==================== design 1
Figure 1. Signal wires on met1 (design 1).
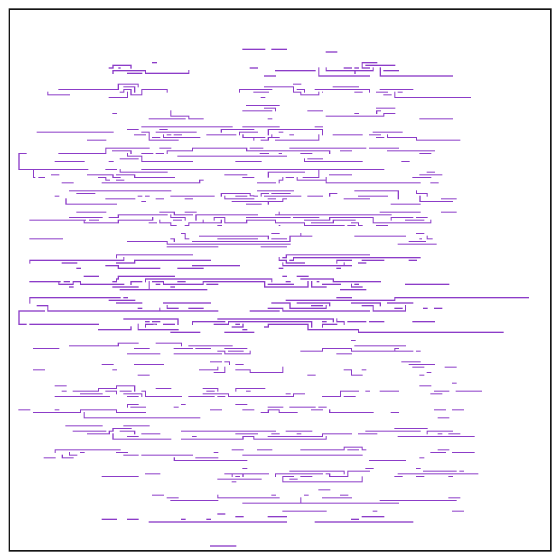

**config.mk**
```make
export PLATFORM = sky130hd
export DESIGN_NAME = seq_gen
export DESIGN_NICKNAME = d
export VERILOG_FILES = /design/src/rtl/seq_gen_pkg.sv /design/src/rtl/seq_gen_shadow.sv /design/src/rtl/seq_gen.sv
export SDC_FILE = /design/constraint.sdc
export NUM_CORES = 1
export LEC_CHECK = 0
export CAP_MARGIN = 20
export CORE_UTILIZATION = 45
export CTS_BUF_LIST = sky130_fd_sc_hd__clkbuf_4 sky130_fd_sc_hd__clkbuf_8
export CTS_CLUSTER_SIZE = 40
export DETAILED_ROUTE_END_ITERATION = 10
export GPL_TIMING_DRIVEN = 1
export PLACE_DENSITY = 0.79
export SYNTH_ARGS = -nofsm -noshare
export SYNTH_HDL_FRONTEND = slang
export SYNTH_HIERARCHICAL = 1
export SYNTH_SLANG_ARGS = --single-unit
```
**constraint.sdc**
```tcl
create_clock -name clk -period 2.7 [get_ports clk]
set_input_delay 0.81 -clock clk [delete_from_list [all_inputs] [get_ports clk]]
set_output_delay 0.81 -clock clk [all_outputs]
set_load 0.005 [all_outputs]
```
**src/rtl/seq_gen_pkg.sv**
```systemverilog
// Shared constants for the serial sequence generator and its shadow detector model.
// Latency: n/a (declarations only).
// Backpressure: n/a.
//
// Holds the detector state encodings (state0..state3) and the generator
// control FSM encoding, shared by seq_gen, seq_shadow and detector benches.
package seq_gen_pkg;

    // Sequence detector state encodings
    localparam logic [1:0] STATE0 = 2'b00;
    localparam logic [1:0] STATE1 = 2'b01;
    localparam logic [1:0] STATE2 = 2'b10;
    localparam logic [1:0] STATE3 = 2'b11;

    // Generator control FSM
    typedef enum logic [1:0] {
        GEN_IDLE = 2'b00,
        GEN_SEND = 2'b01,
        GEN_DONE = 2'b10
    } gen_st_e;

endpackage

```
**src/rtl/seq_gen_shadow.sv**
```systemverilog
// Combinational next-state and Mealy Z model of the sequence detector.
// Latency: zero cycles (pure combinational).
// Backpressure: none; the caller decides when next_st is committed.
//
// Ports:
//   pres_st : present detector state
//   a       : detector input bit
//   next_st : detector state after consuming a
//   z       : Mealy output, high when a=1 is seen in state0
module seq_shadow
    import seq_gen_pkg::*;
(
    input  logic [1:0] pres_st,
    input  logic       a,
    output logic [1:0] next_st,
    output logic       z
);

    always_comb begin
        next_st = STATE0;
        case (pres_st)
            STATE0:  next_st = a ? STATE1 : STATE0;
            STATE1:  next_st = a ? STATE2 : STATE3;
            STATE2:  next_st = a ? STATE3 : STATE0;
            STATE3:  next_st = a ? STATE0 : STATE1;
            default: next_st = STATE0;
        endcase
    end

    assign z = (pres_st == STATE0) && a;

endmodule

```
**src/rtl/seq_gen.sv**
```systemverilog
// Serial pattern generator (LSB first) with a shadow model of the downstream detector.
// Latency: first bit valid the cycle after an accepted start; done pulses the cycle after the last transfer.
// Backpressure: a bit moves only when a_valid && ready; with ready low all state holds.
//
// Ports:
//   clk, rst_n       : clock, asynchronous active-low reset
//   start            : load request, honoured only in IDLE with len != 0
//   pattern, len     : bits to send and bit count (len clamped to PAT_W)
//   ready            : downstream accept for the current bit
//   a_out, a_valid   : serial bit and its valid flag
//   busy, done       : run in progress / one-cycle completion pulse
//   pres_st, z_exp   : shadow detector state and expected Mealy Z
//   z_count          : saturating count of z_exp transfers in the current run
module seq_gen
    import seq_gen_pkg::*;
#(
    parameter int PAT_W = 16,
    parameter int LEN_W = 5
) (
    input  logic             clk,
    input  logic             rst_n,
    input  logic             start,
    input  logic [PAT_W-1:0] pattern,
    input  logic [LEN_W-1:0] len,
    input  logic             ready,
    output logic             a_out,
    output logic             a_valid,
    output logic             busy,
    output logic             done,
    output logic [1:0]       pres_st,
    output logic             z_exp,
    output logic [LEN_W-1:0] z_count
);

    localparam logic [LEN_W-1:0] LEN_MAX = LEN_W'(PAT_W);

    gen_st_e          state_q,   state_d;
    logic [PAT_W-1:0] shift_q,   shift_d;
    logic [LEN_W-1:0] len_q,     len_d;
    logic [LEN_W-1:0] cnt_q,     cnt_d;
    logic [1:0]       pres_st_q, pres_st_d;
    logic [LEN_W-1:0] z_count_q, z_count_d;

    logic [LEN_W-1:0] len_clamped;
    logic [1:0]       shadow_next;
    logic             shadow_z;

    assign len_clamped = (len > LEN_MAX) ? LEN_MAX : len;

    seq_shadow u_shadow (
        .pres_st (pres_st_q),
        .a       (a_out),
        .next_st (shadow_next),
        .z       (shadow_z)
    );

    // Outputs are decoded from state so reset forces them immediately.
    assign a_valid = (state_q == GEN_SEND);
    assign a_out   = a_valid && shift_q[0];
    assign busy    = (state_q != GEN_IDLE);
    assign done    = (state_q == GEN_DONE);
    assign z_exp   = a_valid && shadow_z;
    assign pres_st = pres_st_q;
    assign z_count = z_count_q;

    always_comb begin
        state_d   = state_q;
        shift_d   = shift_q;
        len_d     = len_q;
        cnt_d     = cnt_q;
        pres_st_d = pres_st_q;
        z_count_d = z_count_q;
        case (state_q)
            GEN_IDLE: begin
                if (start && (len != '0)) begin
                    shift_d   = pattern;
                    len_d     = len_clamped;
                    cnt_d     = '0;
                    z_count_d = '0;
                    pres_st_d = STATE0;
                    state_d   = GEN_SEND;
                end
            end
            GEN_SEND: begin
                if (ready) begin
                    shift_d   = {1'b0, shift_q[PAT_W-1:1]};
                    cnt_d     = cnt_q + LEN_W'(1);
                    pres_st_d = shadow_next;
                    if (z_exp && (z_count_q != '1)) begin
                        z_count_d = z_count_q + LEN_W'(1);
                    end
                    // len_q is never zero here, so len_q-1 is the last index.
                    if (cnt_q == (len_q - LEN_W'(1))) begin
                        state_d = GEN_DONE;
                    end
                end
            end
            GEN_DONE: begin
                state_d = GEN_IDLE;
            end
            default: begin
                state_d = GEN_IDLE;
            end
        endcase
    end

    always_ff @(posedge clk or negedge rst_n) begin
        if (!rst_n) begin
            state_q   <= GEN_IDLE;
            shift_q   <= '0;
            len_q     <= '0;
            cnt_q     <= '0;
            pres_st_q <= STATE0;
            z_count_q <= '0;
        end else begin
            state_q   <= state_d;
            shift_q   <= shift_d;
            len_q     <= len_d;
            cnt_q     <= cnt_d;
            pres_st_q <= pres_st_d;
            z_count_q <= z_count_d;
        end
    end

endmodule
```
==================== design 2
--- config.mk ---
export PLATFORM = sky130hd
export DESIGN_NAME = alu_rr_arbiter
export DESIGN_NICKNAME = d
export VERILOG_FILES = /design/src/rtl/alu_rr_arbiter.sv
export SDC_FILE = /design/constraint.sdc
export NUM_CORES = 1
export LEC_CHECK = 0
export ABC_CLOCK_PERIOD_IN_PS = 3500
export CAP_MARGIN = 15
export CELL_PAD_IN_SITES_DETAIL_PLACEMENT = 2
export CELL_PAD_IN_SITES_GLOBAL_PLACEMENT = 2
export CORE_UTILIZATION = 32
export DETAILED_ROUTE_END_ITERATION = 8
export PLACE_DENSITY_LB_ADDON = 0.1
export SYNTH_ARGS = -nofsm -noshare
export SYNTH_HDL_FRONTEND = slang
export SYNTH_SLANG_ARGS = --single-unit
--- constraint.sdc ---
create_clock -name clk -period 3.5 [get_ports clk]
set_input_delay 0.7 -clock clk [delete_from_list [all_inputs] [get_ports clk]]
set_output_delay 0.7 -clock clk [all_outputs]
set_load 0.05 [all_outputs]
--- src/rtl/alu_rr_arbiter.sv ---
// Round-robin arbiter granting one of four requesters access to a shared ALU.
// A grant is held until done or until it has been held TIMEOUT cycles.
module alu_rr_arbiter #(
   parameter int unsigned TIMEOUT = 15
) (
   input  logic       clk,
   input  logic       rst_n,
   input  logic [3:0] req,
   input  logic       done,
   output logic [3:0] gnt,
   output logic [1:0] gnt_idx,
   output logic       gnt_vld,
   output logic       busy,
   output logic       timeout_err
);

   localparam logic ST_IDLE = 1'b0;
   localparam logic ST_BUSY = 1'b1;
   localparam logic [7:0] CNT_MAX = 8'(TIMEOUT - 1);

   logic       r_state;
   logic [1:0] r_ptr;
   logic [1:0] r_idx;
   logic [7:0] r_cnt;
   logic       r_terr;

   logic [1:0] w_winner;
   logic [1:0] w_cand;
   logic       w_any;

   // Scan from lowest to highest priority so the last hit is the winner.
   always_comb begin
      w_any    = |req;
      w_winner = r_ptr;
      w_cand   = r_ptr;
      for (int k = 4; k >= 1; k--) begin
         w_cand = r_ptr + 2'(k);
         if (req[w_cand]) begin
            w_winner = w_cand;
         end
      end
   end

   always_ff @(posedge clk or negedge rst_n) begin
      if (!rst_n) begin
         r_state <= ST_IDLE;
         r_ptr   <= 2'd3;
         r_idx   <= 2'd0;
         r_cnt   <= 8'd0;
         r_terr  <= 1'b0;
      end else begin
         r_terr <= 1'b0;
         case (r_state)
            ST_IDLE: begin
               if (w_any) begin
                  r_state <= ST_BUSY;
                  r_idx   <= w_winner;
                  r_ptr   <= w_winner;
                  r_cnt   <= 8'd0;
               end
            end
            ST_BUSY: begin
               if (done) begin
                  r_state <= ST_IDLE;
               end else if (r_cnt == CNT_MAX) begin
                  r_state <= ST_IDLE;
                  r_terr  <= 1'b1;
               end else begin
                  r_cnt <= r_cnt + 8'd1;
               end
            end
            default: r_state <= ST_IDLE;
         endcase
      end
   end

   assign gnt_vld     = (r_state == ST_BUSY);
   assign busy        = gnt_vld;
   assign gnt_idx     = r_idx;
   assign gnt         = gnt_vld ? (4'b0001 << r_idx) : 4'b0000;
   assign timeout_err = r_terr;

endmodule

==================== design 3
File: config.mk
export PLATFORM = sky130hd
export DESIGN_NAME = input_manager
export DESIGN_NICKNAME = d
export VERILOG_FILES = /design/src/rtl/input_manager.sv
export SDC_FILE = /design/constraint.sdc
export NUM_CORES = 2
export LEC_CHECK = 0
export ABC_CLOCK_PERIOD_IN_PS = 8029
export CAP_MARGIN = 20
export CORE_ASPECT_RATIO = 1.75
export CORE_MARGIN = 2
export CORE_UTILIZATION = 38
export DETAILED_ROUTE_END_ITERATION = 12
export PLACE_DENSITY = 0.64
export SKIP_LAST_GASP = 1
export SYNTH_ARGS = -nofsm -noshare
export SYNTH_HDL_FRONTEND = slang
export SYNTH_SLANG_ARGS = --single-unit
File: constraint.sdc
create_clock -name CLK -period 8.03 [get_ports CLK]
set_input_delay 0.803 -clock CLK [delete_from_list [all_inputs] [get_ports CLK]]
set_output_delay 0.803 -clock CLK [all_outputs]
set_load 0.02 [all_outputs]
File: src/rtl/input_manager.sv
// input_manager: UART receive path for the CPU's READI/READF instructions.
// Deserialises 8N1 bytes from UART_RX into a circular byte queue and, on
// request, pops four bytes and presents them big-endian as one 32-bit word.
// Usable queue capacity is DEPTH-1 (one slot keeps full and empty distinct).
module input_manager #(
    parameter int CLK_PER_BIT = 868,
    parameter int DEPTH       = 512
) (
    input  logic                     CLK,
    input  logic                     INITIALIZE,
    input  logic                     UART_RX,
    input  logic                     read_req,
    output logic                     read_valid,
    output logic [31:0]              read_data,
    output logic [$clog2(DEPTH)-1:0] byte_count,
    output logic                     overrun,
    output logic                     framing_error
);

    localparam int AW = $clog2(DEPTH);
    localparam int TW = $clog2(CLK_PER_BIT + 1);
    localparam logic [TW-1:0] HALF_BIT  = TW'(CLK_PER_BIT / 2);
    localparam logic [TW-1:0] LAST_TICK = TW'(CLK_PER_BIT - 1);

    typedef enum logic [2:0] {
        RX_IDLE,
        RX_START,
        RX_DATA,
        RX_STOP,
        RX_WAIT_IDLE
    } rx_state_t;

    typedef enum logic {
        AS_IDLE,
        AS_COLLECT
    } as_state_t;

    // ------------------------------------------------------------------
    // Line synchroniser and edge history
    // ------------------------------------------------------------------
    logic rx_meta;
    logic rx_sync;
    logic rx_prev;

    // Two-flop synchroniser; all three reset low so a line held low across
    // INITIALIZE never looks like a fresh falling edge.
    always_ff @(posedge CLK) begin
        if (INITIALIZE) begin
            rx_meta <= 1'b0;
            rx_sync <= 1'b0;
            rx_prev <= 1'b0;
        end else begin
            rx_meta <= UART_RX;
            rx_sync <= rx_meta;
            rx_prev <= rx_sync;
        end
    end

    // ------------------------------------------------------------------
    // Receive FSM
    // ------------------------------------------------------------------
    rx_state_t     rx_state;
    logic [TW-1:0] bit_timer;
    logic [2:0]    bit_idx;
    logic [7:0]    rx_shift;
    logic          push_req;
    logic [7:0]    push_byte;

    // Bit-level deserialiser: half-bit start check, then one sample per bit
    // period. A completed byte is handed to the queue as a one-cycle push.
    always_ff @(posedge CLK) begin
        if (INITIALIZE) begin
            rx_state      <= RX_IDLE;
            bit_timer     <= '0;
            bit_idx       <= '0;
            rx_shift      <= '0;
            push_req      <= 1'b0;
            push_byte     <= '0;
            framing_error <= 1'b0;
        end else begin
            push_req      <= 1'b0;
            framing_error <= 1'b0;
            case (rx_state)
                RX_IDLE: begin
                    bit_timer <= '0;
                    if (rx_prev && !rx_sync) begin
                        rx_state <= RX_START;
                    end
                end
                RX_START: begin
                    if (bit_timer == HALF_BIT) begin
                        bit_timer <= '0;
                        bit_idx   <= '0;
                        // Line back high by mid-start-bit: treat as a glitch.
                        rx_state  <= rx_sync ? RX_IDLE : RX_DATA;
                    end else begin
                        bit_timer <= bit_timer + 1'b1;
                    end
                end
                RX_DATA: begin
                    if (bit_timer == LAST_TICK) begin
                        bit_timer <= '0;
                        // LSB arrives first, so shift in from the top.
                        rx_shift  <= {rx_sync, rx_shift[7:1]};
                        if (bit_idx == 3'd7) begin
                            rx_state <= RX_STOP;
                        end else begin
                            bit_idx <= bit_idx + 3'd1;
                        end
                    end else begin
                        bit_timer <= bit_timer + 1'b1;
                    end
                end
                RX_STOP: begin
                    if (bit_timer == LAST_TICK) begin
                        bit_timer <= '0;
                        if (rx_sync) begin
                            push_req  <= 1'b1;
                            push_byte <= rx_shift;
                            rx_state  <= RX_IDLE;
                        end else begin
                            framing_error <= 1'b1;
                            rx_state      <= RX_WAIT_IDLE;
                        end
                    end else begin
                        bit_timer <= bit_timer + 1'b1;
                    end
                end
                RX_WAIT_IDLE: begin
                    // Don't hunt for a start bit until the line recovers.
                    if (rx_sync) begin
                        rx_state <= RX_IDLE;
                    end
                end
                default: rx_state <= RX_IDLE;
            endcase
        end
    end

    // ------------------------------------------------------------------
    // Circular byte queue
    // ------------------------------------------------------------------
    logic [7:0]    mem [DEPTH];
    logic [AW-1:0] wp;
    logic [AW-1:0] rp;
    logic          q_full;
    logic          q_empty;
    logic          do_push;
    logic          do_pop;
    logic [7:0]    q_head;
    as_state_t     as_state;

    // Full is judged on registered pointers, i.e. before any same-cycle pop.
    assign q_full     = (AW'(wp + 1'b1) == rp);
    assign q_empty    = (wp == rp);
    assign do_push    = push_req && !q_full;
    assign do_pop     = (as_state == AS_COLLECT) && !q_empty;
    assign q_head     = mem[rp];
    assign byte_count = wp - rp;

    // Storage array; contents are don't-care after reset since pointers clear.
    always_ff @(posedge CLK) begin
        if (do_push) begin
            mem[wp] <= push_byte;
        end
    end

    // Pointer update and sticky overrun on a dropped push.
    always_ff @(posedge CLK) begin
        if (INITIALIZE) begin
            wp      <= '0;
            rp      <= '0;
            overrun <= 1'b0;
        end else begin
            if (do_push) begin
                wp <= wp + 1'b1;
            end
            if (do_pop) begin
                rp <= rp + 1'b1;
            end
            if (push_req && q_full) begin
                overrun <= 1'b1;
            end
        end
    end

    // ------------------------------------------------------------------
    // Word assembler
    // ------------------------------------------------------------------
    logic [1:0]  as_k;
    logic [23:0] word_buf;

    // Pops four bytes (stalling on empty), first byte ends in [31:24];
    // the word and its valid pulse register on the 4th pop.
    always_ff @(posedge CLK) begin
        if (INITIALIZE) begin
            as_state   <= AS_IDLE;
            as_k       <= '0;
            word_buf   <= '0;
            read_valid <= 1'b0;
            read_data  <= '0;
        end else begin
            read_valid <= 1'b0;
            case (as_state)
                AS_IDLE: begin
                    if (read_req) begin
                        as_state <= AS_COLLECT;
                        as_k     <= '0;
                    end
                end
                AS_COLLECT: begin
                    if (!q_empty) begin
                        word_buf <= {word_buf[15:0], q_head};
                        as_k     <= as_k + 2'd1;
                        if (as_k == 2'd3) begin
                            read_data  <= {word_buf, q_head};
                            read_valid <= 1'b1;
                            as_state   <= AS_IDLE;
                        end
                    end
                end
                default: as_state <= AS_IDLE;
            endcase
        end
    end

endmodule

==================== design 4
--- config.mk ---
export PLATFORM = sky130hd
export DESIGN_NAME = lisp_rx_reassemble
export DESIGN_NICKNAME = d
export VERILOG_FILES = /design/src/rtl/lisp_rx_reassemble_pkg.sv /design/src/rtl/lisp_rx_reassemble_sat_counter.sv /design/src/rtl/lisp_rx_reassemble.sv
export SDC_FILE = /design/constraint.sdc
export NUM_CORES = 1
export LEC_CHECK = 0
export CORE_AREA = 2 2 126 128
export DETAILED_ROUTE_END_ITERATION = 6
export DIE_AREA = 0 0 128 130
export DONT_BUFFER_PORTS = 1
export PLACE_DENSITY_LB_ADDON = 0.25
export SLEW_MARGIN = 20
export SYNTH_ARGS = -nofsm -noshare
export SYNTH_HDL_FRONTEND = slang
export SYNTH_SLANG_ARGS = --single-unit
--- constraint.sdc ---
create_clock -name clk -period 2.4 [get_ports clk]
set_clock_uncertainty 0.05 [all_clocks]
set_input_delay 0.48 -clock clk [delete_from_list [all_inputs] [get_ports clk]]
set_output_delay 0.48 -clock clk [all_outputs]
set_load 0.005 [all_outputs]
--- src/rtl/lisp_rx_reassemble_pkg.sv ---
// lisp_rx_reassemble_pkg: tag codes, LISP header field positions and FSM encoding shared by rx and tx paths
package lisp_rx_reassemble_pkg;
  localparam logic [2:0] TAG_FIRST = 3'b101;
  localparam logic [2:0] TAG_MID = 3'b100;
  localparam logic [2:0] TAG_LAST = 3'b110;
  localparam int FRAG_F_HI = 79;
  localparam int FRAG_F_LO = 72;
  localparam int FRAG_S_HI = 55;
  localparam int FRAG_S_LO = 48;
  localparam logic [1:0] ST_IDLE = 2'd0;
  localparam logic [1:0] ST_HDR = 2'd1;
  localparam logic [1:0] ST_BODY = 2'd2;
  localparam logic [1:0] ST_DROP = 2'd3;
endpackage

--- src/rtl/lisp_rx_reassemble_sat_counter.sv ---
// sat_counter: event counter that sticks at all-ones
module sat_counter #(
  parameter int CNT_W = 16
) (
  input  logic             clk,
  input  logic             reset,
  input  logic             inc,
  output logic [CNT_W-1:0] count
);
  // count one per cycle with inc high, holding once saturated
  always_ff @(posedge clk or negedge reset)
    if (!reset) count <= '0;
    else if (inc && count != '1) count <= count + CNT_W'(1);
endmodule

--- src/rtl/lisp_rx_reassemble.sv ---
// lisp_rx_reassemble: strips LISP encapsulation and rejoins two-fragment packets toward the UM FIFO
module lisp_rx_reassemble
  import lisp_rx_reassemble_pkg::*;
#(
  parameter int HDR_WORDS = 5,
  parameter int USEDW_TH = 160,
  parameter int FRAG_TIMEOUT = 1024,
  parameter int CNT_W = 16
) (
  input  logic             clk,
  input  logic             reset,
  input  logic             mode,
  input  logic             cdp2um_data_valid,
  input  logic [138:0]     cdp2um_data,
  output logic             um2cdp_rx_enable,
  input  logic [7:0]       um_usedw,
  output logic             um_data_valid,
  output logic [138:0]     um_data,
  output logic             um_data_err,
  output logic [CNT_W-1:0] frag_drop_cnt,
  output logic [CNT_W-1:0] runt_cnt
);
  localparam int HW = $clog2(HDR_WORDS + 1);
  localparam int TW = $clog2(FRAG_TIMEOUT);
  logic [1:0] state, state_n;
  logic [HW-1:0] hcnt;
  logic [TW-1:0] tcnt;
  logic first_pend, frag0, frag_pend;
  logic [2:0] tag, out_tag;
  logic [7:0] f_fld, s_fld;
  logic in_hdr, is_last, runt, hdr_done, frag0_hdr, frag1_hdr, timing, expire, abandon, drop_hdr, fwd;
  // decode the current word and decide abandon / drop / forward and the next state
  always_comb begin
    tag = cdp2um_data[138:136];
    f_fld = cdp2um_data[FRAG_F_HI:FRAG_F_LO];
    s_fld = cdp2um_data[FRAG_S_HI:FRAG_S_LO];
    is_last = cdp2um_data_valid && tag == TAG_LAST;
    in_hdr = mode && cdp2um_data_valid && state == ST_HDR;
    runt = in_hdr && is_last;
    hdr_done = in_hdr && !is_last && hcnt == HW'(HDR_WORDS - 1);
    frag0_hdr = f_fld == 8'd1 && s_fld == 8'd0;
    frag1_hdr = f_fld == 8'd1 && s_fld == 8'd1;
    timing = frag_pend && (state == ST_IDLE || state == ST_HDR);
    expire = timing && tcnt == TW'(FRAG_TIMEOUT - 1);
    abandon = mode && frag_pend && (expire || runt || (hdr_done && !frag1_hdr));
    drop_hdr = hdr_done && (frag1_hdr ? (!frag_pend || expire) : !(f_fld == 8'd0 || frag0_hdr));
    fwd = mode && cdp2um_data_valid && state == ST_BODY;
    out_tag = is_last ? (frag0 ? TAG_MID : TAG_LAST) : (first_pend ? TAG_FIRST : TAG_MID);
    state_n = !mode ? ST_IDLE : !cdp2um_data_valid ? state :
              state == ST_IDLE ? (tag == TAG_FIRST ? ST_HDR : ST_IDLE) :
              state == ST_HDR ? (runt ? ST_IDLE : !hdr_done ? ST_HDR : drop_hdr ? ST_DROP : ST_BODY) :
              is_last ? ST_IDLE : state;
  end
  // packet state, header word count, fragment bookkeeping and reassembly timeout
  always_ff @(posedge clk or negedge reset)
    if (!reset) begin
      state <= ST_IDLE;
      hcnt <= '0;
      tcnt <= '0;
      first_pend <= 1'b0;
      frag0 <= 1'b0;
      frag_pend <= 1'b0;
    end else begin
      state <= state_n;
      hcnt <= state == ST_HDR ? hcnt + HW'(in_hdr) : HW'(1);
      tcnt <= (fwd && is_last) ? '0 : timing ? tcnt + TW'(1) : tcnt;
      first_pend <= hdr_done ? !frag1_hdr : fwd ? 1'b0 : first_pend;
      frag0 <= hdr_done ? frag0_hdr : frag0;
      frag_pend <= mode && !abandon && ((fwd && is_last) ? frag0 : frag_pend);
    end
  // registered output: pass-through, pad word on abandon, or retagged body word
  always_ff @(posedge clk or negedge reset)
    if (!reset) begin
      um2cdp_rx_enable <= 1'b0;
      um_data_valid <= 1'b0;
      um_data_err <= 1'b0;
      um_data <= '0;
    end else begin
      um2cdp_rx_enable <= um_usedw < 8'(USEDW_TH);
      um_data_valid <= mode ? (fwd || abandon) : cdp2um_data_valid;
      um_data_err <= abandon;
      um_data <= !mode ? cdp2um_data : abandon ? {TAG_LAST, 136'd0} : fwd ? {out_tag, cdp2um_data[135:0]} : '0;
    end
  sat_counter #(.CNT_W(CNT_W)) u_frag_cnt (.clk(clk), .reset(reset), .inc(abandon || drop_hdr), .count(frag_drop_cnt));
  sat_counter #(.CNT_W(CNT_W)) u_runt_cnt (.clk(clk), .reset(reset), .inc(runt), .count(runt_cnt));
endmodule

==================== design 5
`src/rtl/tmr_triplet_lock_arbiter.sv`:
```
// Round-robin arbiter in front of the time-TMR voter: a winner keeps the grant
// for one full redundant triplet, with timeout release, voter extension and flush.
module tmr_triplet_lock_arbiter #(
  parameter int unsigned NumIn       = 3,
  parameter type         DataType    = logic,
  parameter int unsigned LockTimeout = 5,
  parameter int unsigned IdxWidth    = $clog2(NumIn)
) (
  input  logic                clk_i,
  input  logic                rst_i,
  input  logic                flush_i,
  input  logic [NumIn-1:0]    req_i,
  output logic [NumIn-1:0]    gnt_o,
  input  DataType             data_i [NumIn],
  output logic                req_o,
  input  logic                gnt_i,
  output DataType             data_o,
  output logic [IdxWidth-1:0] idx_o,
  input  logic                lock_i,
  output logic                locked_o,
  output logic                timeout_o
);

  localparam int unsigned TmrWidth = $clog2(LockTimeout + 1);
  localparam logic [TmrWidth-1:0] TmrMax  = TmrWidth'(LockTimeout - 1);
  localparam logic [IdxWidth-1:0] LastIdx = IdxWidth'(NumIn - 1);

  typedef enum logic {IDLE, LOCKED} state_t;

  state_t              state;
  logic [IdxWidth-1:0] ptr;
  logic [IdxWidth-1:0] lk_idx;
  logic [1:0]          cnt;
  logic [TmrWidth-1:0] tmr;
  logic                hold_v;
  logic [IdxWidth-1:0] hold_idx;
  logic                timeout_q;

  logic [IdxWidth-1:0] rr_sel;
  logic [IdxWidth-1:0] sel;
  logic [IdxWidth-1:0] nxt_ptr;
  logic [1:0]          cnt_inc;
  logic                found;
  int unsigned         cand;
  logic                xfer;

  // First asserted request at or after ptr, wrapping modulo NumIn.
  always_comb begin
    rr_sel = ptr;
    found  = 1'b0;
    cand   = 0;
    for (int unsigned i = 0; i < NumIn; i++) begin
      cand = (32'(ptr) + i) % NumIn;
      if (!found && req_i[IdxWidth'(cand)]) begin
        found  = 1'b1;
        rr_sel = IdxWidth'(cand);
      end
    end
  end

  // A stalled offer keeps its index; otherwise the lock owner, else round-robin.
  always_comb begin
    if (hold_v)               sel = hold_idx;
    else if (state == LOCKED) sel = lk_idx;
    else                      sel = rr_sel;
  end

  always_comb begin
    gnt_o      = '0;
    gnt_o[sel] = ~rst_i & gnt_i & req_i[sel];
  end

  assign req_o     = ~rst_i & req_i[sel];
  assign data_o    = data_i[sel];
  assign idx_o     = sel;
  assign xfer      = req_o & gnt_i;
  assign nxt_ptr   = (lk_idx == LastIdx) ? '0 : lk_idx + IdxWidth'(1);
  assign cnt_inc   = (cnt == 2'd3) ? 2'd3 : cnt + 2'd1;
  assign locked_o  = (state == LOCKED);
  assign timeout_o = timeout_q;

  always_ff @(posedge clk_i) begin
    if (rst_i || flush_i) begin
      state     <= IDLE;
      ptr       <= '0;
      lk_idx    <= '0;
      cnt       <= '0;
      tmr       <= '0;
      hold_v    <= 1'b0;
      hold_idx  <= '0;
      timeout_q <= 1'b0;
    end else begin
      timeout_q <= 1'b0;
      hold_v    <= req_o & ~gnt_i;
      hold_idx  <= sel;
      case (state)
        IDLE: begin
          if (xfer) begin
            state  <= LOCKED;
            lk_idx <= sel;
            cnt    <= 2'd1;
            tmr    <= '0;
          end
        end
        LOCKED: begin
          if (xfer) begin
            tmr <= '0;
            if (cnt_inc == 2'd3 && !lock_i) begin
              state <= IDLE;
              ptr   <= nxt_ptr;
              cnt   <= '0;
            end else begin
              cnt <= cnt_inc;
            end
          end else if (cnt == 2'd3 && !lock_i) begin
            // Extension just dropped: release without a timeout pulse.
            state <= IDLE;
            ptr   <= nxt_ptr;
            cnt   <= '0;
            tmr   <= '0;
          end else if (tmr == TmrMax) begin
            state     <= IDLE;
            ptr       <= nxt_ptr;
            cnt       <= '0;
            tmr       <= '0;
            timeout_q <= 1'b1;
          end else begin
            tmr <= tmr + TmrWidth'(1);
          end
        end
        default: state <= IDLE;
      endcase
    end
  end

endmodule

```
`config.mk`:
```
export PLATFORM = sky130hd
export DESIGN_NAME = tmr_triplet_lock_arbiter
export DESIGN_NICKNAME = d
export VERILOG_FILES = /design/src/rtl/tmr_triplet_lock_arbiter.sv
export SDC_FILE = /design/constraint.sdc
export NUM_CORES = 1
export LEC_CHECK = 0
export CORE_MARGIN = 5
export CORE_UTILIZATION = 47
export DETAILED_ROUTE_END_ITERATION = 16
export GPL_ROUTABILITY_DRIVEN = 0
export GPL_TIMING_DRIVEN = 0
export PLACE_DENSITY = 0.75
export SYNTH_ARGS = -nofsm -noshare
export SYNTH_HDL_FRONTEND = slang
export SYNTH_SLANG_ARGS = --single-unit
export TNS_END_PERCENT = 50
```
`constraint.sdc`:
```
create_clock -name clk_i -period 3 [get_ports clk_i]
set_input_delay 0.3 -clock clk_i [delete_from_list [all_inputs] [get_ports clk_i]]
set_output_delay 0.3 -clock clk_i [all_outputs]
set_load 0.05 [all_outputs]
```
Figure 2. Local utilization (design 4).
13 x 13 tiles, from white (low) to dark blue (high), 0 to 100% covered.
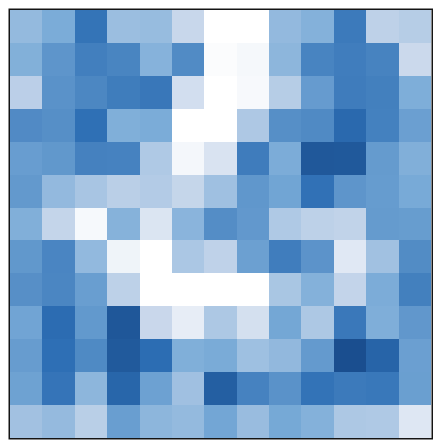
The emptiest ninth of the die: top center. The fullest tile reaches 88%. The mean over all tiles is 47%. 6.5% of the tiles are nearly empty.

==> out/results.tsv, design 4 <==
metric	value	unit
ys_area	7110	um^2
die-width	128	um
intPower	0.00486	W
synthAdderAreaFrac	0.00880	
finalMaxSlewViolations	0	
antenna_violating_nets_post_route	0	
ys_dominant_reg_cell	sky130_fd_sc_hd__dfrtp_1	
outcome	finished, violations left	
place_inst	732	
design.seq.count	192	
initial_utilization	0.461	
mostFrequentLayoutCell	sky130_fd_sc_hd__dfrtp_1	
finalSetupTns	0	ns
ys_async_sr_fraction	1.00	
synthSimpleGateAreaFrac	0.212	
cp_data_required_time	2.66	ns
gr-usage-met2	0.316	
synth.cellmix.compoundShare	0.0333	
failed_checks	hold timing	
final-hold-violation-count	192	
most_frequent_logic_cells_in_the_routed_design	sky130_fd_sc_hd__dfrtp_1, sky130_fd_sc_hd__and2_1, sky130_fd_sc_hd__xnor2_1	
grt_setup_unrepaired	no	
power_switching_share	0.236	
tapCellCount	192	
timing.hold.ws	-0.304	ns
synth.cellmix.xorXnorShare	0.0456	
## design 4: flip-flops by register name, indices dropped and copies added (netlist names)
name              count
frag_pend             1
tcnt                 10
um_data             139
u_frag_cnt.count     16
um_data_valid         1
state                 2
u_runt_cnt.count     16
first_pend            1
frag0                 1
hcnt                  3
um2cdp_rx_enable      1
um_data_err           1
## design 4: power groups by stage
stage	Clock, W	Combinational [W]	Sequential, W
floorplan	0	0.000113	0.00347
global placement	0	0.000135	0.00351
detailed placement	0	0.000143	0.00351
CTS	0.00285	0.000142	0.00344
global route	0.00298	0.000159	0.00345
finish	0.00278	0.000138	0.00344
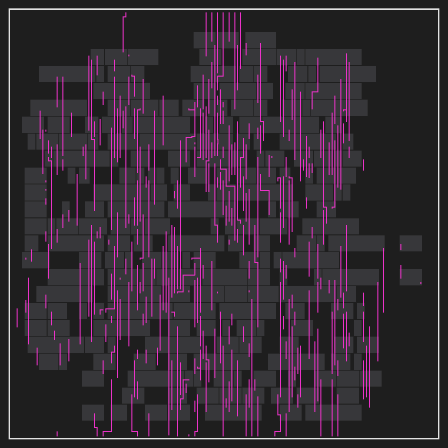
Figure 3: design 1, met2 routing.
Cells faint in the background.
The wires run mostly vertical. The longest straight run is 25.2 um. The layer carries 1,820 um of wire. 204 nets have wire on it. The layer holds 46% of the routed length.
global routing usage on met2: 0.316
total via count after detailed routing: 1,428
final routed wirelength across all metal layers: 3960 um

Notes on Figure 1 above:
240 nets have wire on it. The longest straight run is 30.8 um. The layer holds 49% of the routed length.
met1 routing resource usage after global routing: 0.271

==> out/results.tsv, design 1 <==
metric	value	unit
final.fill_count	357	
globalplace.congestion	0.820	
area_growth	26.1	%
path_buffers	2	
final_core_util	0.610	
post_cts_resized	1	
seq_area	876	um^2
clockBufferDepth	2	
diodes	0	
outcome	completed	
worst_path_largest_cell_delay	0.55	ns
number_of_synthesized_register_bits	35	
worstPathCellList	nor2_2 > buf_6 > clkdlybuf4s50_1	
synthesis.yosys.warnings	6	
warning_count	26	
die-width	68.8	um
grt_setup_unrepaired	no	
timing.max_slew.rel_slack	0.696	
finalSetupTns	0	ns
design 1: state kept, by name (all words and copies together), names as in the netlist:
| name | count |
|---|---|
| pres_st | 2 |
| cnt_q | 5 |
| z_count | 5 |
| len_q | 5 |
| shift_q | 16 |
| state_q | 2 |
design 1: cell type report:
type,count,area share
multi-input cells,138,0.404
flip-flops and latches,35,0.346
repair buffers,44,0.174
clock buffers,8,0.0411
well taps,50,0.0247
inverters,7,0.0104
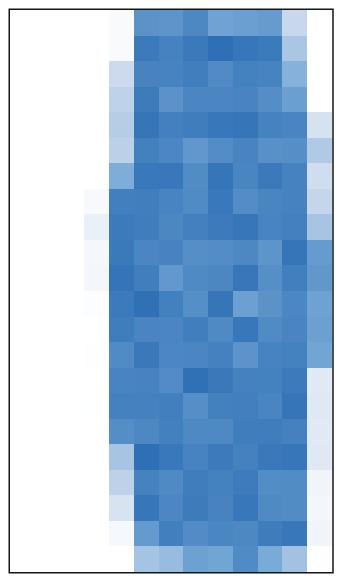
Figure 4: design 3, local utilization.
13 x 22 tiles, from white (low) to dark blue (high), 0 to 100% covered.
32% of the tiles are nearly empty. The fullest tile reaches 75%. The mean over all tiles is 40%. The densest ninth of the die: center. The emptiest ninth of the die: upper left.
area of the placeable core: 436,000 um^2
post-layout utilization of the core: 0.422
starting density of the core: 0.381

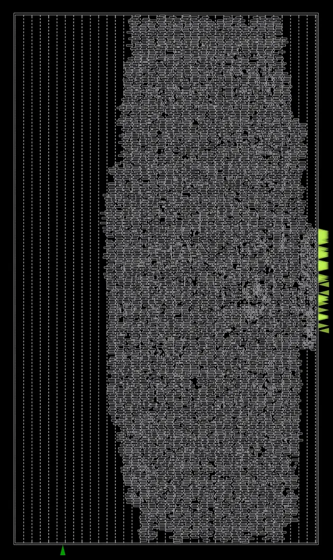
Figure 5: design 3, placement view.
cell row count: 321
Flops: 4,221
fraction of area in registers: 0.683
n_taps: 5,814
number of fillers in the final layout: 37,597

==> out/results.tsv, design 3 <==
metric	value	unit
largestRegisters	mem x4096, read_data x32, word_buf x24	
grtUsageMet3	0.0317	
clock_tree.root_cell	sky130_fd_sc_hd__clkbuf_16	
ios	48	
pre_cts_slack	2.61	ns
power.combinational.total	0.0000876	W
htree_levels	5	
worstSkewPairLatency	0.98	ns
clockBufferDepth	4	
cts_tree	done	
synthAdderAreaFrac	0.00147	
die.size.y	879	um
post_drt_wl_per_cell	34.1	um
initialDrtViolationCount	10553	
post_cts_resized	0	
grt_start_max_net_pins	176	
finish.net_count	8358	
outcome	completed	
met2_length	249000	um
worst_slack	2.20	ns
number_of_global_route_vias_before_repair	87101	
synth_top_area_share	0.740	
power.net_switching	0.00804	W
vias_per_cell	5.89	
crit_arrival	6.74	ns
design 3: kinds of logic (layout without fill, tap and decap cells):
| group | Yosys count | count (layout) |
|---|---|---|
| AND-OR/OR-AND | 922 | 922 |
| XOR/XNOR | 27 | 27 |
| adder cells (fa/ha/maj) | 19 | 19 |
| buffers and inverters | 547 | 908 |
| flip-flops | 4221 | 4221 |
| multiplexers | 1361 | 1361 |
| other | 0 | 36 |
| AND/OR/NAND/NOR | 1143 | 1143 |
design 3: worst reg2reg max path: cells and delay by family (launching register included):
family	cells	cell delay (ns)
compound gates	6	3.12
buf+inv	2	1.21
flops	1	0.87
mux	1	0.55
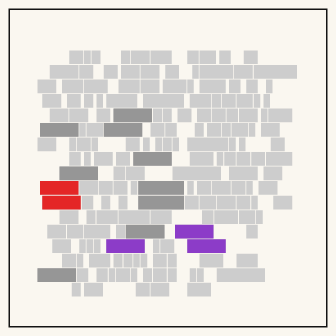
Figure 6: design 5, sequential cells colored by netlist name.
Other sequential cells in the stronger gray, the rest of the logic in the fainter gray.
Red stands for cnt, placed flops 2. Purple stands for tmr, placed flops 3.
Another 9 sequential cells are not colored.

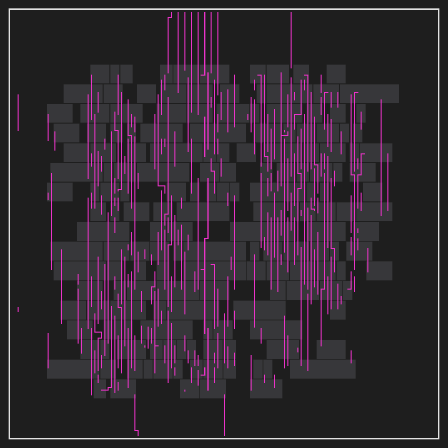
Figure 7: design 5, met2 routing.
Cells faint in the background.
The layer carries 1,460 um of wire. The wires run mostly vertical. 161 nets have wire on it. The longest straight run is 23.5 um.
final routed wirelength across all metal layers: 2980 um
total via count after detailed routing: 1,152
global routing usage on met2: 0.281

==> out/results.tsv, design 5 <==
metric	value	unit
setup_violations	1	
min-delay-path-class	reg -> reg	
pwr-share-clk	0.235	
power.net_switching	0.000149	W
worstPathCellList	inv_4 > ha_4 > buf_6 > mux2i_4 > nor2b_4 > mux2_4 > o31ai_4 > o211ai_1 > and2_4 > nor2_4 > buf_8	
met2_length	1460	um
htree_levels	1	
synth.cellmix.xorXnorShare	0	
met3_wirelength	132	um
ys_async_sr_fraction	0	
drcViolationCount	0	
fp.dieArea	3500	um^2
synth.cellmix.compoundShare	0.237	
worst_slack	-0.000794	ns
diodes	0	
synth-cells-yosys	140	
largest-register	tmr	
grt_setup_unrepaired	yes	
outcome	finished, violations left	
timing.hold.worst_path_depth	1	
reg2reg_slack	0.01	ns
failed_checks	setup timing	
timing.critical_path.to	req_o	
cts_buffers	3	
==> design 5: area by class of cell <==
cell class              instances  area (um^2)
fillers                       190          659
well taps                      28         35.0
repair buffers                 30          273
multi-input cells             109          878
plain buffers                   5         51.3
inverters                      12         47.5
flip-flops and latches         14          288
clock buffers                   3         22.5
==> design 5: what timing repair did <==
item | 4_1_cts | 5_1_grt
setup buffers | 2 | 9
endpoints found under the hold margin | 0 | 0
gates cloned | 0 | 0
pin swaps | 1 | 7
setup endpoints to repair | 13 | 11
gates resized | 37 | 27
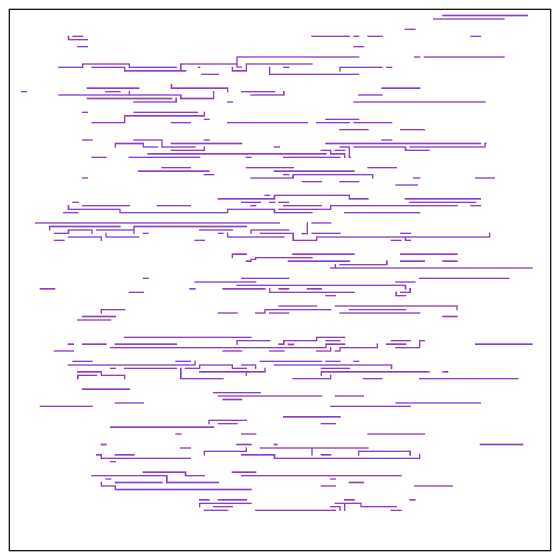
Figure 8: design 2, signal wires on met1.
The wires run mostly horizontal. 102 nets have wire on it.
total via count after detailed routing: 800
final routed wirelength across all metal layers: 2360 um
met1 routing resource usage after global routing: 0.255

==> out/results.tsv, design 2 <==
metric	value	unit
outcome	completed	
warning_count	27	
timing.max_slew.rel_slack	0.557	
worstPathCellList	clkinv_1 > nor3b_1 > clkdlybuf4s50_1	
largest_register_ffs	8	
detailed_place_hpwl	1790	um
cp_data_required_time	2.80	ns
globalplace.congestion	0.739	
vias_per_cell	5.63	
number_of_synthesized_register_bits	14	
min-delay-path-class	reg -> reg	
timing.hold.worst_endpoint	r_ptr[1]	
grt_setup_unrepaired	no	
worst_path_largest_cell_delay	0.84	ns
final_core_util	0.414	
muxShareOfSynthArea	0	
top_layer_used	met4	
p_seq_frac	0.413	
leakage	0.406	nW
final-hold-violation-count	0	
cts_buffers	3	
synth.cellmix.xorXnorShare	0.0105	
diodes	0	
n_all_inverters	4	
timing.hold.worst_path_depth	2	
initialDrtViolationCount	12	
[design 2: synth_stat cells (all sizes together) (2+ instances only)]
cell type  number  area share
dfstp           2       0.063
and2            2       0.016
nand4           3       0.022
o21ai           8       0.048
a21boi          2       0.018
buf             2       0.022
or4             2       0.022
o211ai          2       0.018
nand3           3       0.018
a21oi           4       0.024
inv             3       0.013
or3             2       0.015
dfrtp          12        0.36
nor3            4       0.024
nor2            8       0.036
ha              2       0.030
nand2          15       0.067
a31oi           2       0.015

==================== design 6
Figure 9. Met2 routing (design 6).
Cells faint in the background.
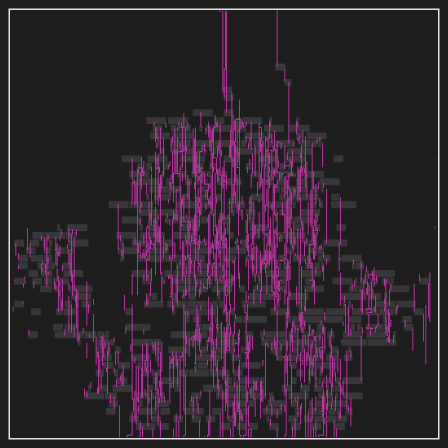

**src/rtl/lcd_pkg.sv**
```systemverilog
`default_nettype none
// ============================================================================
// Module      : lcd_pkg
// Description : Shared command codes, widths and FSM encoding for lcd_host.
// Revision    : 1.0 - initial release
// ============================================================================
package lcd_pkg;

    localparam int c_CMD_W  = 4;
    localparam int c_PIX_AW = 6;
    localparam int c_PIX_DW = 8;
    localparam int c_SUM_W  = 14;
    localparam int c_CNT_W  = 7;
    localparam int c_NPIX   = 64;

    typedef logic [c_CMD_W-1:0] cmd_t;

    localparam cmd_t c_CMD_WRITE    = 4'h0;
    localparam cmd_t c_CMD_SHIFT_U  = 4'h1;
    localparam cmd_t c_CMD_SHIFT_D  = 4'h2;
    localparam cmd_t c_CMD_SHIFT_L  = 4'h3;
    localparam cmd_t c_CMD_SHIFT_R  = 4'h4;
    localparam cmd_t c_CMD_MAX      = 4'h5;
    localparam cmd_t c_CMD_MIN      = 4'h6;
    localparam cmd_t c_CMD_AVG      = 4'h7;
    localparam cmd_t c_CMD_ROT_CCW  = 4'h8;
    localparam cmd_t c_CMD_ROT_CW   = 4'h9;
    localparam cmd_t c_CMD_MIRROR_X = 4'hA;
    localparam cmd_t c_CMD_MIRROR_Y = 4'hB;

    typedef enum logic [2:0] {
        IDLE      = 3'd0,
        FETCH     = 3'd1,
        ISSUE     = 3'd2,
        GAP       = 3'd3,
        WAIT_BUSY = 3'd4,
        CAPTURE   = 3'd5,
        FINISH    = 3'd6
    } state_t;

endpackage
`default_nettype wire

```
**src/rtl/lcd_host_if.sv**
```systemverilog
`default_nettype none
// ============================================================================
// Module      : lcd_host_if
// Description : Script ROM, LCD controller command and image-write bus.
// Revision    : 1.0 - initial release
// ============================================================================
interface lcd_host_if
    import lcd_pkg::*;
#(
    parameter int CMDROM_AW = 5
);
    logic [CMDROM_AW-1:0] CMDROM_A;
    logic [c_CMD_W-1:0]   CMDROM_Q;
    logic [c_CMD_W-1:0]   cmd;
    logic                 cmd_valid;
    logic                 busy;
    logic                 IRAM_valid;
    logic [c_PIX_AW-1:0]  IRAM_A;
    logic [c_PIX_DW-1:0]  IRAM_D;
    logic                 done;
    logic [c_SUM_W-1:0]   result_sum;
    logic [c_CNT_W-1:0]   pix_cnt;
    logic                 finished;
    logic                 error;

    modport master (
        output CMDROM_A, cmd, cmd_valid, result_sum, pix_cnt, finished, error,
        input  CMDROM_Q, busy, IRAM_valid, IRAM_A, IRAM_D, done
    );

    modport slave (
        input  CMDROM_A, cmd, cmd_valid, result_sum, pix_cnt, finished, error,
        output CMDROM_Q, busy, IRAM_valid, IRAM_A, IRAM_D, done
    );
endinterface
`default_nettype wire

```
**src/rtl/iram_capture.sv**
```systemverilog
`default_nettype none
// ============================================================================
// Module      : iram_capture
// Description : First-write-wins pixel capture: mask, running sum, count.
// Revision    : 1.0 - initial release
// ============================================================================
module iram_capture
    import lcd_pkg::*;
(
    input  wire logic                clk,
    input  wire logic                reset,
    input  wire logic                i_clear,
    input  wire logic                i_cap_en,
    input  wire logic [c_PIX_AW-1:0] i_addr,
    input  wire logic [c_PIX_DW-1:0] i_data,
    output logic      [c_SUM_W-1:0]  o_result_sum,
    output logic      [c_CNT_W-1:0]  o_pix_cnt,
    output logic      [c_CNT_W-1:0]  o_pix_cnt_next
);

    logic [c_NPIX-1:0]  r_mask;
    logic [c_SUM_W-1:0] r_sum;
    logic [c_CNT_W-1:0] r_cnt;
    logic               w_new;

    assign w_new          = i_cap_en && !r_mask[i_addr];
    // Count including a write landing this cycle, so done can judge completeness.
    assign o_pix_cnt_next = r_cnt + c_CNT_W'(w_new);
    assign o_result_sum   = r_sum;
    assign o_pix_cnt      = r_cnt;

    always_ff @(posedge clk) begin
        if (!reset) begin
            r_mask <= '0;
            r_sum  <= '0;
            r_cnt  <= '0;
        end else if (i_clear) begin
            r_mask <= '0;
            r_sum  <= '0;
            r_cnt  <= '0;
        end else if (w_new) begin
            r_mask[i_addr] <= 1'b1;
            r_sum          <= r_sum + c_SUM_W'(i_data);
            r_cnt          <= o_pix_cnt_next;
        end
    end

endmodule
`default_nettype wire

```
**src/rtl/lcd_host.sv**
```systemverilog
`default_nettype none
// ============================================================================
// Module      : lcd_host
// Description : Runs a command script on an LCD controller and sums the image.
// Revision    : 1.0 - initial release
// ============================================================================
module lcd_host
    import lcd_pkg::*;
#(
    parameter int TIMEOUT   = 1024,
    parameter int CMDROM_AW = 5
)(
    input wire logic    clk,
    input wire logic    reset,
    input wire logic    start,
    lcd_host_if.master  bus
);

    localparam int                   c_TW        = $clog2(TIMEOUT + 1);
    localparam logic [CMDROM_AW-1:0] c_LAST_ADDR = '1;

    state_t               r_state;
    state_t               w_next;
    logic [CMDROM_AW-1:0] r_addr;
    cmd_t                 r_cmd;
    logic                 r_error;
    logic [c_TW-1:0]      r_tmo;

    logic                 w_tmo_hit;
    logic                 w_cmd_valid;
    logic                 w_clear;
    logic                 w_cap_en;
    logic                 w_err_set;
    logic [c_SUM_W-1:0]   w_sum;
    logic [c_CNT_W-1:0]   w_pix_cnt;
    logic [c_CNT_W-1:0]   w_cnt_next;

    assign w_tmo_hit = (r_tmo == c_TW'(TIMEOUT - 1));
    assign w_cap_en  = (r_state == CAPTURE) && bus.IRAM_valid;

    always_ff @(posedge clk) begin
        if (!reset) r_state <= IDLE;
        else        r_state <= w_next;
    end

    always_comb begin
        w_next      = r_state;
        w_cmd_valid = 1'b0;
        w_clear     = 1'b0;
        w_err_set   = 1'b0;
        case (r_state)
            IDLE, FINISH: begin
                if (start) begin
                    w_next  = FETCH;
                    w_clear = 1'b1;
                end
            end
            FETCH: begin
                w_err_set = bus.IRAM_valid;
                w_next    = ISSUE;
            end
            ISSUE: begin
                w_err_set = bus.IRAM_valid;
                if (!bus.busy) begin
                    w_cmd_valid = 1'b1;
                    w_next      = (r_cmd == c_CMD_WRITE) ? CAPTURE : GAP;
                end else if (w_tmo_hit) begin
                    w_next    = FINISH;
                    w_err_set = 1'b1;
                end
            end
            GAP: begin
                w_err_set = bus.IRAM_valid;
                w_next    = WAIT_BUSY;
            end
            WAIT_BUSY: begin
                w_err_set = bus.IRAM_valid;
                if (!bus.busy) begin
                    w_next = FETCH;
                end else if (w_tmo_hit) begin
                    w_next    = FINISH;
                    w_err_set = 1'b1;
                end
            end
            CAPTURE: begin
                if (bus.done) begin
                    w_next    = FINISH;
                    w_err_set = (w_cnt_next != c_CNT_W'(c_NPIX));
                end else if (w_tmo_hit) begin
                    w_next    = FINISH;
                    w_err_set = 1'b1;
                end
            end
            default: w_next = IDLE;
        endcase
    end

    always_ff @(posedge clk) begin
        if (!reset) begin
            r_addr  <= '0;
            r_cmd   <= c_CMD_WRITE;
            r_error <= 1'b0;
            r_tmo   <= '0;
        end else begin
            // Timer restarts on every state change and only runs in wait states.
            if (w_next != r_state || !(r_state inside {ISSUE, WAIT_BUSY, CAPTURE}))
                r_tmo <= '0;
            else
                r_tmo <= r_tmo + c_TW'(1);

            if (w_clear)        r_error <= 1'b0;
            else if (w_err_set) r_error <= 1'b1;

            if (w_clear)
                r_addr <= '0;
            else if (r_state == GAP)
                r_addr <= r_addr + CMDROM_AW'(1);

            // The last script slot always becomes the write command.
            if (r_state == FETCH)
                r_cmd <= (r_addr == c_LAST_ADDR) ? c_CMD_WRITE : bus.CMDROM_Q;
        end
    end

    iram_capture u_capture (
        .clk            (clk),
        .reset          (reset),
        .i_clear        (w_clear),
        .i_cap_en       (w_cap_en),
        .i_addr         (bus.IRAM_A),
        .i_data         (bus.IRAM_D),
        .o_result_sum   (w_sum),
        .o_pix_cnt      (w_pix_cnt),
        .o_pix_cnt_next (w_cnt_next)
    );

    assign bus.CMDROM_A   = r_addr;
    assign bus.cmd        = r_cmd;
    assign bus.cmd_valid  = w_cmd_valid;
    assign bus.result_sum = w_sum;
    assign bus.pix_cnt    = w_pix_cnt;
    assign bus.finished   = (r_state == FINISH);
    assign bus.error      = r_error;

endmodule
`default_nettype wire

```
**src/flat_wrapper.sv**
```systemverilog
// flat-port wrapper written by rule: the top's interface ports become plain ports
module lcd_host_flat import lcd_pkg::*;
#(
    parameter int TIMEOUT   = 1024,
    parameter int CMDROM_AW = 5
)
  (clk, reset, start, bus_CMDROM_A, bus_cmd, bus_cmd_valid, bus_result_sum, bus_pix_cnt, bus_finished, bus_error, bus_CMDROM_Q, bus_busy, bus_IRAM_valid, bus_IRAM_A, bus_IRAM_D, bus_done);
  lcd_host_if #(.CMDROM_AW(CMDROM_AW)) bus_i ();
  input wire logic clk;
  input wire logic reset;
  input wire logic start;
  output wire logic [$bits(bus_i.CMDROM_A)-1:0] bus_CMDROM_A;
  output wire logic [$bits(bus_i.cmd)-1:0] bus_cmd;
  output wire logic [$bits(bus_i.cmd_valid)-1:0] bus_cmd_valid;
  output wire logic [$bits(bus_i.result_sum)-1:0] bus_result_sum;
  output wire logic [$bits(bus_i.pix_cnt)-1:0] bus_pix_cnt;
  output wire logic [$bits(bus_i.finished)-1:0] bus_finished;
  output wire logic [$bits(bus_i.error)-1:0] bus_error;
  input wire logic [$bits(bus_i.CMDROM_Q)-1:0] bus_CMDROM_Q;
  input wire logic [$bits(bus_i.busy)-1:0] bus_busy;
  input wire logic [$bits(bus_i.IRAM_valid)-1:0] bus_IRAM_valid;
  input wire logic [$bits(bus_i.IRAM_A)-1:0] bus_IRAM_A;
  input wire logic [$bits(bus_i.IRAM_D)-1:0] bus_IRAM_D;
  input wire logic [$bits(bus_i.done)-1:0] bus_done;
  assign bus_CMDROM_A = bus_i.CMDROM_A;
  assign bus_cmd = bus_i.cmd;
  assign bus_cmd_valid = bus_i.cmd_valid;
  assign bus_result_sum = bus_i.result_sum;
  assign bus_pix_cnt = bus_i.pix_cnt;
  assign bus_finished = bus_i.finished;
  assign bus_error = bus_i.error;
  assign bus_i.CMDROM_Q = bus_CMDROM_Q;
  assign bus_i.busy = bus_busy;
  assign bus_i.IRAM_valid = bus_IRAM_valid;
  assign bus_i.IRAM_A = bus_IRAM_A;
  assign bus_i.IRAM_D = bus_IRAM_D;
  assign bus_i.done = bus_done;
  lcd_host #(.TIMEOUT(TIMEOUT), .CMDROM_AW(CMDROM_AW)) u_core (.clk(clk), .reset(reset), .start(start), .bus(bus_i));
endmodule
```
**config.mk**
```make
export PLATFORM = sky130hd
export DESIGN_NAME = lcd_host_flat
export DESIGN_NICKNAME = d
export VERILOG_FILES = /design/src/rtl/lcd_pkg.sv /design/src/rtl/lcd_host_if.sv /design/src/rtl/iram_capture.sv /design/src/rtl/lcd_host.sv /design/src/flat_wrapper.sv
export SDC_FILE = /design/constraint.sdc
export NUM_CORES = 1
export LEC_CHECK = 0
export CORE_UTILIZATION = 23
export CTS_CLUSTER_DIAMETER = 80
export DETAILED_ROUTE_END_ITERATION = 10
export HOLD_SLACK_MARGIN = 0.1
export RECOVER_POWER = 100
export SLEW_MARGIN = 20
export SYNTH_ARGS = -nofsm -noshare
export SYNTH_HDL_FRONTEND = slang
export SYNTH_SLANG_ARGS = --single-unit
```
**constraint.sdc**
```tcl
create_clock -name clk -period 13.7 [get_ports clk]
set_clock_uncertainty 0.15 [all_clocks]
set_input_delay 2.74 -clock clk [delete_from_list [all_inputs] [get_ports clk]]
set_output_delay 2.74 -clock clk [all_outputs]
set_load 0.02 [all_outputs]
```
==================== design 7
==> src/rtl/pipeline_skid_latch.sv <==
// Two-entry skid latch between pipeline stages with stall/flush performance counters.
// One cycle accept-to-output latency; in_ready is a registered-state decode (low only when FULL).
module pipeline_skid_latch #(
    parameter int DATA_W = 64,
    parameter int CNT_W  = 16
) (
    input  logic              CLK,
    input  logic              RST,
    input  logic              in_valid,
    output logic              in_ready,
    input  logic [DATA_W-1:0] in_data,
    input  logic              flush,
    output logic              out_valid,
    input  logic              out_ready,
    output logic [DATA_W-1:0] out_data,
    output logic [1:0]        occupancy,
    input  logic              clr_cnt,
    output logic [CNT_W-1:0]  stall_cnt,
    output logic [CNT_W-1:0]  flush_cnt
);

    typedef enum logic [1:0] {
        EMPTY = 2'd0,
        ONE   = 2'd1,
        FULL  = 2'd2
    } state_t;

    state_t             state_q, state_d;
    logic [DATA_W-1:0]  main_q, main_d;
    logic [DATA_W-1:0]  skid_q, skid_d;
    logic [CNT_W-1:0]   stall_q, stall_d;
    logic [CNT_W-1:0]   flush_q, flush_d;
    logic               accept;
    logic               pop;
    logic               stall;

    always_comb begin
        in_ready  = (state_q != FULL);
        out_valid = (state_q == ONE) || (state_q == FULL);
        out_data  = main_q;
        stall_cnt = stall_q;
        flush_cnt = flush_q;
        case (state_q)
            ONE:     occupancy = 2'd1;
            FULL:    occupancy = 2'd2;
            default: occupancy = 2'd0;
        endcase
    end

    assign accept = in_valid && in_ready;
    assign pop    = out_valid && out_ready;
    assign stall  = out_valid && !out_ready;

    always_comb begin
        state_d = state_q;
        main_d  = main_q;
        skid_d  = skid_q;
        if (flush) begin
            // Flush wins over any same-cycle accept or pop; the incoming payload is dropped.
            state_d = EMPTY;
            main_d  = '0;
            skid_d  = '0;
        end else begin
            case (state_q)
                EMPTY: begin
                    if (accept) begin
                        main_d  = in_data;
                        state_d = ONE;
                    end
                end
                ONE: begin
                    if (accept && !pop) begin
                        skid_d  = in_data;
                        state_d = FULL;
                    end else if (accept && pop) begin
                        main_d  = in_data;
                    end else if (pop) begin
                        state_d = EMPTY;
                    end
                end
                FULL: begin
                    if (pop) begin
                        main_d  = skid_q;
                        state_d = ONE;
                    end
                end
                default: begin
                    state_d = EMPTY;
                end
            endcase
        end
    end

    always_comb begin
        stall_d = stall_q;
        flush_d = flush_q;
        if (clr_cnt) begin
            stall_d = '0;
            flush_d = '0;
        end else begin
            if (stall && (stall_q != {CNT_W{1'b1}})) begin
                stall_d = stall_q + CNT_W'(1);
            end
            if (flush && (flush_q != {CNT_W{1'b1}})) begin
                flush_d = flush_q + CNT_W'(1);
            end
        end
    end

    always_ff @(posedge CLK) begin
        if (RST) begin
            state_q <= EMPTY;
            main_q  <= '0;
            skid_q  <= '0;
            stall_q <= '0;
            flush_q <= '0;
        end else begin
            state_q <= state_d;
            main_q  <= main_d;
            skid_q  <= skid_d;
            stall_q <= stall_d;
            flush_q <= flush_d;
        end
    end

endmodule
==> config.mk <==
export PLATFORM = sky130hd
export DESIGN_NAME = pipeline_skid_latch
export DESIGN_NICKNAME = d
export VERILOG_FILES = /design/src/rtl/pipeline_skid_latch.sv
export SDC_FILE = /design/constraint.sdc
export NUM_CORES = 1
export LEC_CHECK = 0
export CORE_ASPECT_RATIO = 1.4
export CORE_MARGIN = 10
export CORE_UTILIZATION = 52
export CTS_BUF_LIST = sky130_fd_sc_hd__clkbuf_4
export DETAILED_ROUTE_END_ITERATION = 10
export PLACE_DENSITY_LB_ADDON = 0.2
export SLEW_MARGIN = 20
export SYNTH_ARGS = -nofsm -noshare
export SYNTH_HDL_FRONTEND = slang
export SYNTH_SLANG_ARGS = --single-unit
==> constraint.sdc <==
create_clock -name CLK -period 2.4 [get_ports CLK]
set_clock_uncertainty 0.05 [all_clocks]
set_input_delay 0.36 -clock CLK [delete_from_list [all_inputs] [get_ports CLK]]
set_output_delay 0.36 -clock CLK [all_outputs]
set_load 0.02 [all_outputs]
==================== design 8
### src/rtl/nmea_pkg.sv
// Shared constants, state encoding and field bundle for the NMEA RMC
// sentence transmitter.
package nmea_pkg;

    localparam logic [7:0] ASCII_DOLLAR = 8'h24;
    localparam logic [7:0] ASCII_COMMA  = 8'h2C;
    localparam logic [7:0] ASCII_STAR   = 8'h2A;
    localparam logic [7:0] ASCII_CR     = 8'h0D;
    localparam logic [7:0] ASCII_LF     = 8'h0A;

    localparam logic [5:0] RMC_LEN      = 6'd63;
    localparam logic [5:0] CKS_LAST_IDX = 6'd57;

    localparam logic [5:0] IDX_CKS_HI   = 6'd59;
    localparam logic [5:0] IDX_CKS_LO   = 6'd60;
    localparam logic [5:0] IDX_LF       = 6'd62;

    localparam logic [5:0] OFS_TIME     = 6'd7;
    localparam logic [5:0] OFS_STATUS   = 6'd17;
    localparam logic [5:0] OFS_LAT      = 6'd19;
    localparam logic [5:0] OFS_NS       = 6'd30;
    localparam logic [5:0] OFS_LON      = 6'd32;
    localparam logic [5:0] OFS_EW       = 6'd44;
    localparam logic [5:0] OFS_DATE     = 6'd48;
    localparam logic [5:0] OFS_MODE     = 6'd57;

    typedef enum logic [1:0] {IDLE, SEND, CKS, TERM} state_t;

    typedef struct packed {
        logic [71:0] utc;
        logic [7:0]  status;
        logic [79:0] lat;
        logic [7:0]  ns;
        logic [87:0] lon;
        logic [7:0]  ew;
        logic [47:0] date;
    } rmc_fields_t;

    // Byte k of a multi-byte ASCII field, left-aligned in an 88-bit word.
    function automatic logic [7:0] pick_byte(input logic [87:0] v, input logic [5:0] k);
        logic [87:0] sh;
        sh = v << {k, 3'b000};
        return sh[87:80];
    endfunction

endpackage

### src/rtl/nmea_rmc_tx_if.sv
// Byte-wide valid/ready stream from the sentence builder to the UART transmitter.
interface nmea_rmc_tx_if;
    logic [7:0] tx_data;
    logic       tx_valid;
    logic       tx_ready;

    modport master (output tx_data, output tx_valid, input tx_ready);
    modport slave  (input tx_data, input tx_valid, output tx_ready);
endinterface

### src/rtl/nmea_hex_ascii.sv
// Combinational nibble to uppercase ASCII hex digit.
module nmea_hex_ascii (
    input  logic [3:0] nibble,
    output logic [7:0] ascii
);

    always_comb begin
        ascii = 8'h30 + {4'h0, nibble};
        if (nibble > 4'd9) begin
            ascii = 8'h37 + {4'h0, nibble};
        end
    end

endmodule

### src/rtl/nmea_rmc_tx.sv
// Serialises a $GPRMC sentence from latched ASCII fields, appending the
// running XOR checksum as two hex digits and a CR LF terminator.
module nmea_rmc_tx
    import nmea_pkg::*;
#(
    parameter logic [7:0]  MODE_CHAR = 8'h41,
    parameter logic [15:0] TALKER_ID = 16'h4750
) (
    input  logic          clk,
    input  logic          rst_n,
    input  logic          start,
    input  logic [71:0]   time_in,
    input  logic [7:0]    status_in,
    input  logic [79:0]   lat_in,
    input  logic [7:0]    ns_in,
    input  logic [87:0]   lon_in,
    input  logic [7:0]    ew_in,
    input  logic [47:0]   date_in,
    nmea_rmc_tx_if.master tx,
    output logic          busy,
    output logic          done
);

    state_t      state_q, state_d;
    logic [5:0]  idx_q, idx_d;
    logic [7:0]  cks_q, cks_d;
    logic [7:0]  data_q, data_d;
    logic        valid_q, valid_d;
    logic        busy_q, busy_d;
    logic        done_q, done_d;
    rmc_fields_t fields_q, fields_d;

    logic [7:0]  cks_hi_ascii;
    logic [7:0]  cks_lo_ascii;
    logic        xfer;
    logic [5:0]  idx_next;

    nmea_hex_ascii u_hex_hi (.nibble(cks_q[7:4]), .ascii(cks_hi_ascii));
    nmea_hex_ascii u_hex_lo (.nibble(cks_q[3:0]), .ascii(cks_lo_ascii));

    // Body byte at positions 0..57; anything not a field or header is a comma.
    function automatic logic [7:0] body_byte(input logic [5:0] i, input rmc_fields_t f);
        logic [7:0] b;
        b = ASCII_COMMA;
        if (i == 6'd0)                                    b = ASCII_DOLLAR;
        else if (i == 6'd1)                               b = TALKER_ID[15:8];
        else if (i == 6'd2)                               b = TALKER_ID[7:0];
        else if (i == 6'd3)                               b = 8'h52;
        else if (i == 6'd4)                               b = 8'h4D;
        else if (i == 6'd5)                               b = 8'h43;
        else if (i >= OFS_TIME && i < OFS_TIME + 6'd9)    b = pick_byte({f.utc, 16'h0}, i - OFS_TIME);
        else if (i == OFS_STATUS)                         b = f.status;
        else if (i >= OFS_LAT && i < OFS_LAT + 6'd10)     b = pick_byte({f.lat, 8'h0}, i - OFS_LAT);
        else if (i == OFS_NS)                             b = f.ns;
        else if (i >= OFS_LON && i < OFS_LON + 6'd11)     b = pick_byte(f.lon, i - OFS_LON);
        else if (i == OFS_EW)                             b = f.ew;
        else if (i >= OFS_DATE && i < OFS_DATE + 6'd6)    b = pick_byte({f.date, 40'h0}, i - OFS_DATE);
        else if (i == OFS_MODE)                           b = MODE_CHAR;
        return b;
    endfunction

    assign xfer     = valid_q & tx.tx_ready;
    assign idx_next = idx_q + 6'd1;

    always_comb begin
        state_d  = state_q;
        idx_d    = idx_q;
        cks_d    = cks_q;
        data_d   = data_q;
        valid_d  = valid_q;
        busy_d   = busy_q;
        done_d   = 1'b0;
        fields_d = fields_q;

        case (state_q)
            IDLE: begin
                if (start) begin
                    fields_d = '{utc: time_in, status: status_in, lat: lat_in, ns: ns_in,
                                 lon: lon_in, ew: ew_in, date: date_in};
                    cks_d    = 8'h00;
                    idx_d    = 6'd0;
                    data_d   = ASCII_DOLLAR;
                    valid_d  = 1'b1;
                    busy_d   = 1'b1;
                    state_d  = SEND;
                end
            end
            SEND: begin
                if (xfer) begin
                    // Checksum follows accepted bytes only; '$' is excluded.
                    if (idx_q != 6'd0) begin
                        cks_d = cks_q ^ data_q;
                    end
                    idx_d = idx_next;
                    if (idx_q == CKS_LAST_IDX) begin
                        data_d  = ASCII_STAR;
                        state_d = CKS;
                    end else begin
                        data_d = body_byte(idx_next, fields_q);
                    end
                end
            end
            CKS: begin
                if (xfer) begin
                    idx_d = idx_next;
                    if (idx_q == IDX_CKS_HI - 6'd1) begin
                        data_d = cks_hi_ascii;
                    end else if (idx_q == IDX_CKS_LO - 6'd1) begin
                        data_d = cks_lo_ascii;
                    end else begin
                        data_d  = ASCII_CR;
                        state_d = TERM;
                    end
                end
            end
            TERM: begin
                if (xfer) begin
                    if (idx_q == IDX_LF) begin
                        idx_d   = 6'd0;
                        data_d  = 8'h00;
                        valid_d = 1'b0;
                        busy_d  = 1'b0;
                        done_d  = 1'b1;
                        state_d = IDLE;
                    end else begin
                        idx_d  = idx_next;
                        data_d = ASCII_LF;
                    end
                end
            end
            default: begin
                state_d = IDLE;
            end
        endcase
    end

    always_ff @(posedge clk) begin
        if (!rst_n) begin
            state_q  <= IDLE;
            idx_q    <= 6'd0;
            cks_q    <= 8'h00;
            data_q   <= 8'h00;
            valid_q  <= 1'b0;
            busy_q   <= 1'b0;
            done_q   <= 1'b0;
            fields_q <= '0;
        end else begin
            state_q  <= state_d;
            idx_q    <= idx_d;
            cks_q    <= cks_d;
            data_q   <= data_d;
            valid_q  <= valid_d;
            busy_q   <= busy_d;
            done_q   <= done_d;
            fields_q <= fields_d;
        end
    end

    assign tx.tx_data  = data_q;
    assign tx.tx_valid = valid_q;
    assign busy        = busy_q;
    assign done        = done_q;

endmodule
### src/flat_wrapper.sv
// flat-port wrapper written by rule: the top's interface ports become plain ports
module nmea_rmc_tx_flat import nmea_pkg::*;
#(
    parameter logic [7:0]  MODE_CHAR = 8'h41,
    parameter logic [15:0] TALKER_ID = 16'h4750
)
  (clk, rst_n, start, time_in, status_in, lat_in, ns_in, lon_in, ew_in, date_in, busy, done, tx_tx_data, tx_tx_valid, tx_tx_ready);
  nmea_rmc_tx_if tx_i ();
  input  logic clk;
  input  logic rst_n;
  input  logic start;
  input  logic [71:0] time_in;
  input  logic [7:0] status_in;
  input  logic [79:0] lat_in;
  input  logic [7:0] ns_in;
  input  logic [87:0] lon_in;
  input  logic [7:0] ew_in;
  input  logic [47:0] date_in;
  output logic busy;
  output logic done;
  output wire logic [$bits(tx_i.tx_data)-1:0] tx_tx_data;
  output wire logic [$bits(tx_i.tx_valid)-1:0] tx_tx_valid;
  input wire logic [$bits(tx_i.tx_ready)-1:0] tx_tx_ready;
  assign tx_tx_data = tx_i.tx_data;
  assign tx_tx_valid = tx_i.tx_valid;
  assign tx_i.tx_ready = tx_tx_ready;
  nmea_rmc_tx #(.MODE_CHAR(MODE_CHAR), .TALKER_ID(TALKER_ID)) u_core (.clk(clk), .rst_n(rst_n), .start(start), .time_in(time_in), .status_in(status_in), .lat_in(lat_in), .ns_in(ns_in), .lon_in(lon_in), .ew_in(ew_in), .date_in(date_in), .tx(tx_i), .busy(busy), .done(done));
endmodule
### config.mk
export PLATFORM = sky130hd
export DESIGN_NAME = nmea_rmc_tx_flat
export DESIGN_NICKNAME = d
export VERILOG_FILES = /design/src/rtl/nmea_pkg.sv /design/src/rtl/nmea_rmc_tx_if.sv /design/src/rtl/nmea_hex_ascii.sv /design/src/rtl/nmea_rmc_tx.sv /design/src/flat_wrapper.sv
export SDC_FILE = /design/constraint.sdc
export NUM_CORES = 1
export LEC_CHECK = 0
export ABC_AREA = 0
export CAP_MARGIN = 10
export CELL_PAD_IN_SITES_DETAIL_PLACEMENT = 1
export CELL_PAD_IN_SITES_GLOBAL_PLACEMENT = 1
export CORE_ASPECT_RATIO = 2
export CORE_MARGIN = 1.5
export CORE_UTILIZATION = 42
export CTS_BUF_LIST = sky130_fd_sc_hd__clkbuf_2 sky130_fd_sc_hd__clkbuf_4 sky130_fd_sc_hd__clkbuf_8
export DETAILED_ROUTE_END_ITERATION = 10
export PLACE_DENSITY = 0.93
export SLEW_MARGIN = 20
export SYNTH_ARGS = -nofsm -noshare
export SYNTH_HDL_FRONTEND = slang
export SYNTH_SLANG_ARGS = --single-unit
### constraint.sdc
create_clock -name clk -period 7.4 [get_ports clk]
set_clock_uncertainty 0.1 [all_clocks]
set_input_delay 1.48 -clock clk [delete_from_list [all_inputs] [get_ports clk]]
set_output_delay 1.48 -clock clk [all_outputs]
set_load 0.02 [all_outputs]
==================== design 9
$ cat src/rtl/fc_argmax.sv
// fc_argmax: streaming argmax over packed signed logits arriving on an AXIS slave port.
// Latency: result registers and argmax_done assert 1 cycle after the TLAST handshake.
// Backpressure: TREADY is high only in RUN; it is also gated by M_AXIS_TREADY with ARGMAX_PASSTHRU_EN.
//
// Ports:
//   clk, rstn           single clock, asynchronous active-low reset
//   argmax_start        level run request; argmax_done held until it drops
//   S_AXIS_*            logit stream, lane 0 = TDATA[ELEM_WIDTH-1:0] (lowest class index)
//   max_index/max_value argmax result (32'hFFFF_FFFF / most-negative if nothing competed)
//   elem_count          kept lanes in the frame, saturating at 16'hFFFF
//   overflow_err        sticky: a kept lane sat at positional index >= MAX_CLASSES
//   M_AXIS_*            unchanged forward of the S beats, only when ARGMAX_PASSTHRU_EN is defined
module fc_argmax #(
   parameter int DATA_WIDTH  = 32,
   parameter int ELEM_WIDTH  = 8,
   parameter int MAX_CLASSES = 16
) (
   input  logic                    clk,
   input  logic                    rstn,
   input  logic                    argmax_start,
   output logic                    argmax_done,
   output logic                    S_AXIS_TREADY,
   input  logic [DATA_WIDTH-1:0]   S_AXIS_TDATA,
   input  logic [DATA_WIDTH/8-1:0] S_AXIS_TKEEP,
   input  logic                    S_AXIS_TUSER,
   input  logic                    S_AXIS_TLAST,
   input  logic                    S_AXIS_TVALID,
   output logic [31:0]             max_index,
   output logic [ELEM_WIDTH-1:0]   max_value,
   output logic [15:0]             elem_count,
   output logic                    overflow_err
`ifdef ARGMAX_PASSTHRU_EN
   ,
   input  logic                    M_AXIS_TREADY,
   output logic                    M_AXIS_TVALID,
   output logic [DATA_WIDTH-1:0]   M_AXIS_TDATA,
   output logic [DATA_WIDTH/8-1:0] M_AXIS_TKEEP,
   output logic                    M_AXIS_TUSER,
   output logic                    M_AXIS_TLAST
`endif
);

   localparam int LANES       = DATA_WIDTH / ELEM_WIDTH;
   localparam int KEEP_STRIDE = ELEM_WIDTH / 8;
   localparam int KW          = $clog2(LANES + 1);
   localparam logic [ELEM_WIDTH-1:0] MOST_NEG = {1'b1, {(ELEM_WIDTH-1){1'b0}}};

   typedef enum logic [1:0] {S_IDLE, S_RUN, S_DONE} state_t;

   state_t state, state_nxt;
   logic   run;
   logic   accept;

   // Running values for the frame in progress.
   logic [ELEM_WIDTH-1:0] run_max;
   logic [31:0]           run_idx;
   logic [15:0]           run_cnt;
   logic                  run_err;
   logic [31:0]           word_cnt;

   // Running values with the current beat folded in.
   logic [ELEM_WIDTH-1:0] b_max;
   logic [31:0]           b_idx;
   logic [15:0]           b_cnt;
   logic                  b_err;
   logic [KW-1:0]         kept_n;
   logic [16:0]           cnt_sum;
   logic [63:0]           word_base;
   logic [63:0]           pos;
   logic [ELEM_WIDTH-1:0] lane;

   assign run = (state == S_RUN);

`ifdef ARGMAX_PASSTHRU_EN
   assign S_AXIS_TREADY = run & M_AXIS_TREADY;
   assign M_AXIS_TVALID = S_AXIS_TVALID & run;
   assign M_AXIS_TDATA  = S_AXIS_TDATA;
   assign M_AXIS_TKEEP  = S_AXIS_TKEEP;
   assign M_AXIS_TUSER  = S_AXIS_TUSER;
   assign M_AXIS_TLAST  = S_AXIS_TLAST;
`else
   assign S_AXIS_TREADY = run;
   // TUSER carries nothing this block needs when the stream terminates here.
   logic unused_tuser;
   assign unused_tuser = S_AXIS_TUSER;
`endif

   assign accept = S_AXIS_TVALID & S_AXIS_TREADY;

   // ---------------- FSM ----------------
   always_ff @(posedge clk or negedge rstn) begin
      if (!rstn) state <= S_IDLE;
      else       state <= state_nxt;
   end

   always_comb begin
      state_nxt   = state;
      argmax_done = 1'b0;
      case (state)
         S_IDLE: if (argmax_start) state_nxt = S_RUN;
         S_RUN: begin
            // Dropping start aborts the frame even if a beat lands this cycle.
            if (!argmax_start)               state_nxt = S_IDLE;
            else if (accept && S_AXIS_TLAST) state_nxt = S_DONE;
         end
         S_DONE: begin
            argmax_done = 1'b1;
            // Must see start low before another run can begin.
            if (!argmax_start) state_nxt = S_IDLE;
         end
         default: state_nxt = S_IDLE;
      endcase
   end

   // ---------------- beat resolve ----------------
   // Lanes are folded in ascending order; strict '>' keeps the first occurrence on ties.
   always_comb begin
      b_max     = run_max;
      b_idx     = run_idx;
      b_err     = run_err;
      kept_n    = '0;
      pos       = '0;
      lane      = '0;
      word_base = 64'(word_cnt) * 64'(LANES);
      for (int i = 0; i < LANES; i++) begin
         lane = S_AXIS_TDATA[i*ELEM_WIDTH +: ELEM_WIDTH];
         pos  = word_base + 64'(i);
         if (S_AXIS_TKEEP[i*KEEP_STRIDE]) begin
            kept_n = kept_n + KW'(1);
            if (pos < 64'(MAX_CLASSES)) begin
               if ($signed(lane) > $signed(b_max)) begin
                  b_max = lane;
                  b_idx = pos[31:0];
               end
            end else begin
               b_err = 1'b1;
            end
         end
      end
      cnt_sum = {1'b0, run_cnt} + 17'(kept_n);
      b_cnt   = cnt_sum[16] ? 16'hFFFF : cnt_sum[15:0];
   end

   // ---------------- running state ----------------
   always_ff @(posedge clk or negedge rstn) begin
      if (!rstn) begin
         run_max  <= '0;
         run_idx  <= '0;
         run_cnt  <= '0;
         run_err  <= 1'b0;
         word_cnt <= '0;
      end else if (state == S_IDLE && argmax_start) begin
         run_max  <= MOST_NEG;
         run_idx  <= 32'hFFFF_FFFF;
         run_cnt  <= '0;
         run_err  <= 1'b0;
         word_cnt <= '0;
      end else if (run && accept) begin
         run_max  <= b_max;
         run_idx  <= b_idx;
         run_cnt  <= b_cnt;
         run_err  <= b_err;
         // Saturate so an absurdly long frame keeps landing beyond MAX_CLASSES.
         if (word_cnt != 32'hFFFF_FFFF) word_cnt <= word_cnt + 32'd1;
      end
   end

   // ---------------- result registers ----------------
   // Only a completed frame updates these; aborts and RUN entry leave them alone.
   always_ff @(posedge clk or negedge rstn) begin
      if (!rstn) begin
         max_index    <= '0;
         max_value    <= '0;
         elem_count   <= '0;
         overflow_err <= 1'b0;
      end else if (run && accept && S_AXIS_TLAST && argmax_start) begin
         max_index    <= b_idx;
         max_value    <= b_max;
         elem_count   <= b_cnt;
         overflow_err <= b_err;
      end
   end

endmodule

$ cat config.mk
export PLATFORM = sky130hd
export DESIGN_NAME = fc_argmax
export DESIGN_NICKNAME = d
export VERILOG_FILES = /design/src/rtl/fc_argmax.sv
export SDC_FILE = /design/constraint.sdc
export NUM_CORES = 1
export LEC_CHECK = 0
export ABC_AREA = 1
export CAP_MARGIN = 20
export CORE_MARGIN = 3
export CORE_UTILIZATION = 40
export CTS_CLUSTER_SIZE = 14
export DETAILED_ROUTE_END_ITERATION = 10
export PLACE_DENSITY = 0.64
export SLEW_MARGIN = 20
export SYNTH_ARGS = -nofsm -noshare
export SYNTH_HDL_FRONTEND = slang
export SYNTH_SLANG_ARGS = --single-unit
$ cat constraint.sdc
create_clock -name clk -period 8.3 [get_ports clk]
set_input_delay 0.83 -clock clk [delete_from_list [all_inputs] [get_ports clk]]
set_output_delay 0.83 -clock clk [all_outputs]
set_load 0.1 [all_outputs]
Figure 10. Local utilization (design 6).
15 x 15 tiles, from white (low) to dark blue (high), 0 to 100% covered.
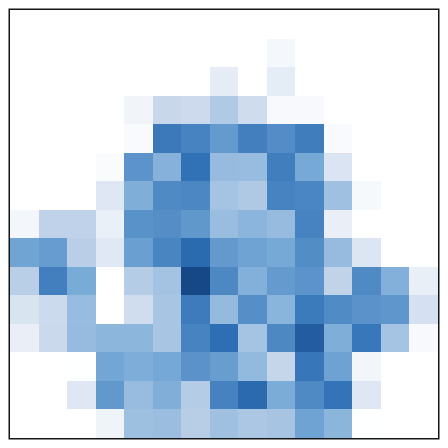
The emptiest ninth of the die: upper left. The densest ninth of the die: center. The fullest tile reaches 91%. The mean over all tiles is 26%. 1.8% of the tiles are over 75% full. 40% of the tiles are nearly empty.
starting density of the core: 0.236
area of the placeable core: 22,000 um^2
post-layout utilization of the core: 0.286

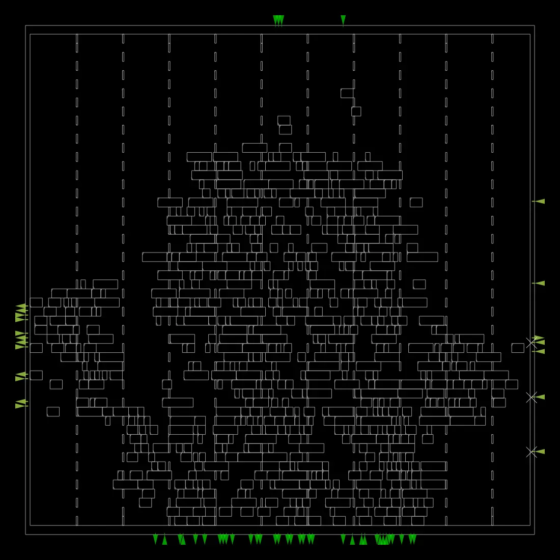
Figure 11: design 6, placement view.
number of fillers in the final layout: 2,299
cell row count: 54
n_taps: 280
non-filler cells in the finished layout: 923
Flops: 109

## Picture notes: Figure 9
542 nets have wire on it. The layer carries 5,900 um of wire. The longest straight run is 44.9 um. The layer holds 46% of the routed length.
final routed wirelength across all metal layers: 12,900 um
global routing usage on met2: 0.180
total via count after detailed routing: 4,493

==> out/results.tsv, design 6 <==
metric	value	unit
startpoint_type	primary input	
power.largest_group	registers	
outcome	finished, violations left	
failed_checks	DRC, capacitance limit, slew limit	
max_cap_violations	2	
synthSimpleGateAreaFrac	0.212	
power_per_cell_area	106	nW/um^2
clockBufferCount	12	
dominant_cell_by_count_in_the_synthesized_netlist	sky130_fd_sc_hd__nor2_1	
worst_slack	4.82	ns
synth_area_leader_cell	sky130_fd_sc_hd__dfxtp_1	
finalMaxSlewViolations	179	
slowest_cell_on_crit_path	sky130_fd_sc_hd__clkbuf_1	
seq_area_frac	0.348	
worst_slew_pin_slew	3.99	ns
path_buffers	2	
io_buffer_count	56	
drcViolationCount	3	
## design 6: sequential cells by signal, summed over array words and instances, names as in the netlist
signal	flops
u_core.u_capture.o_pix_cnt	7
u_core.bus.CMDROM_A	5
u_core.r_state	3
u_core.r_tmo	11
u_core.u_capture.r_mask	64
u_core.bus.error	1
u_core.bus.cmd	4
u_core.u_capture.o_result_sum	14
## design 6: final timing paths
kind                                 endpoint
max          u_core.u_capture.o_result_sum[9]
min               u_core.u_capture.r_mask[55]
max reg2reg  u_core.u_capture.o_result_sum[9]
min reg2reg       u_core.u_capture.r_mask[55]
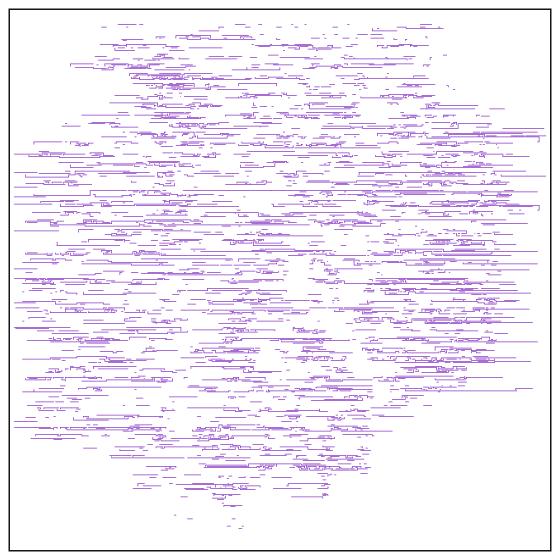
Figure 12: design 9, signal wires on met1.
The wires run mostly horizontal. The layer holds 47% of the routed length. The longest straight run is 52.7 um. 1,119 nets have wire on it. The layer carries 9,430 um of wire.
total via count after detailed routing: 7,102
final routed wirelength across all metal layers: 20,000 um
met1 routing resource usage after global routing: 0.255

==> out/results.tsv, design 9 <==
metric	value	unit
multi_input_comb_area	4010	um^2
warning_count	28	
post_route_cells_drive_above_1_share	0.0850	
cts_num_sinks	148	
synth.cellmix.xorXnorShare	0.0105	
ys_top_logic_family	simple AND/OR/NAND/NOR gates	
antenna_violating_nets_post_route	0	
worst_path_dominant_cell_family	simple AND/OR/NAND/NOR gates	
muxShareOfSynthArea	0	
gr-total-overflow	0	
post_cts.repair.setup_buffers	0	
leakage	4.95	nW
top_area_cell_class	multi-input combinational cells	
nMultiInputCombCells	752	
intPower	0.00204	W
outcome	completed	
[design 9: through the flow]
stage / hold WS [ns] / utilization / setup slack, ns / cells / area [um^2]
after floorplan: 0.449 / - / 1.78 / 1060 / 8350
after global placement: 0.464 / 0.471 / 0.555 / 1403 / 9590
after detailed placement: 0.464 / 0.471 / 0.502 / 1403 / 9590
after CTS: 0.482 / 0.503 / 0.923 / 1435 / 10200
after global routing: 0.505 / 0.503 / 0.141 / 1435 / 10200
final: 0.456 / 0.503 / 0.895 / 1435 / 10200
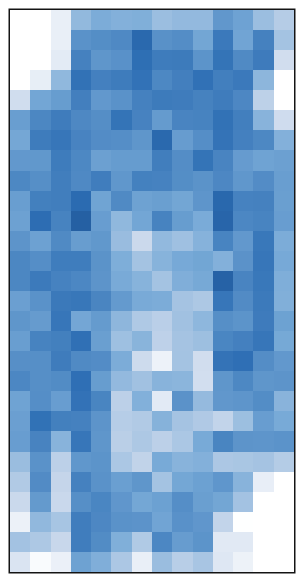
Figure 13: design 8, local utilization.
14 x 28 tiles, from white (low) to dark blue (high), 0 to 100% covered.
The mean over all tiles is 51%. The emptiest ninth of the die: lower right. 2.0% of the tiles are over 75% full. The fullest tile reaches 81%. 4.8% of the tiles are nearly empty.
post-layout utilization of the core: 0.545
starting density of the core: 0.425
area of the placeable core: 37,900 um^2

==> out/results.tsv, design 8 <==
metric	value	unit
io_buffer_count	326	
power_switching_share	0.374	
finalSetupTns	0	ns
non_clock_buffer_area_share	0.165	
initialDrtViolationCount	832	
multi_input_comb_area	8620	um^2
min-delay-path-class	reg -> reg	
top_layer_used	met4	
synth.net_count	2392	
top_usage_layer	met2	
num_rows	101	
outcome	completed	
cts_buffers	49	
crit-reg2reg-capture	u_core.tx.tx_data[6]	
globalplace.congestion	1.02	
gr-total-overflow	0	
timing.final.crit_share	0.679	
warning_count	49	
final-hold-violation-count	0	
antenna_violating_nets_post_route	0	
detail_route.first_pass.iterations	5	
cts_num_sinks	338	
htree_levels	2	
final_area	20600	um^2
pwr-share-clk	0.288	
==> design 8: kinds of logic after synthesis <==
kind of cell / Yosys count / share of synthesized area
simple gates: 875 / 0.220
compound gates: 543 / 0.194
flops: 338 / 0.420
buf+inv: 174 / 0.0451
mux: 94 / 0.0960
fa+ha+maj: 20 / 0.0155
xor+xnor: 12 / 0.00932
==> design 8: state kept, by name (all words and copies together), names as in the netlist <==
| signal | flops |
|---|---|
| u_core.cks_q | 8 |
| u_core.done | 1 |
| u_core.fields_q | 312 |
| u_core.idx_q | 6 |
| u_core.state_q | 2 |
| u_core.tx.tx_data | 8 |
| u_core.tx.tx_valid | 1 |
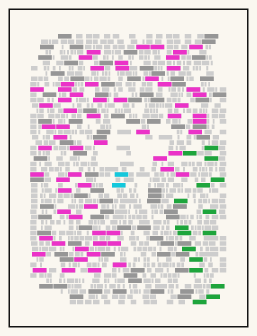
Figure 14: design 7, sequential cells colored by netlist name.
Other sequential cells in the stronger gray, the rest of the logic in the fainter gray.
Magenta stands for out_data, placed flops 64. Green stands for flush_cnt, placed flops 16. Cyan stands for state_q, placed flops 2.
Another 80 sequential cells are not colored.
post-layout utilization of the core: 0.690
power in sequential cells: 0.00282 W
fraction of area in registers: 0.336
register area: 3240 um^2

==> out/results.tsv, design 7 <==
metric	value	unit
count_of_flip_flops_with_a_built_in_enable_after_synthesis	0	
number_of_global_route_vias_before_repair	6693	
final.fill_count	1152	
most_frequent_logic_cells_in_the_routed_design	sky130_fd_sc_hd__clkdlybuf4s50_1, sky130_fd_sc_hd__dfxtp_1, sky130_fd_sc_hd__nand2_1	
cts.hold.buffers_added	0	
outcome	completed	
antenna_found_initial	1	
grt_first_pass_wirelength	33800	um
ys_async_sr_fraction	0	
ys_area	7460	um^2
cts_num_sinks	162	
setup_violations	0	
worst_path_dominant_cell_family	buffers and inverters	
slowest_cell_on_crit_path	sky130_fd_sc_hd__dfxtp_1	
post_synth_most_frequent_cells	sky130_fd_sc_hd__dfxtp_1, sky130_fd_sc_hd__nand2_1, sky130_fd_sc_hd__a211oi_1	
## design 7: per-stage QoR
stage | utilization | hold WS (ns)
after floorplan | - | 0.383
after global placement | 0.672 | 0.388
after detailed placement | 0.672 | 0.396
after CTS | 0.690 | 0.272
after global routing | 0.690 | 0.253
final | 0.690 | 0.308
## design 7: power groups by stage
stage | registers (W) | clock network (W) | logic, W
floorplan | 0.00295 | 0 | 0.000370
global placement | 0.00288 | 0 | 0.000836
detailed placement | 0.00287 | 0 | 0.000844
CTS | 0.00282 | 0.00155 | 0.000846
global route | 0.00283 | 0.00166 | 0.000910
finish | 0.00282 | 0.00151 | 0.000841

==================== design 10
Figure 15. Placement view (design 10).
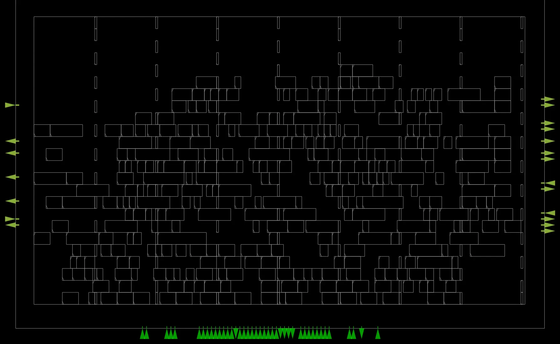

===== src/rtl/mul_sched_pkg.sv =====
// Shared types and constants for the constant-multiply scheduler.
// MUL_SCHED_RR_EN selects round-robin arbitration in mul_sched.
package mul_sched_pkg;

   typedef enum logic {
      IDLE = 1'b0,
      RUN  = 1'b1
   } state_t;

   localparam int OPW    = 8;
   localparam int PRODW  = 11;
   localparam int NPHASE = 4;

   localparam int COEF0 = 1;
   localparam int COEF1 = 3;
   localparam int COEF2 = 7;
   localparam int COEF3 = 8;

   localparam logic [1:0] LAST_PHASE = 2'(NPHASE - 1);

endpackage


===== src/rtl/mul_shift_add.sv =====
// Shared shift-add datapath: operand times coefficient of the phase.
// Coefficients x1, x3, x7, x8 built from shifts and adds only.
module mul_shift_add
   import mul_sched_pkg::*;
(
   input  logic [OPW-1:0]   operand,
   input  logic [1:0]       phase,
   output logic [PRODW-1:0] product
);

   logic [PRODW-1:0] d;

   assign d = PRODW'(operand);

   // select the shift-add form for the current coefficient
   always_comb begin
      product = d;
      case (phase)
         2'd0:    product = d;
         2'd1:    product = (d << 1) + d;
         2'd2:    product = (d << 3) - d;
         2'd3:    product = d << 3;
         default: product = d;
      endcase
   end

endmodule


===== src/rtl/mul_sched.sv =====
// Arbiter and phase sequencer in front of the shared multiplier.
// MUL_SCHED_RR_EN: round-robin grant; otherwise fixed lowest-index priority.
module mul_sched
   import mul_sched_pkg::*;
#(
   parameter int NREQ = 4,
   parameter int IDW  = 3
) (
   input  logic              clk,
   input  logic              rst,
   input  logic [NREQ-1:0]   req_valid,
   input  logic [8*NREQ-1:0] req_data,
   output logic [NREQ-1:0]   req_ready,
   output logic              rsp_valid,
   input  logic              rsp_ready,
   output logic [IDW-1:0]    rsp_id,
   output logic [1:0]        rsp_phase,
   output logic [10:0]       rsp_data,
   output logic              busy
);

   state_t           state, state_n;
   logic [OPW-1:0]   op_q, op_n;
   logic [IDW-1:0]   id_q, id_n;
   logic [1:0]       phase_q, phase_n;
   logic [PRODW-1:0] prod_q, prod_n;
   logic [IDW-1:0]   win;
   logic             win_ok;
   logic             grant_en;
   logic             xfer;

`ifdef MUL_SCHED_RR_EN
   logic [IDW-1:0]    ptr_q, ptr_n;
   logic [2*NREQ-1:0] rot2;

   assign rot2 = {req_valid, req_valid} >> ptr_q;

   // first asserted request at or after the pointer, wrapping
   always_comb begin
      int idx;
      win    = '0;
      win_ok = 1'b0;
      idx    = 0;
      for (int k = 0; k < NREQ; k++) begin
         if (!win_ok && rot2[k]) begin
            idx = int'(ptr_q) + k;
            if (idx >= NREQ) idx = idx - NREQ;
            win    = IDW'(idx);
            win_ok = 1'b1;
         end
      end
   end
`else
   // lowest asserted index wins
   always_comb begin
      win    = '0;
      win_ok = 1'b0;
      for (int k = 0; k < NREQ; k++) begin
         if (!win_ok && req_valid[k]) begin
            win    = IDW'(k);
            win_ok = 1'b1;
         end
      end
   end
`endif

   assign grant_en = !rst &&
                     ((state == IDLE) ||
                      (phase_q == LAST_PHASE && rsp_ready));
   assign xfer     = grant_en && win_ok;

   // one-hot grant, only when a slot is free
   always_comb begin
      req_ready = '0;
      if (xfer) req_ready = NREQ'(1) << win;
   end

   // next-state: load on transfer, step phase on accept
   always_comb begin
      state_n = state;
      op_n    = op_q;
      id_n    = id_q;
      phase_n = phase_q;
`ifdef MUL_SCHED_RR_EN
      ptr_n   = ptr_q;
`endif
      if (xfer) begin
         state_n = RUN;
         op_n    = req_data[int'(win)*OPW +: OPW];
         id_n    = win;
         phase_n = 2'd0;
`ifdef MUL_SCHED_RR_EN
         ptr_n   = (win == IDW'(NREQ - 1)) ? '0 : win + IDW'(1);
`endif
      end else if (state == RUN && rsp_ready) begin
         if (phase_q == LAST_PHASE) state_n = IDLE;
         else phase_n = phase_q + 2'd1;
      end
   end

   mul_shift_add u_dp (
      .operand (op_n),
      .phase   (phase_n),
      .product (prod_n)
   );

   // state and registered response
   always_ff @(posedge clk) begin
      if (rst) begin
         state   <= IDLE;
         op_q    <= '0;
         id_q    <= '0;
         phase_q <= '0;
         prod_q  <= '0;
`ifdef MUL_SCHED_RR_EN
         ptr_q   <= '0;
`endif
      end else begin
         state   <= state_n;
         op_q    <= op_n;
         id_q    <= id_n;
         phase_q <= phase_n;
         prod_q  <= prod_n;
`ifdef MUL_SCHED_RR_EN
         ptr_q   <= ptr_n;
`endif
      end
   end

   assign rsp_valid = (state == RUN);
   assign busy      = (state == RUN);
   assign rsp_id    = id_q;
   assign rsp_phase = phase_q;
   assign rsp_data  = prod_q;

endmodule

===== config.mk =====
export PLATFORM = sky130hd
export DESIGN_NAME = mul_sched
export DESIGN_NICKNAME = d
export VERILOG_FILES = /design/src/rtl/mul_sched_pkg.sv /design/src/rtl/mul_shift_add.sv /design/src/rtl/mul_sched.sv
export SDC_FILE = /design/constraint.sdc
export NUM_CORES = 1
export LEC_CHECK = 0
export CAP_MARGIN = 20
export CORE_ASPECT_RATIO = 0.6
export CORE_MARGIN = 4
export CORE_UTILIZATION = 30
export DETAILED_ROUTE_END_ITERATION = 7
export PLACE_DENSITY = 0.57
export SLEW_MARGIN = 40
export SYNTH_ARGS = -nofsm -noshare
export SYNTH_HDL_FRONTEND = slang
export SYNTH_SLANG_ARGS = --single-unit
export TNS_END_PERCENT = 100

===== constraint.sdc =====
create_clock -name clk -period 8.9 [get_ports clk]
set_input_delay 1.78 -clock clk [delete_from_list [all_inputs] [get_ports clk]]
set_output_delay 1.78 -clock clk [all_outputs]
set_load 0.02 [all_outputs]

==================== design 11
File: src/rtl/biu_arbiter.sv
// biu_arbiter: shares the 16-bit external bus between the prefetcher and the EU,
// splitting EU accesses into aligned bus cycles. Define BIU_PF_FAIRNESS_EN to bound prefetch starvation.
module biu_arbiter #(
  parameter int PF_STARVE_MAX = 4
) (
  input  logic        clk,
  input  logic        reset_n,
  input  logic        eu_req,
  input  logic        eu_write,
  input  logic [1:0]  eu_size,
  input  logic [19:0] eu_addr,
  input  logic [31:0] eu_wdata,
  output logic        eu_ack,
  output logic [31:0] eu_rdata,
  input  logic        pf_req,
  input  logic [19:0] pf_addr,
  input  logic        pf_flush,
  output logic        pf_ack,
  output logic [15:0] pf_rdata,
  output logic        pf_two,
  output logic        bus_req,
  output logic [18:0] bus_addr,
  output logic [1:0]  bus_be,
  output logic        bus_write,
  output logic [15:0] bus_wdata,
  input  logic        bus_rdy,
  input  logic [15:0] bus_rdata
);

  typedef enum logic [1:0] {IDLE, PF, EU} state_t;

  typedef struct packed {
    logic [18:0] addr;
    logic [1:0]  be;
    logic [15:0] wdata;
  } sub_t;

  state_t      state;
  logic [1:0]  phase;
  logic [19:0] acc_addr;
  logic [1:0]  acc_size;
  logic [31:0] acc_wdata;
  logic [31:0] rbuf;
  logic        pf_odd;
  logic        pf_flushed;
  logic        settle;

  logic [1:0]  size_n;
  logic [1:0]  last_phase;
  logic        word_mode;
  logic [31:0] rbuf_next;
  logic        eu_win, pf_win, force_pf;
  logic        grant_eu, grant_pf;
  sub_t        sub_first, sub_next;

  // Aligned word/dword accesses move whole words; everything else moves one byte per phase.
  function automatic sub_t sub_cycle(input logic [19:0] addr, input logic [1:0] size,
                                     input logic [31:0] wdata, input logic [1:0] ph);
    sub_t        s;
    logic [19:0] ba;
    logic [7:0]  b;
    if (size != 2'd0 && !addr[0]) begin
      ba      = addr + {17'd0, ph, 1'b0};
      s.addr  = ba[19:1];
      s.be    = 2'b11;
      s.wdata = ph[0] ? wdata[31:16] : wdata[15:0];
    end else begin
      ba      = addr + {18'd0, ph};
      b       = wdata[{ph, 3'b000} +: 8];
      s.addr  = ba[19:1];
      s.be    = ba[0] ? 2'b10 : 2'b01;
      s.wdata = ba[0] ? {b, 8'h00} : {8'h00, b};
    end
    return s;
  endfunction

  assign size_n    = (eu_size == 2'd3) ? 2'd1 : eu_size;
  assign word_mode = (acc_size != 2'd0) && !acc_addr[0];
  assign sub_first = sub_cycle(eu_addr, size_n, eu_wdata, 2'd0);
  assign sub_next  = sub_cycle(acc_addr, acc_size, acc_wdata, phase + 2'd1);

  // NOTE: every always_comb output gets a default first so no latch is inferred.
  always_comb begin
    last_phase = 2'd0;
    case (acc_size)
      2'd1:    last_phase = {1'b0, acc_addr[0]};
      2'd2:    last_phase = acc_addr[0] ? 2'd3 : 2'd1;
      default: last_phase = 2'd0;
    endcase
  end

  always_comb begin
    rbuf_next = rbuf;
    if (word_mode) rbuf_next[{phase[0], 4'b0000} +: 16] = bus_rdata;
    else           rbuf_next[{phase, 3'b000} +: 8] = bus_be[1] ? bus_rdata[15:8] : bus_rdata[7:0];
  end

  // settle marks the cycle after any completion; no grant is made then, which also hides own-ack requests.
  assign eu_win   = eu_req && !eu_ack;
  assign pf_win   = pf_req && !pf_ack;
  assign grant_eu = (state == IDLE) && !settle && eu_win && !(pf_win && force_pf);
  assign grant_pf = (state == IDLE) && !settle && pf_win && !grant_eu;

`ifdef BIU_PF_FAIRNESS_EN
  localparam int CNT_W = $clog2(PF_STARVE_MAX + 1);
  logic [CNT_W-1:0] starve_cnt;

  always_ff @(posedge clk or negedge reset_n) begin
    if (!reset_n) begin
      starve_cnt <= '0;
    end else if (state == IDLE) begin
      if (grant_pf || !pf_req)
        starve_cnt <= '0;
      else if (grant_eu && starve_cnt != CNT_W'(PF_STARVE_MAX))
        starve_cnt <= starve_cnt + 1'b1;
    end
  end

  assign force_pf = (starve_cnt == CNT_W'(PF_STARVE_MAX));
`else
  assign force_pf = 1'b0;
`endif

  // NOTE: sequential state uses non-blocking assignments only, so every read sees the pre-edge value.
  always_ff @(posedge clk or negedge reset_n) begin
    if (!reset_n) begin
      state      <= IDLE;
      phase      <= 2'd0;
      acc_addr   <= '0;
      acc_size   <= '0;
      acc_wdata  <= '0;
      rbuf       <= '0;
      pf_odd     <= 1'b0;
      pf_flushed <= 1'b0;
      settle     <= 1'b0;
      eu_ack     <= 1'b0;
      eu_rdata   <= '0;
      pf_ack     <= 1'b0;
      pf_rdata   <= '0;
      pf_two     <= 1'b0;
      bus_req    <= 1'b0;
      bus_addr   <= '0;
      bus_be     <= '0;
      bus_write  <= 1'b0;
      bus_wdata  <= '0;
    end else begin
      eu_ack <= 1'b0;
      pf_ack <= 1'b0;
      settle <= 1'b0;
      case (state)
        IDLE: begin
          if (grant_eu) begin
            acc_addr  <= eu_addr;
            acc_size  <= size_n;
            acc_wdata <= eu_wdata;
            rbuf      <= '0;
            phase     <= 2'd0;
            bus_req   <= 1'b1;
            bus_addr  <= sub_first.addr;
            bus_be    <= sub_first.be;
            bus_write <= eu_write;
            bus_wdata <= eu_write ? sub_first.wdata : 16'h0000;
            state     <= EU;
          end else if (grant_pf) begin
            pf_odd     <= pf_addr[0];
            pf_flushed <= 1'b0;
            bus_req    <= 1'b1;
            bus_addr   <= pf_addr[19:1];
            bus_be     <= pf_addr[0] ? 2'b10 : 2'b11;
            bus_write  <= 1'b0;
            bus_wdata  <= '0;
            state      <= PF;
          end
        end
        PF: begin
          if (pf_flush) pf_flushed <= 1'b1;
          if (bus_rdy) begin
            bus_req  <= 1'b0;
            bus_addr <= '0;
            bus_be   <= '0;
            settle   <= 1'b1;
            state    <= IDLE;
            if (!pf_flushed && !pf_flush) begin
              pf_ack   <= 1'b1;
              pf_rdata <= pf_odd ? {8'h00, bus_rdata[15:8]} : bus_rdata;
              pf_two   <= !pf_odd;
            end
          end
        end
        EU: begin
          if (bus_rdy) begin
            rbuf <= rbuf_next;
            if (phase == last_phase) begin
              if (!bus_write) eu_rdata <= rbuf_next;
              eu_ack    <= 1'b1;
              bus_req   <= 1'b0;
              bus_addr  <= '0;
              bus_be    <= '0;
              bus_write <= 1'b0;
              bus_wdata <= '0;
              settle    <= 1'b1;
              state     <= IDLE;
            end else begin
              phase     <= phase + 2'd1;
              bus_addr  <= sub_next.addr;
              bus_be    <= sub_next.be;
              bus_wdata <= bus_write ? sub_next.wdata : 16'h0000;
            end
          end
        end
        default: state <= IDLE;
      endcase
    end
  end

endmodule

File: config.mk
export PLATFORM = sky130hd
export DESIGN_NAME = biu_arbiter
export DESIGN_NICKNAME = d
export VERILOG_FILES = /design/src/rtl/biu_arbiter.sv
export SDC_FILE = /design/constraint.sdc
export NUM_CORES = 1
export LEC_CHECK = 0
export ABC_AREA = 0
export CAP_MARGIN = 20
export CORE_MARGIN = 2
export CORE_UTILIZATION = 31
export DETAILED_ROUTE_END_ITERATION = 10
export PLACE_DENSITY = 0.56
export SLEW_MARGIN = 40
export SYNTH_ARGS = -nofsm -noshare
export SYNTH_HDL_FRONTEND = slang
export SYNTH_SLANG_ARGS = --single-unit
File: constraint.sdc
create_clock -name clk -period 3.62 [get_ports clk]
set_input_delay 0.543 -clock clk [delete_from_list [all_inputs] [get_ports clk]]
set_output_delay 0.543 -clock clk [all_outputs]
set_load 0.01 [all_outputs]
==================== design 12
--- src/rtl/uart_pkg.sv ---
// Shared types and constants for the UART transmit path.
package uart_pkg;

    localparam int UART_DATA_BITS       = 8;
    localparam int DEFAULT_CLKS_PER_BIT = 868;

    typedef enum logic [1:0] {
        IDLE  = 2'd0,
        START = 2'd1,
        DATA  = 2'd2,
        STOP  = 2'd3
    } tx_state_t;

endpackage

--- src/rtl/sync_fifo.sv ---
// Single-clock FIFO with a combinational head read. Pointers carry an extra
// wrap bit so full and empty can be told apart when the index bits match.
module sync_fifo #(
    parameter int WIDTH = 8,
    parameter int DEPTH = 16
) (
    input  logic                       clk,
    input  logic                       reset,
    input  logic                       wr_en,
    input  logic [WIDTH-1:0]           wr_data,
    input  logic                       rd_en,
    output logic [WIDTH-1:0]           rd_data,
    output logic                       full,
    output logic                       empty,
    output logic [$clog2(DEPTH+1)-1:0] count
);

    localparam int AW = $clog2(DEPTH);
    localparam int CW = $clog2(DEPTH+1);

    logic [AW:0]      wr_ptr, rd_ptr;
    logic [WIDTH-1:0] mem [DEPTH];
    logic             do_wr, do_rd;

    assign empty   = (wr_ptr == rd_ptr);
    assign full    = (wr_ptr[AW] != rd_ptr[AW]) && (wr_ptr[AW-1:0] == rd_ptr[AW-1:0]);
    assign count   = CW'(wr_ptr - rd_ptr);
    assign rd_data = mem[rd_ptr[AW-1:0]];
    assign do_wr   = wr_en && !full;
    assign do_rd   = rd_en && !empty;

    always_ff @(posedge clk) begin
        if (!reset) begin
            wr_ptr <= '0;
            rd_ptr <= '0;
        end else begin
            if (do_wr) wr_ptr <= wr_ptr + 1'b1;
            if (do_rd) rd_ptr <= rd_ptr + 1'b1;
        end
    end

    // Storage needs no reset; only the pointers define what is valid.
    always_ff @(posedge clk) begin
        if (do_wr) mem[wr_ptr[AW-1:0]] <= wr_data;
    end

endmodule

--- src/rtl/uart_tx.sv ---
// 8N1 UART transmitter: valid/ready byte port into a FIFO, LSB-first serializer
// driving the RsTx pin. Back-to-back frames run with no idle gap.
module uart_tx
    import uart_pkg::*;
#(
    parameter int CLKS_PER_BIT = DEFAULT_CLKS_PER_BIT,
    parameter int FIFO_DEPTH   = 16
) (
    input  logic                            clk,
    input  logic                            reset,
    input  logic [UART_DATA_BITS-1:0]       tx_data,
    input  logic                            tx_valid,
    output logic                            tx_ready,
    output logic                            RsTx,
    output logic                            busy,
    output logic [$clog2(FIFO_DEPTH+1)-1:0] fifo_count
);

    localparam int BW = $clog2(CLKS_PER_BIT);

    tx_state_t                 state;
    logic [BW-1:0]             baud_cnt;
    logic [2:0]                bit_idx;
    logic [UART_DATA_BITS-1:0] shift;
    logic [UART_DATA_BITS-1:0] head;
    logic                      fifo_full, fifo_empty;
    logic                      push, pop, bit_last;

    assign tx_ready = reset && !fifo_full;
    assign push     = tx_valid && tx_ready;
    assign bit_last = (baud_cnt == BW'(CLKS_PER_BIT-1));
    // Pop from IDLE immediately, or at the last stop-bit cycle to chain frames.
    assign pop      = !fifo_empty && ((state == IDLE) || (state == STOP && bit_last));
    assign busy     = (state != IDLE) || (fifo_count != '0);

    sync_fifo #(
        .WIDTH (UART_DATA_BITS),
        .DEPTH (FIFO_DEPTH)
    ) u_fifo (
        .clk     (clk),
        .reset   (reset),
        .wr_en   (push),
        .wr_data (tx_data),
        .rd_en   (pop),
        .rd_data (head),
        .full    (fifo_full),
        .empty   (fifo_empty),
        .count   (fifo_count)
    );

    always_ff @(posedge clk) begin
        if (!reset) begin
            state    <= IDLE;
            baud_cnt <= '0;
            bit_idx  <= '0;
            shift    <= '0;
            RsTx     <= 1'b1;
        end else begin
            case (state)
                IDLE: begin
                    RsTx     <= 1'b1;
                    baud_cnt <= '0;
                    if (pop) begin
                        shift <= head;
                        state <= START;
                        RsTx  <= 1'b0;
                    end
                end
                START: begin
                    if (bit_last) begin
                        baud_cnt <= '0;
                        bit_idx  <= '0;
                        state    <= DATA;
                        RsTx     <= shift[0];
                    end else begin
                        baud_cnt <= baud_cnt + 1'b1;
                    end
                end
                DATA: begin
                    if (bit_last) begin
                        baud_cnt <= '0;
                        if (bit_idx == 3'(UART_DATA_BITS-1)) begin
                            state <= STOP;
                            RsTx  <= 1'b1;
                        end else begin
                            bit_idx <= bit_idx + 1'b1;
                            shift   <= shift >> 1;
                            RsTx    <= shift[1];
                        end
                    end else begin
                        baud_cnt <= baud_cnt + 1'b1;
                    end
                end
                STOP: begin
                    if (bit_last) begin
                        baud_cnt <= '0;
                        if (pop) begin
                            shift <= head;
                            state <= START;
                            RsTx  <= 1'b0;
                        end else begin
                            state <= IDLE;
                        end
                    end else begin
                        baud_cnt <= baud_cnt + 1'b1;
                    end
                end
                default: begin
                    state <= IDLE;
                    RsTx  <= 1'b1;
                end
            endcase
        end
    end

endmodule

--- config.mk ---
export PLATFORM = sky130hd
export DESIGN_NAME = uart_tx
export DESIGN_NICKNAME = d
export VERILOG_FILES = /design/src/rtl/uart_pkg.sv /design/src/rtl/sync_fifo.sv /design/src/rtl/uart_tx.sv
export SDC_FILE = /design/constraint.sdc
export NUM_CORES = 1
export LEC_CHECK = 0
export CAP_MARGIN = 10
export CORE_ASPECT_RATIO = 1.5
export CORE_MARGIN = 4
export CORE_UTILIZATION = 60
export CTS_CLUSTER_DIAMETER = 200
export DETAILED_ROUTE_END_ITERATION = 12
export PLACE_DENSITY_LB_ADDON = 0.1
export SLEW_MARGIN = 20
export SYNTH_ARGS = -nofsm -noshare
export SYNTH_HDL_FRONTEND = slang
export SYNTH_SLANG_ARGS = --single-unit
export TNS_END_PERCENT = 1
--- constraint.sdc ---
create_clock -name clk -period 3.3 [get_ports clk]
set_input_delay 0.66 -clock clk [delete_from_list [all_inputs] [get_ports clk]]
set_output_delay 0.66 -clock clk [all_outputs]
set_load 0.01 [all_outputs]
Figure 16. Sequential cells colored by netlist name (design 10).
Other sequential cells in the stronger gray, the rest of the logic in the fainter gray.
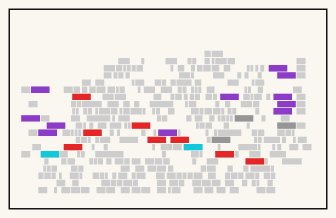
Red stands for op_q, placed flops 8. Purple stands for rsp_data, placed flops 11. Cyan stands for rsp_id, placed flops 2.

Notes on Figure 15 above:
fraction of area in registers: 0.161
Flops: 24
non-filler cells in the finished layout: 437
number of fillers in the final layout: 751
post-layout utilization of the core: 0.409

==> out/results.tsv, design 10 <==
metric	value	unit
outcome	completed	
syn_inst	288	
initialDrtViolationCount	181	
power_switching_share	0.332	
power.combinational.total	0.000167	W
gr-usage-all-layers	0.165	
finish.net_count	391	
vdd.ir_drop.worst	62.9	uV
post-layout-total-power	0.000420	W
cts_buffers	3	
netlist_top_cells_area	sky130_fd_sc_hd__dfxtp_1, sky130_fd_sc_hd__ha_1, sky130_fd_sc_hd__nor2_1, sky130_fd_sc_hd__o21ai_0, sky130_fd_sc_hd__a21oi_1	
post_route_cells_drive_above_1_share	0.0781	
cts.hold.buffers_added	0	
fp.dieArea	9010	um^2
post-route-min-period	5.80	ns
crit_arrival	4.02	ns
critical_path.reg2reg.startpoint	rsp_phase[1]	
max_cap_violations	0	
timing.hold.ws	0.503	ns
worstPathCellList	clkdlybuf4s50_1 > nor2b_1 > and2_1 > clkdlybuf4s50_1	
grt_setup_unrepaired	no	
globalplace.congestion	0.864	
drcViolationCount	0	
[design 10: metal layers]
metal | vias up | global-route usage | share of wire
met1 | 1074 | 0.263 | 0.57
met2 | 63 | 0.229 | 0.37
met4 | 0 | 0.0203 | 0.0047
met5 | - | 0 | 0
met3 | 8 | 0.0360 | 0.051
li1 | 1131 | - | -
[design 10: area by class of cell]
type                            instances  area, um^2  area share
Clock inverter                          1        30.0      0.0101
Multi-Input combinational cell        230        1610       0.541
Sequential cell                        24         480       0.161
Inverter                               15        56.3      0.0189
Timing Repair Buffer                   60         593       0.199
Tap cell                              104         130      0.0437
Clock buffer                            3        75.1      0.0252
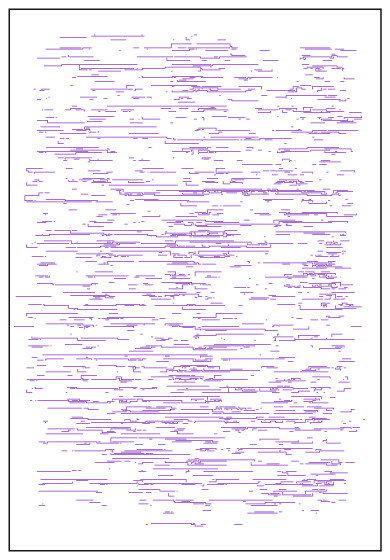
Figure 17: design 12, signal wires on met1.
The longest straight run is 43.2 um. The layer carries 5,550 um of wire. The wires run mostly horizontal. The layer holds 39% of the routed length. 513 nets have wire on it.
met1 routing resource usage after global routing: 0.257
total via count after detailed routing: 4,073
final routed wirelength across all metal layers: 14,100 um

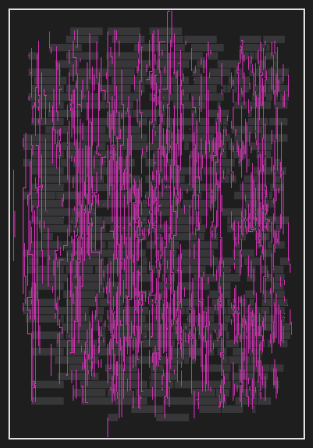
Figure 18: design 12, met2 routing.
Cells faint in the background.
471 nets have wire on it. The layer holds 55% of the routed length.
global routing usage on met2: 0.396

==> out/results.tsv, design 12 <==
metric	value	unit
initial_utilization	0.616	
n_all_buffers	40	
r2r_cells	6	
worstPathCellList	inv_1 > ha_2 > fa_2 > inv_1 > a21o_1 > a21oi_1 > xnor2_1 > or4_1 > clkbuf_2	
sum_of_routed_wire_segments_on_met1	5550	um
synth_seq_share	0.644	
post_route_cells_drive_above_1_share	0.182	
cpMostUsedCell	sky130_fd_sc_hd__inv_1	
final-instance-count-excl-fill	684	
outcome	completed	
number_of_global_route_vias_before_repair	4173	
warning_count	34	
worstHoldStart	baud_cnt[0]	
grt_start_max_net_pins	26	
mostFrequentLayoutCell	sky130_fd_sc_hd__edfxtp_1	
cts_buffers	17	
multi_input_comb_area	2370	um^2
diodes	0	
timing.critical_path.to	busy	
worst_path_dominant_cell_family	adder cells	
cts_num_sinks	166	
seq_area_frac	0.567	
worstSkewPairLatency	0.42	ns
timing.max_slew.rel_slack	0.467	
core_area	11600	um^2
[design 12: where the power goes]
part | switching (W) | leakage [nW] | internal (W)
Sequential | 0.0000938 | 1.46 | 0.00233
Clock | 0.000764 | 0.281 | 0.00111
Combinational | 0.000687 | 0.976 | 0.000581
Total | 0.00154 | 2.72 | 0.00402
[design 12: state kept, by name, indices dropped and copies added, names as in the netlist, named ones only]
| signal | cells |
|---|---|
| RsTx | 1 |
| baud_cnt | 10 |
| bit_idx | 3 |
| shift | 8 |
| state | 2 |
| u_fifo.mem | 128 |
| u_fifo.rd_ptr | 5 |
| u_fifo.wr_ptr | 5 |
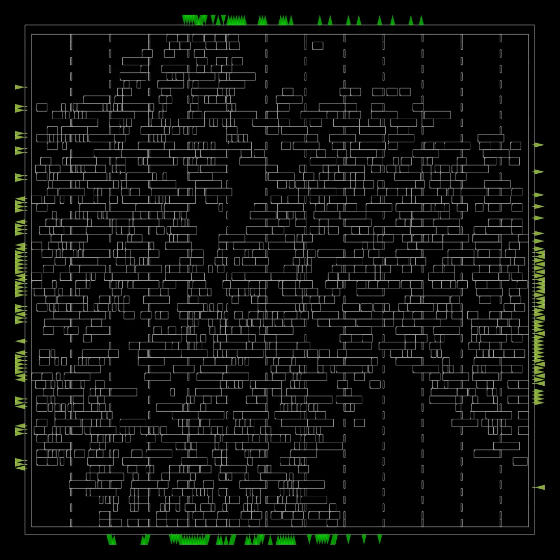
Figure 19: design 11, placement view.
post-layout utilization of the core: 0.412
non-filler cells in the finished layout: 1,556
Flops: 183
number of fillers in the final layout: 3,047

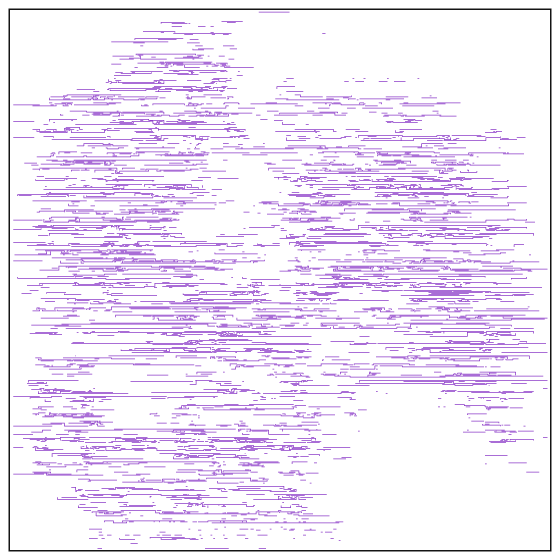
Figure 20: design 11, signal wires on met1.
1,120 nets have wire on it. The layer carries 14,100 um of wire. The layer holds 47% of the routed length.
final routed wirelength across all metal layers: 30,100 um
total via count after detailed routing: 8,120
met1 routing resource usage after global routing: 0.260

==> out/results.tsv, design 11 <==
metric	value	unit
worstSkewPairLatency	0.44	ns
gr-total-overflow	0	
final_area	12600	um^2
max_cap_violations	0	
antenna_found_initial	0	
path_buffers	1	
muxShareOfSynthArea	0.141	
count_of_flip_flops_with_a_built_in_enable_after_synthesis	0	
nMultiInputCombCells	712	
crit-reg2reg-capture	bus_addr[15]	
clkCellAreaFrac	0.0482	
leakage	5.41	nW
core_area	30600	um^2
fp.dieArea	32400	um^2
seq_area_frac	0.364	
ys_async_sr_fraction	1.00	
outcome	completed	
synth-cells-yosys	980	
synthesis.yosys.warnings	0	
tapCellCount	396	
critical_path_depth	8	
clock_tree.root_cell	sky130_fd_sc_hd__clkbuf_16	
netlist_top_cells_area	sky130_fd_sc_hd__dfrtp_1, sky130_fd_sc_hd__nand2_1, sky130_fd_sc_hd__mux2i_1, sky130_fd_sc_hd__a21oi_1, sky130_fd_sc_hd__mux2_2	
number_of_synthesized_register_bits	183	
drcViolationCount	0	
startpoint_type	flip-flop	
dominant_cell_by_count_in_the_synthesized_netlist	sky130_fd_sc_hd__nand2_1	
grt_setup_unrepaired	no	
-- design 11: per-layer routing --
metal	vias up	global-route usage	share of wire
met5	-	0	0
met4	0	0.0423	0.011
met1	4024	0.260	0.47
met2	231	0.297	0.47
li1	3845	-	-
met3	20	0.0368	0.050
-- design 11: report_power, final --
group          switching, W  internal (W)  leakage (nW)
Combinational       0.00321       0.00268          2.76
Sequential         0.000741       0.00293          2.36
Clock              0.000953      0.000996         0.294

==> gallery <==
Local utilization.
picture 1
10 x 14 tiles, from white (low) to dark blue (high), 0 to 100% covered.
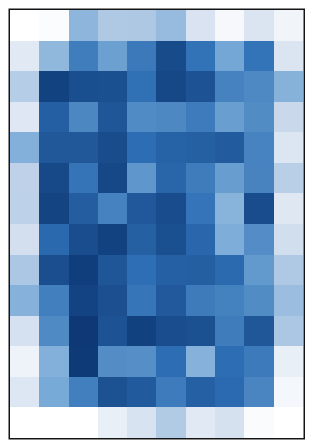
picture 2
18 x 18 tiles, from white (low) to dark blue (high), 0 to 100% covered.
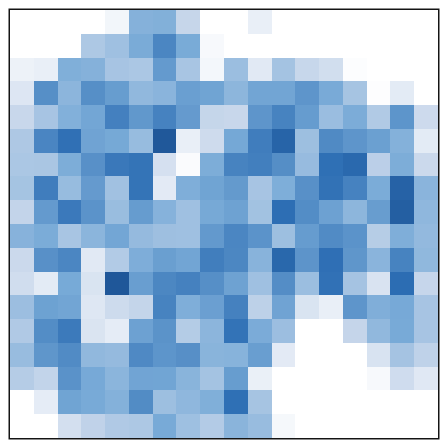
picture 3
12 x 8 tiles, from white (low) to dark blue (high), 0 to 100% covered.
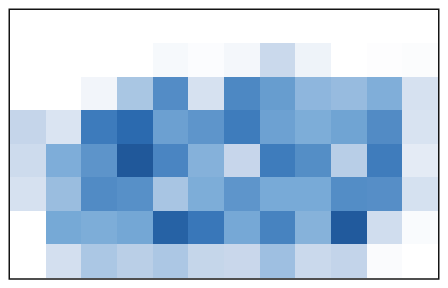
| picture | from |
|---|---|
| picture 1 | design 12 |
| picture 2 | design 11 |
| picture 3 | design 10 |
Of these, highest utilization: picture 1

Key to picture 2:
The emptiest ninth of the die: lower right. The mean over all tiles is 37%. The fullest tile reaches 84%. 17% of the tiles are nearly empty. 2.8% of the tiles are over 75% full.


==================== design 13
Figure 21. Met2 routing (design 13).
Cells faint in the background.
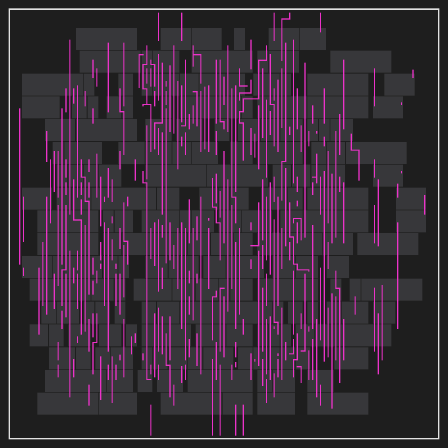
Figure 22. Signal wires on met1 (design 13).
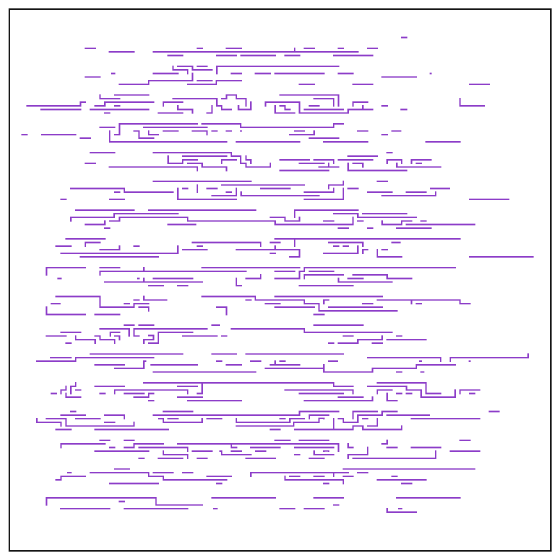
Figure 23. Placement view (design 13).
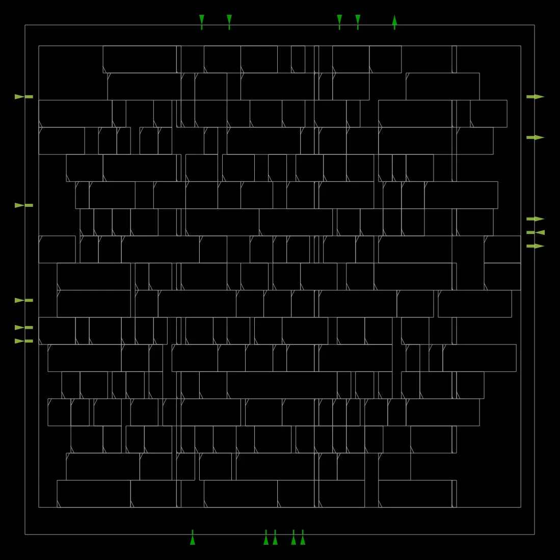
`config.mk`:
```
export PLATFORM = sky130hd
export DESIGN_NAME = fsm_pattern_transmitter
export DESIGN_NICKNAME = d
export VERILOG_FILES = /design/src/rtl/fsm_pattern_transmitter.sv
export SDC_FILE = /design/constraint.sdc
export NUM_CORES = 1
export LEC_CHECK = 0
export ABC_CLOCK_PERIOD_IN_PS = 1750
export CAP_MARGIN = 20
export CORE_UTILIZATION = 52
export DETAILED_ROUTE_END_ITERATION = 8
export GPL_ROUTABILITY_DRIVEN = 0
export PLACE_DENSITY = 0.79
export SLEW_MARGIN = 10
export SYNTH_ARGS = -nofsm -noshare
export SYNTH_HDL_FRONTEND = slang
export SYNTH_SLANG_ARGS = --single-unit
```
`constraint.sdc`:
```
create_clock -name clk -period 1.75 [get_ports clk]
set_input_delay 0.4375 -clock clk [delete_from_list [all_inputs] [get_ports clk]]
set_output_delay 0.4375 -clock clk [all_outputs]
set_load 0.01 [all_outputs]
```
`src/rtl/fsm_pattern_transmitter.sv`:
```
// Serial pattern transmitter: shifts a captured pattern word out MSB first,
// repeated s_reps times with GAP idle cycles between copies.
module fsm_pattern_transmitter #(
   parameter int   PAT_W    = 4,
   parameter int   CNT_W    = 8,
   parameter int   GAP      = 1,
   parameter logic IDLE_BIT = 1'b1
) (
   input  logic             clk,
   input  logic             reset,
   input  logic             s_valid,
   output logic             s_ready,
   input  logic [PAT_W-1:0] s_data,
   input  logic [CNT_W-1:0] s_reps,
   output logic             tx_bit,
   output logic             tx_valid,
   output logic             busy,
   output logic             done
);

   localparam int BIT_CNT_W = (PAT_W > 1) ? $clog2(PAT_W) : 1;
   localparam int GAP_CNT_W = (GAP > 1) ? $clog2(GAP) : 1;
   localparam logic [BIT_CNT_W-1:0] BIT_LAST = BIT_CNT_W'(PAT_W - 1);
   localparam logic [GAP_CNT_W-1:0] GAP_LAST = GAP_CNT_W'((GAP > 0) ? GAP - 1 : 0);

   typedef enum logic [1:0] {
      ST_IDLE,
      ST_SHIFT,
      ST_GAP
   } state_t;

   state_t               r_state;
   logic [PAT_W-1:0]     r_pat;
   logic [PAT_W-1:0]     r_shift;
   logic [BIT_CNT_W-1:0] r_bit_cnt;
   logic [CNT_W-1:0]     r_reps;
   logic [GAP_CNT_W-1:0] r_gap_cnt;
   logic                 r_tx_bit;
   logic                 r_tx_valid;
   logic                 r_busy;
   logic                 r_done;

   state_t               w_state_nxt;
   logic [PAT_W-1:0]     w_pat_nxt;
   logic [PAT_W-1:0]     w_shift_nxt;
   logic [BIT_CNT_W-1:0] w_bit_cnt_nxt;
   logic [CNT_W-1:0]     w_reps_nxt;
   logic [GAP_CNT_W-1:0] w_gap_cnt_nxt;
   logic                 w_done_nxt;

   always_comb begin
      // NOTE: every signal gets a default first so no path leaves one unassigned (no latches).
      w_state_nxt   = r_state;
      w_pat_nxt     = r_pat;
      w_shift_nxt   = r_shift;
      w_bit_cnt_nxt = r_bit_cnt;
      w_reps_nxt    = r_reps;
      w_gap_cnt_nxt = r_gap_cnt;
      w_done_nxt    = 1'b0;

      case (r_state)
         ST_IDLE: begin
            if (s_valid) begin
               w_pat_nxt     = s_data;
               w_reps_nxt    = s_reps;
               w_bit_cnt_nxt = '0;
               w_gap_cnt_nxt = '0;
               if (s_reps != '0) begin
                  w_state_nxt = ST_SHIFT;
                  w_shift_nxt = s_data;
               end else begin
                  w_done_nxt = 1'b1;
               end
            end
         end

         ST_SHIFT: begin
            w_shift_nxt   = {r_shift[PAT_W-2:0], 1'b0};
            w_bit_cnt_nxt = r_bit_cnt + BIT_CNT_W'(1);
            if (r_bit_cnt == BIT_LAST) begin
               w_bit_cnt_nxt = '0;
               if (r_reps > CNT_W'(1)) begin
                  w_reps_nxt = r_reps - CNT_W'(1);
                  if (GAP > 0) begin
                     w_state_nxt   = ST_GAP;
                     w_gap_cnt_nxt = '0;
                  end else begin
                     w_shift_nxt = r_pat;
                  end
               end else begin
                  w_state_nxt = ST_IDLE;
                  w_done_nxt  = 1'b1;
               end
            end
         end

         ST_GAP: begin
            if (r_gap_cnt == GAP_LAST) begin
               w_state_nxt   = ST_SHIFT;
               w_shift_nxt   = r_pat;
               w_gap_cnt_nxt = '0;
            end else begin
               w_gap_cnt_nxt = r_gap_cnt + GAP_CNT_W'(1);
            end
         end

         default: w_state_nxt = ST_IDLE;
      endcase
   end

   // Outputs are registered from the next-state values so they line up with the state they describe.
   always_ff @(posedge clk) begin
      // NOTE: sequential state uses non-blocking assignments; reset is sampled on the clock edge.
      if (reset) begin
         r_state    <= ST_IDLE;
         r_pat      <= '0;
         r_shift    <= '0;
         r_bit_cnt  <= '0;
         r_reps     <= '0;
         r_gap_cnt  <= '0;
         r_tx_bit   <= IDLE_BIT;
         r_tx_valid <= 1'b0;
         r_busy     <= 1'b0;
         r_done     <= 1'b0;
      end else begin
         r_state    <= w_state_nxt;
         r_pat      <= w_pat_nxt;
         r_shift    <= w_shift_nxt;
         r_bit_cnt  <= w_bit_cnt_nxt;
         r_reps     <= w_reps_nxt;
         r_gap_cnt  <= w_gap_cnt_nxt;
         r_tx_bit   <= (w_state_nxt == ST_SHIFT) ? w_shift_nxt[PAT_W-1] : IDLE_BIT;
         r_tx_valid <= (w_state_nxt == ST_SHIFT);
         r_busy     <= (w_state_nxt != ST_IDLE);
         r_done     <= w_done_nxt;
      end
   end

   assign s_ready  = (r_state == ST_IDLE);
   assign tx_bit   = r_tx_bit;
   assign tx_valid = r_tx_valid;
   assign busy     = r_busy;
   assign done     = r_done;

endmodule

```
==> out/results.tsv <==
metric	value	unit
synth.cellmix.compoundShare	0.280	
crit_arrival	1.95	ns
top_area_cell_class	multi-input combinational cells	
ys_async_sr_fraction	0	
synth.cellmix.xorXnorShare	0	
clockBufferDepth	2	
met2_length	1570	um
post_cts_resized	1	
min-delay-path-class	reg -> reg	
clock_tree.root_cell	sky130_fd_sc_hd__clkbuf_4	
cts.hold.buffers_added	0	
number_of_global_route_vias_before_repair	1125	
dominant_cell_by_count_in_the_synthesized_netlist	sky130_fd_sc_hd__dfxtp_1	
synth_top_area_share	0.384	
gr-usage-all-layers	0.244	
worstHoldStart	r_pat[2]	
post_route_cells_drive_above_1_share	0.238	
outcome	completed	
leakage	0.673	nW
synthesis.yosys.warnings	0	
critical_path.reg2reg.startpoint	r_state[1]	
post_drt_wl_per_cell	14.8	um
vdd.ir_drop.worst	766	uV
htree_levels	1	
design.seq.count	24	
multi_input_comb_area	764	um^2
place_inst	203	
grt_first_pass_wirelength	4790	um
cts_tree	done	
## Picture notes: Figure 21
The layer holds 50% of the routed length. The layer carries 1,570 um of wire. The wires run mostly vertical. The longest straight run is 23.5 um.

## Picture notes: Figure 22
181 nets have wire on it. The layer holds 42% of the routed length. The layer carries 1,330 um of wire.
total via count after detailed routing: 1,265
met1 routing resource usage after global routing: 0.306
final routed wirelength across all metal layers: 3160 um

## Picture notes: Figure 23
area of the placeable core: 2230 um^2
number of fillers in the final layout: 156
non-filler cells in the finished layout: 213
post-layout utilization of the core: 0.767

## final timing paths
path	to	slack (ns)	cells after the start
max	r_shift[0]	0.05	6
min	r_pat[2]	0.47	2
min reg2reg	r_pat[2]	0.47	2
max reg2reg	r_reps[7]	0.07	5
## sequential cells by signal, summed over array words and instances, names as in the netlist
name	flops
r_state	2
r_shift	4
r_pat	4
tx_valid	1
r_reps	8
r_bit_cnt	2
done	1
busy	1
tx_bit	1
## critical path, delay by kind of cell
| kind | cells | cell delay (ns) |
|---|---|---|
| AOI/OAI and AO/OA | 3 | 0.63 |
| and+or+nand+nor | 2 | 0.43 |
| buffers and inverters | 1 | 0.46 |


## Gallery

Placement view.
shot_01.png
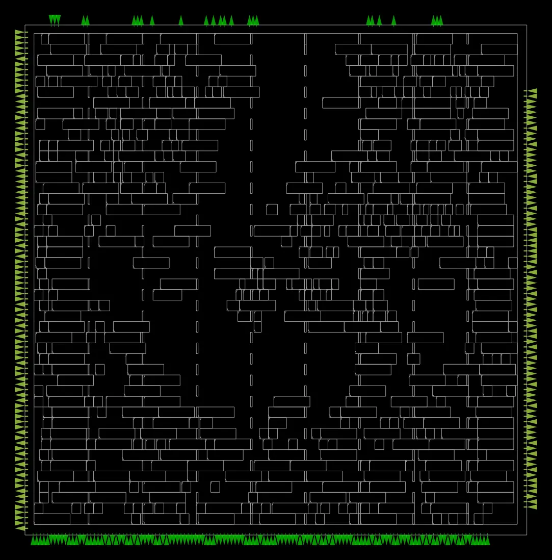
shot_02.png
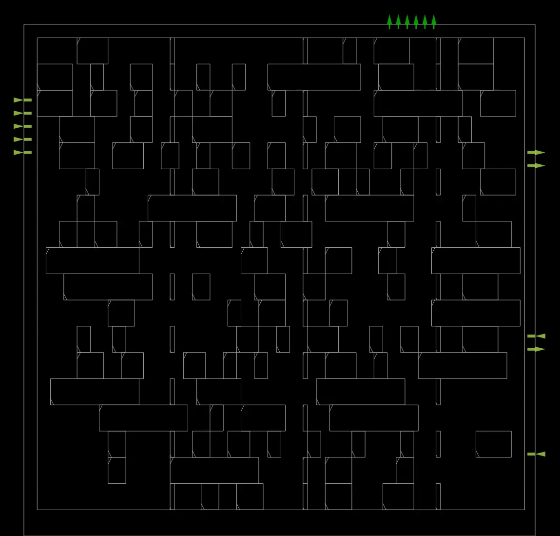
shot_03.png
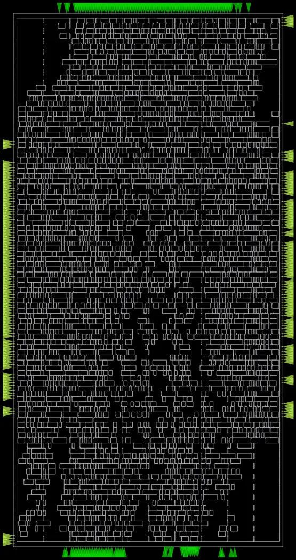
shot_04.png
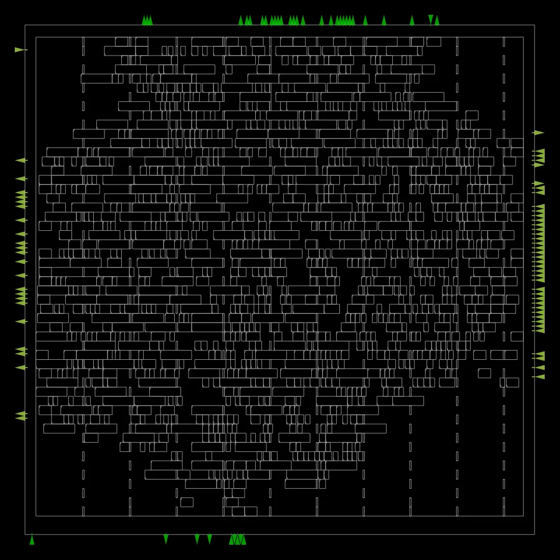
shot_05.png
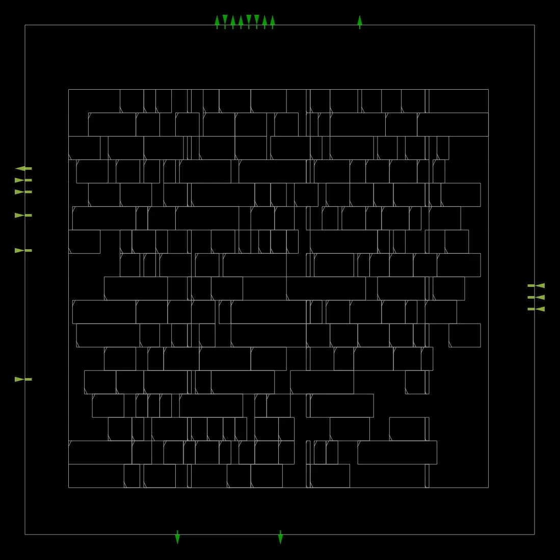
shot_06.png
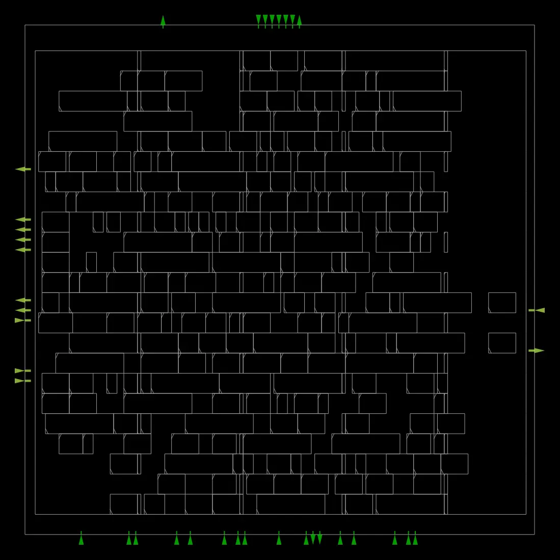
shot_02.png comes from design 2.
shot_01.png comes from design 4.
shot_04.png comes from design 9.
shot_06.png comes from design 1.
shot_05.png comes from design 5.
shot_03.png comes from design 8.
Of these, fewest cells: shot_02.png
Of these, lowest utilization: shot_02.png


==> layout pictures side by side <==
Met2 routing.
Cells faint in the background.
(a)
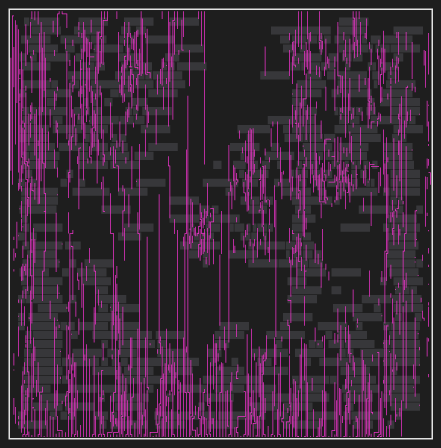
(b)
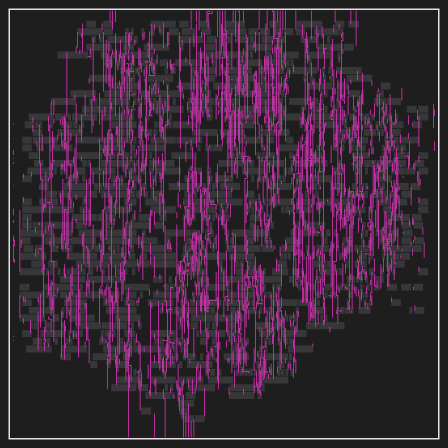
(c)
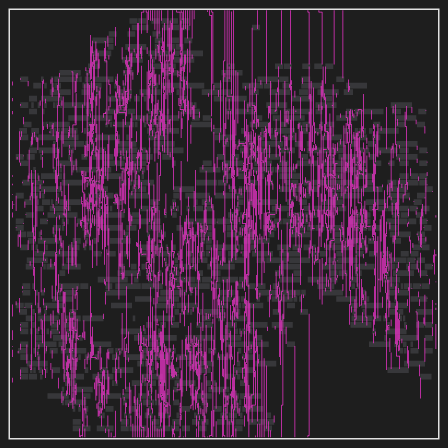
(d)
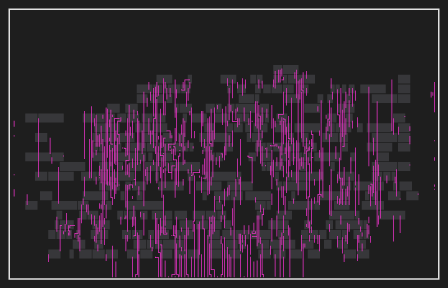
(d) comes from design 10.
(a) comes from design 4.
(b) comes from design 9.
(c) comes from design 11.

Power is estimated from default activity; no workload was simulated.
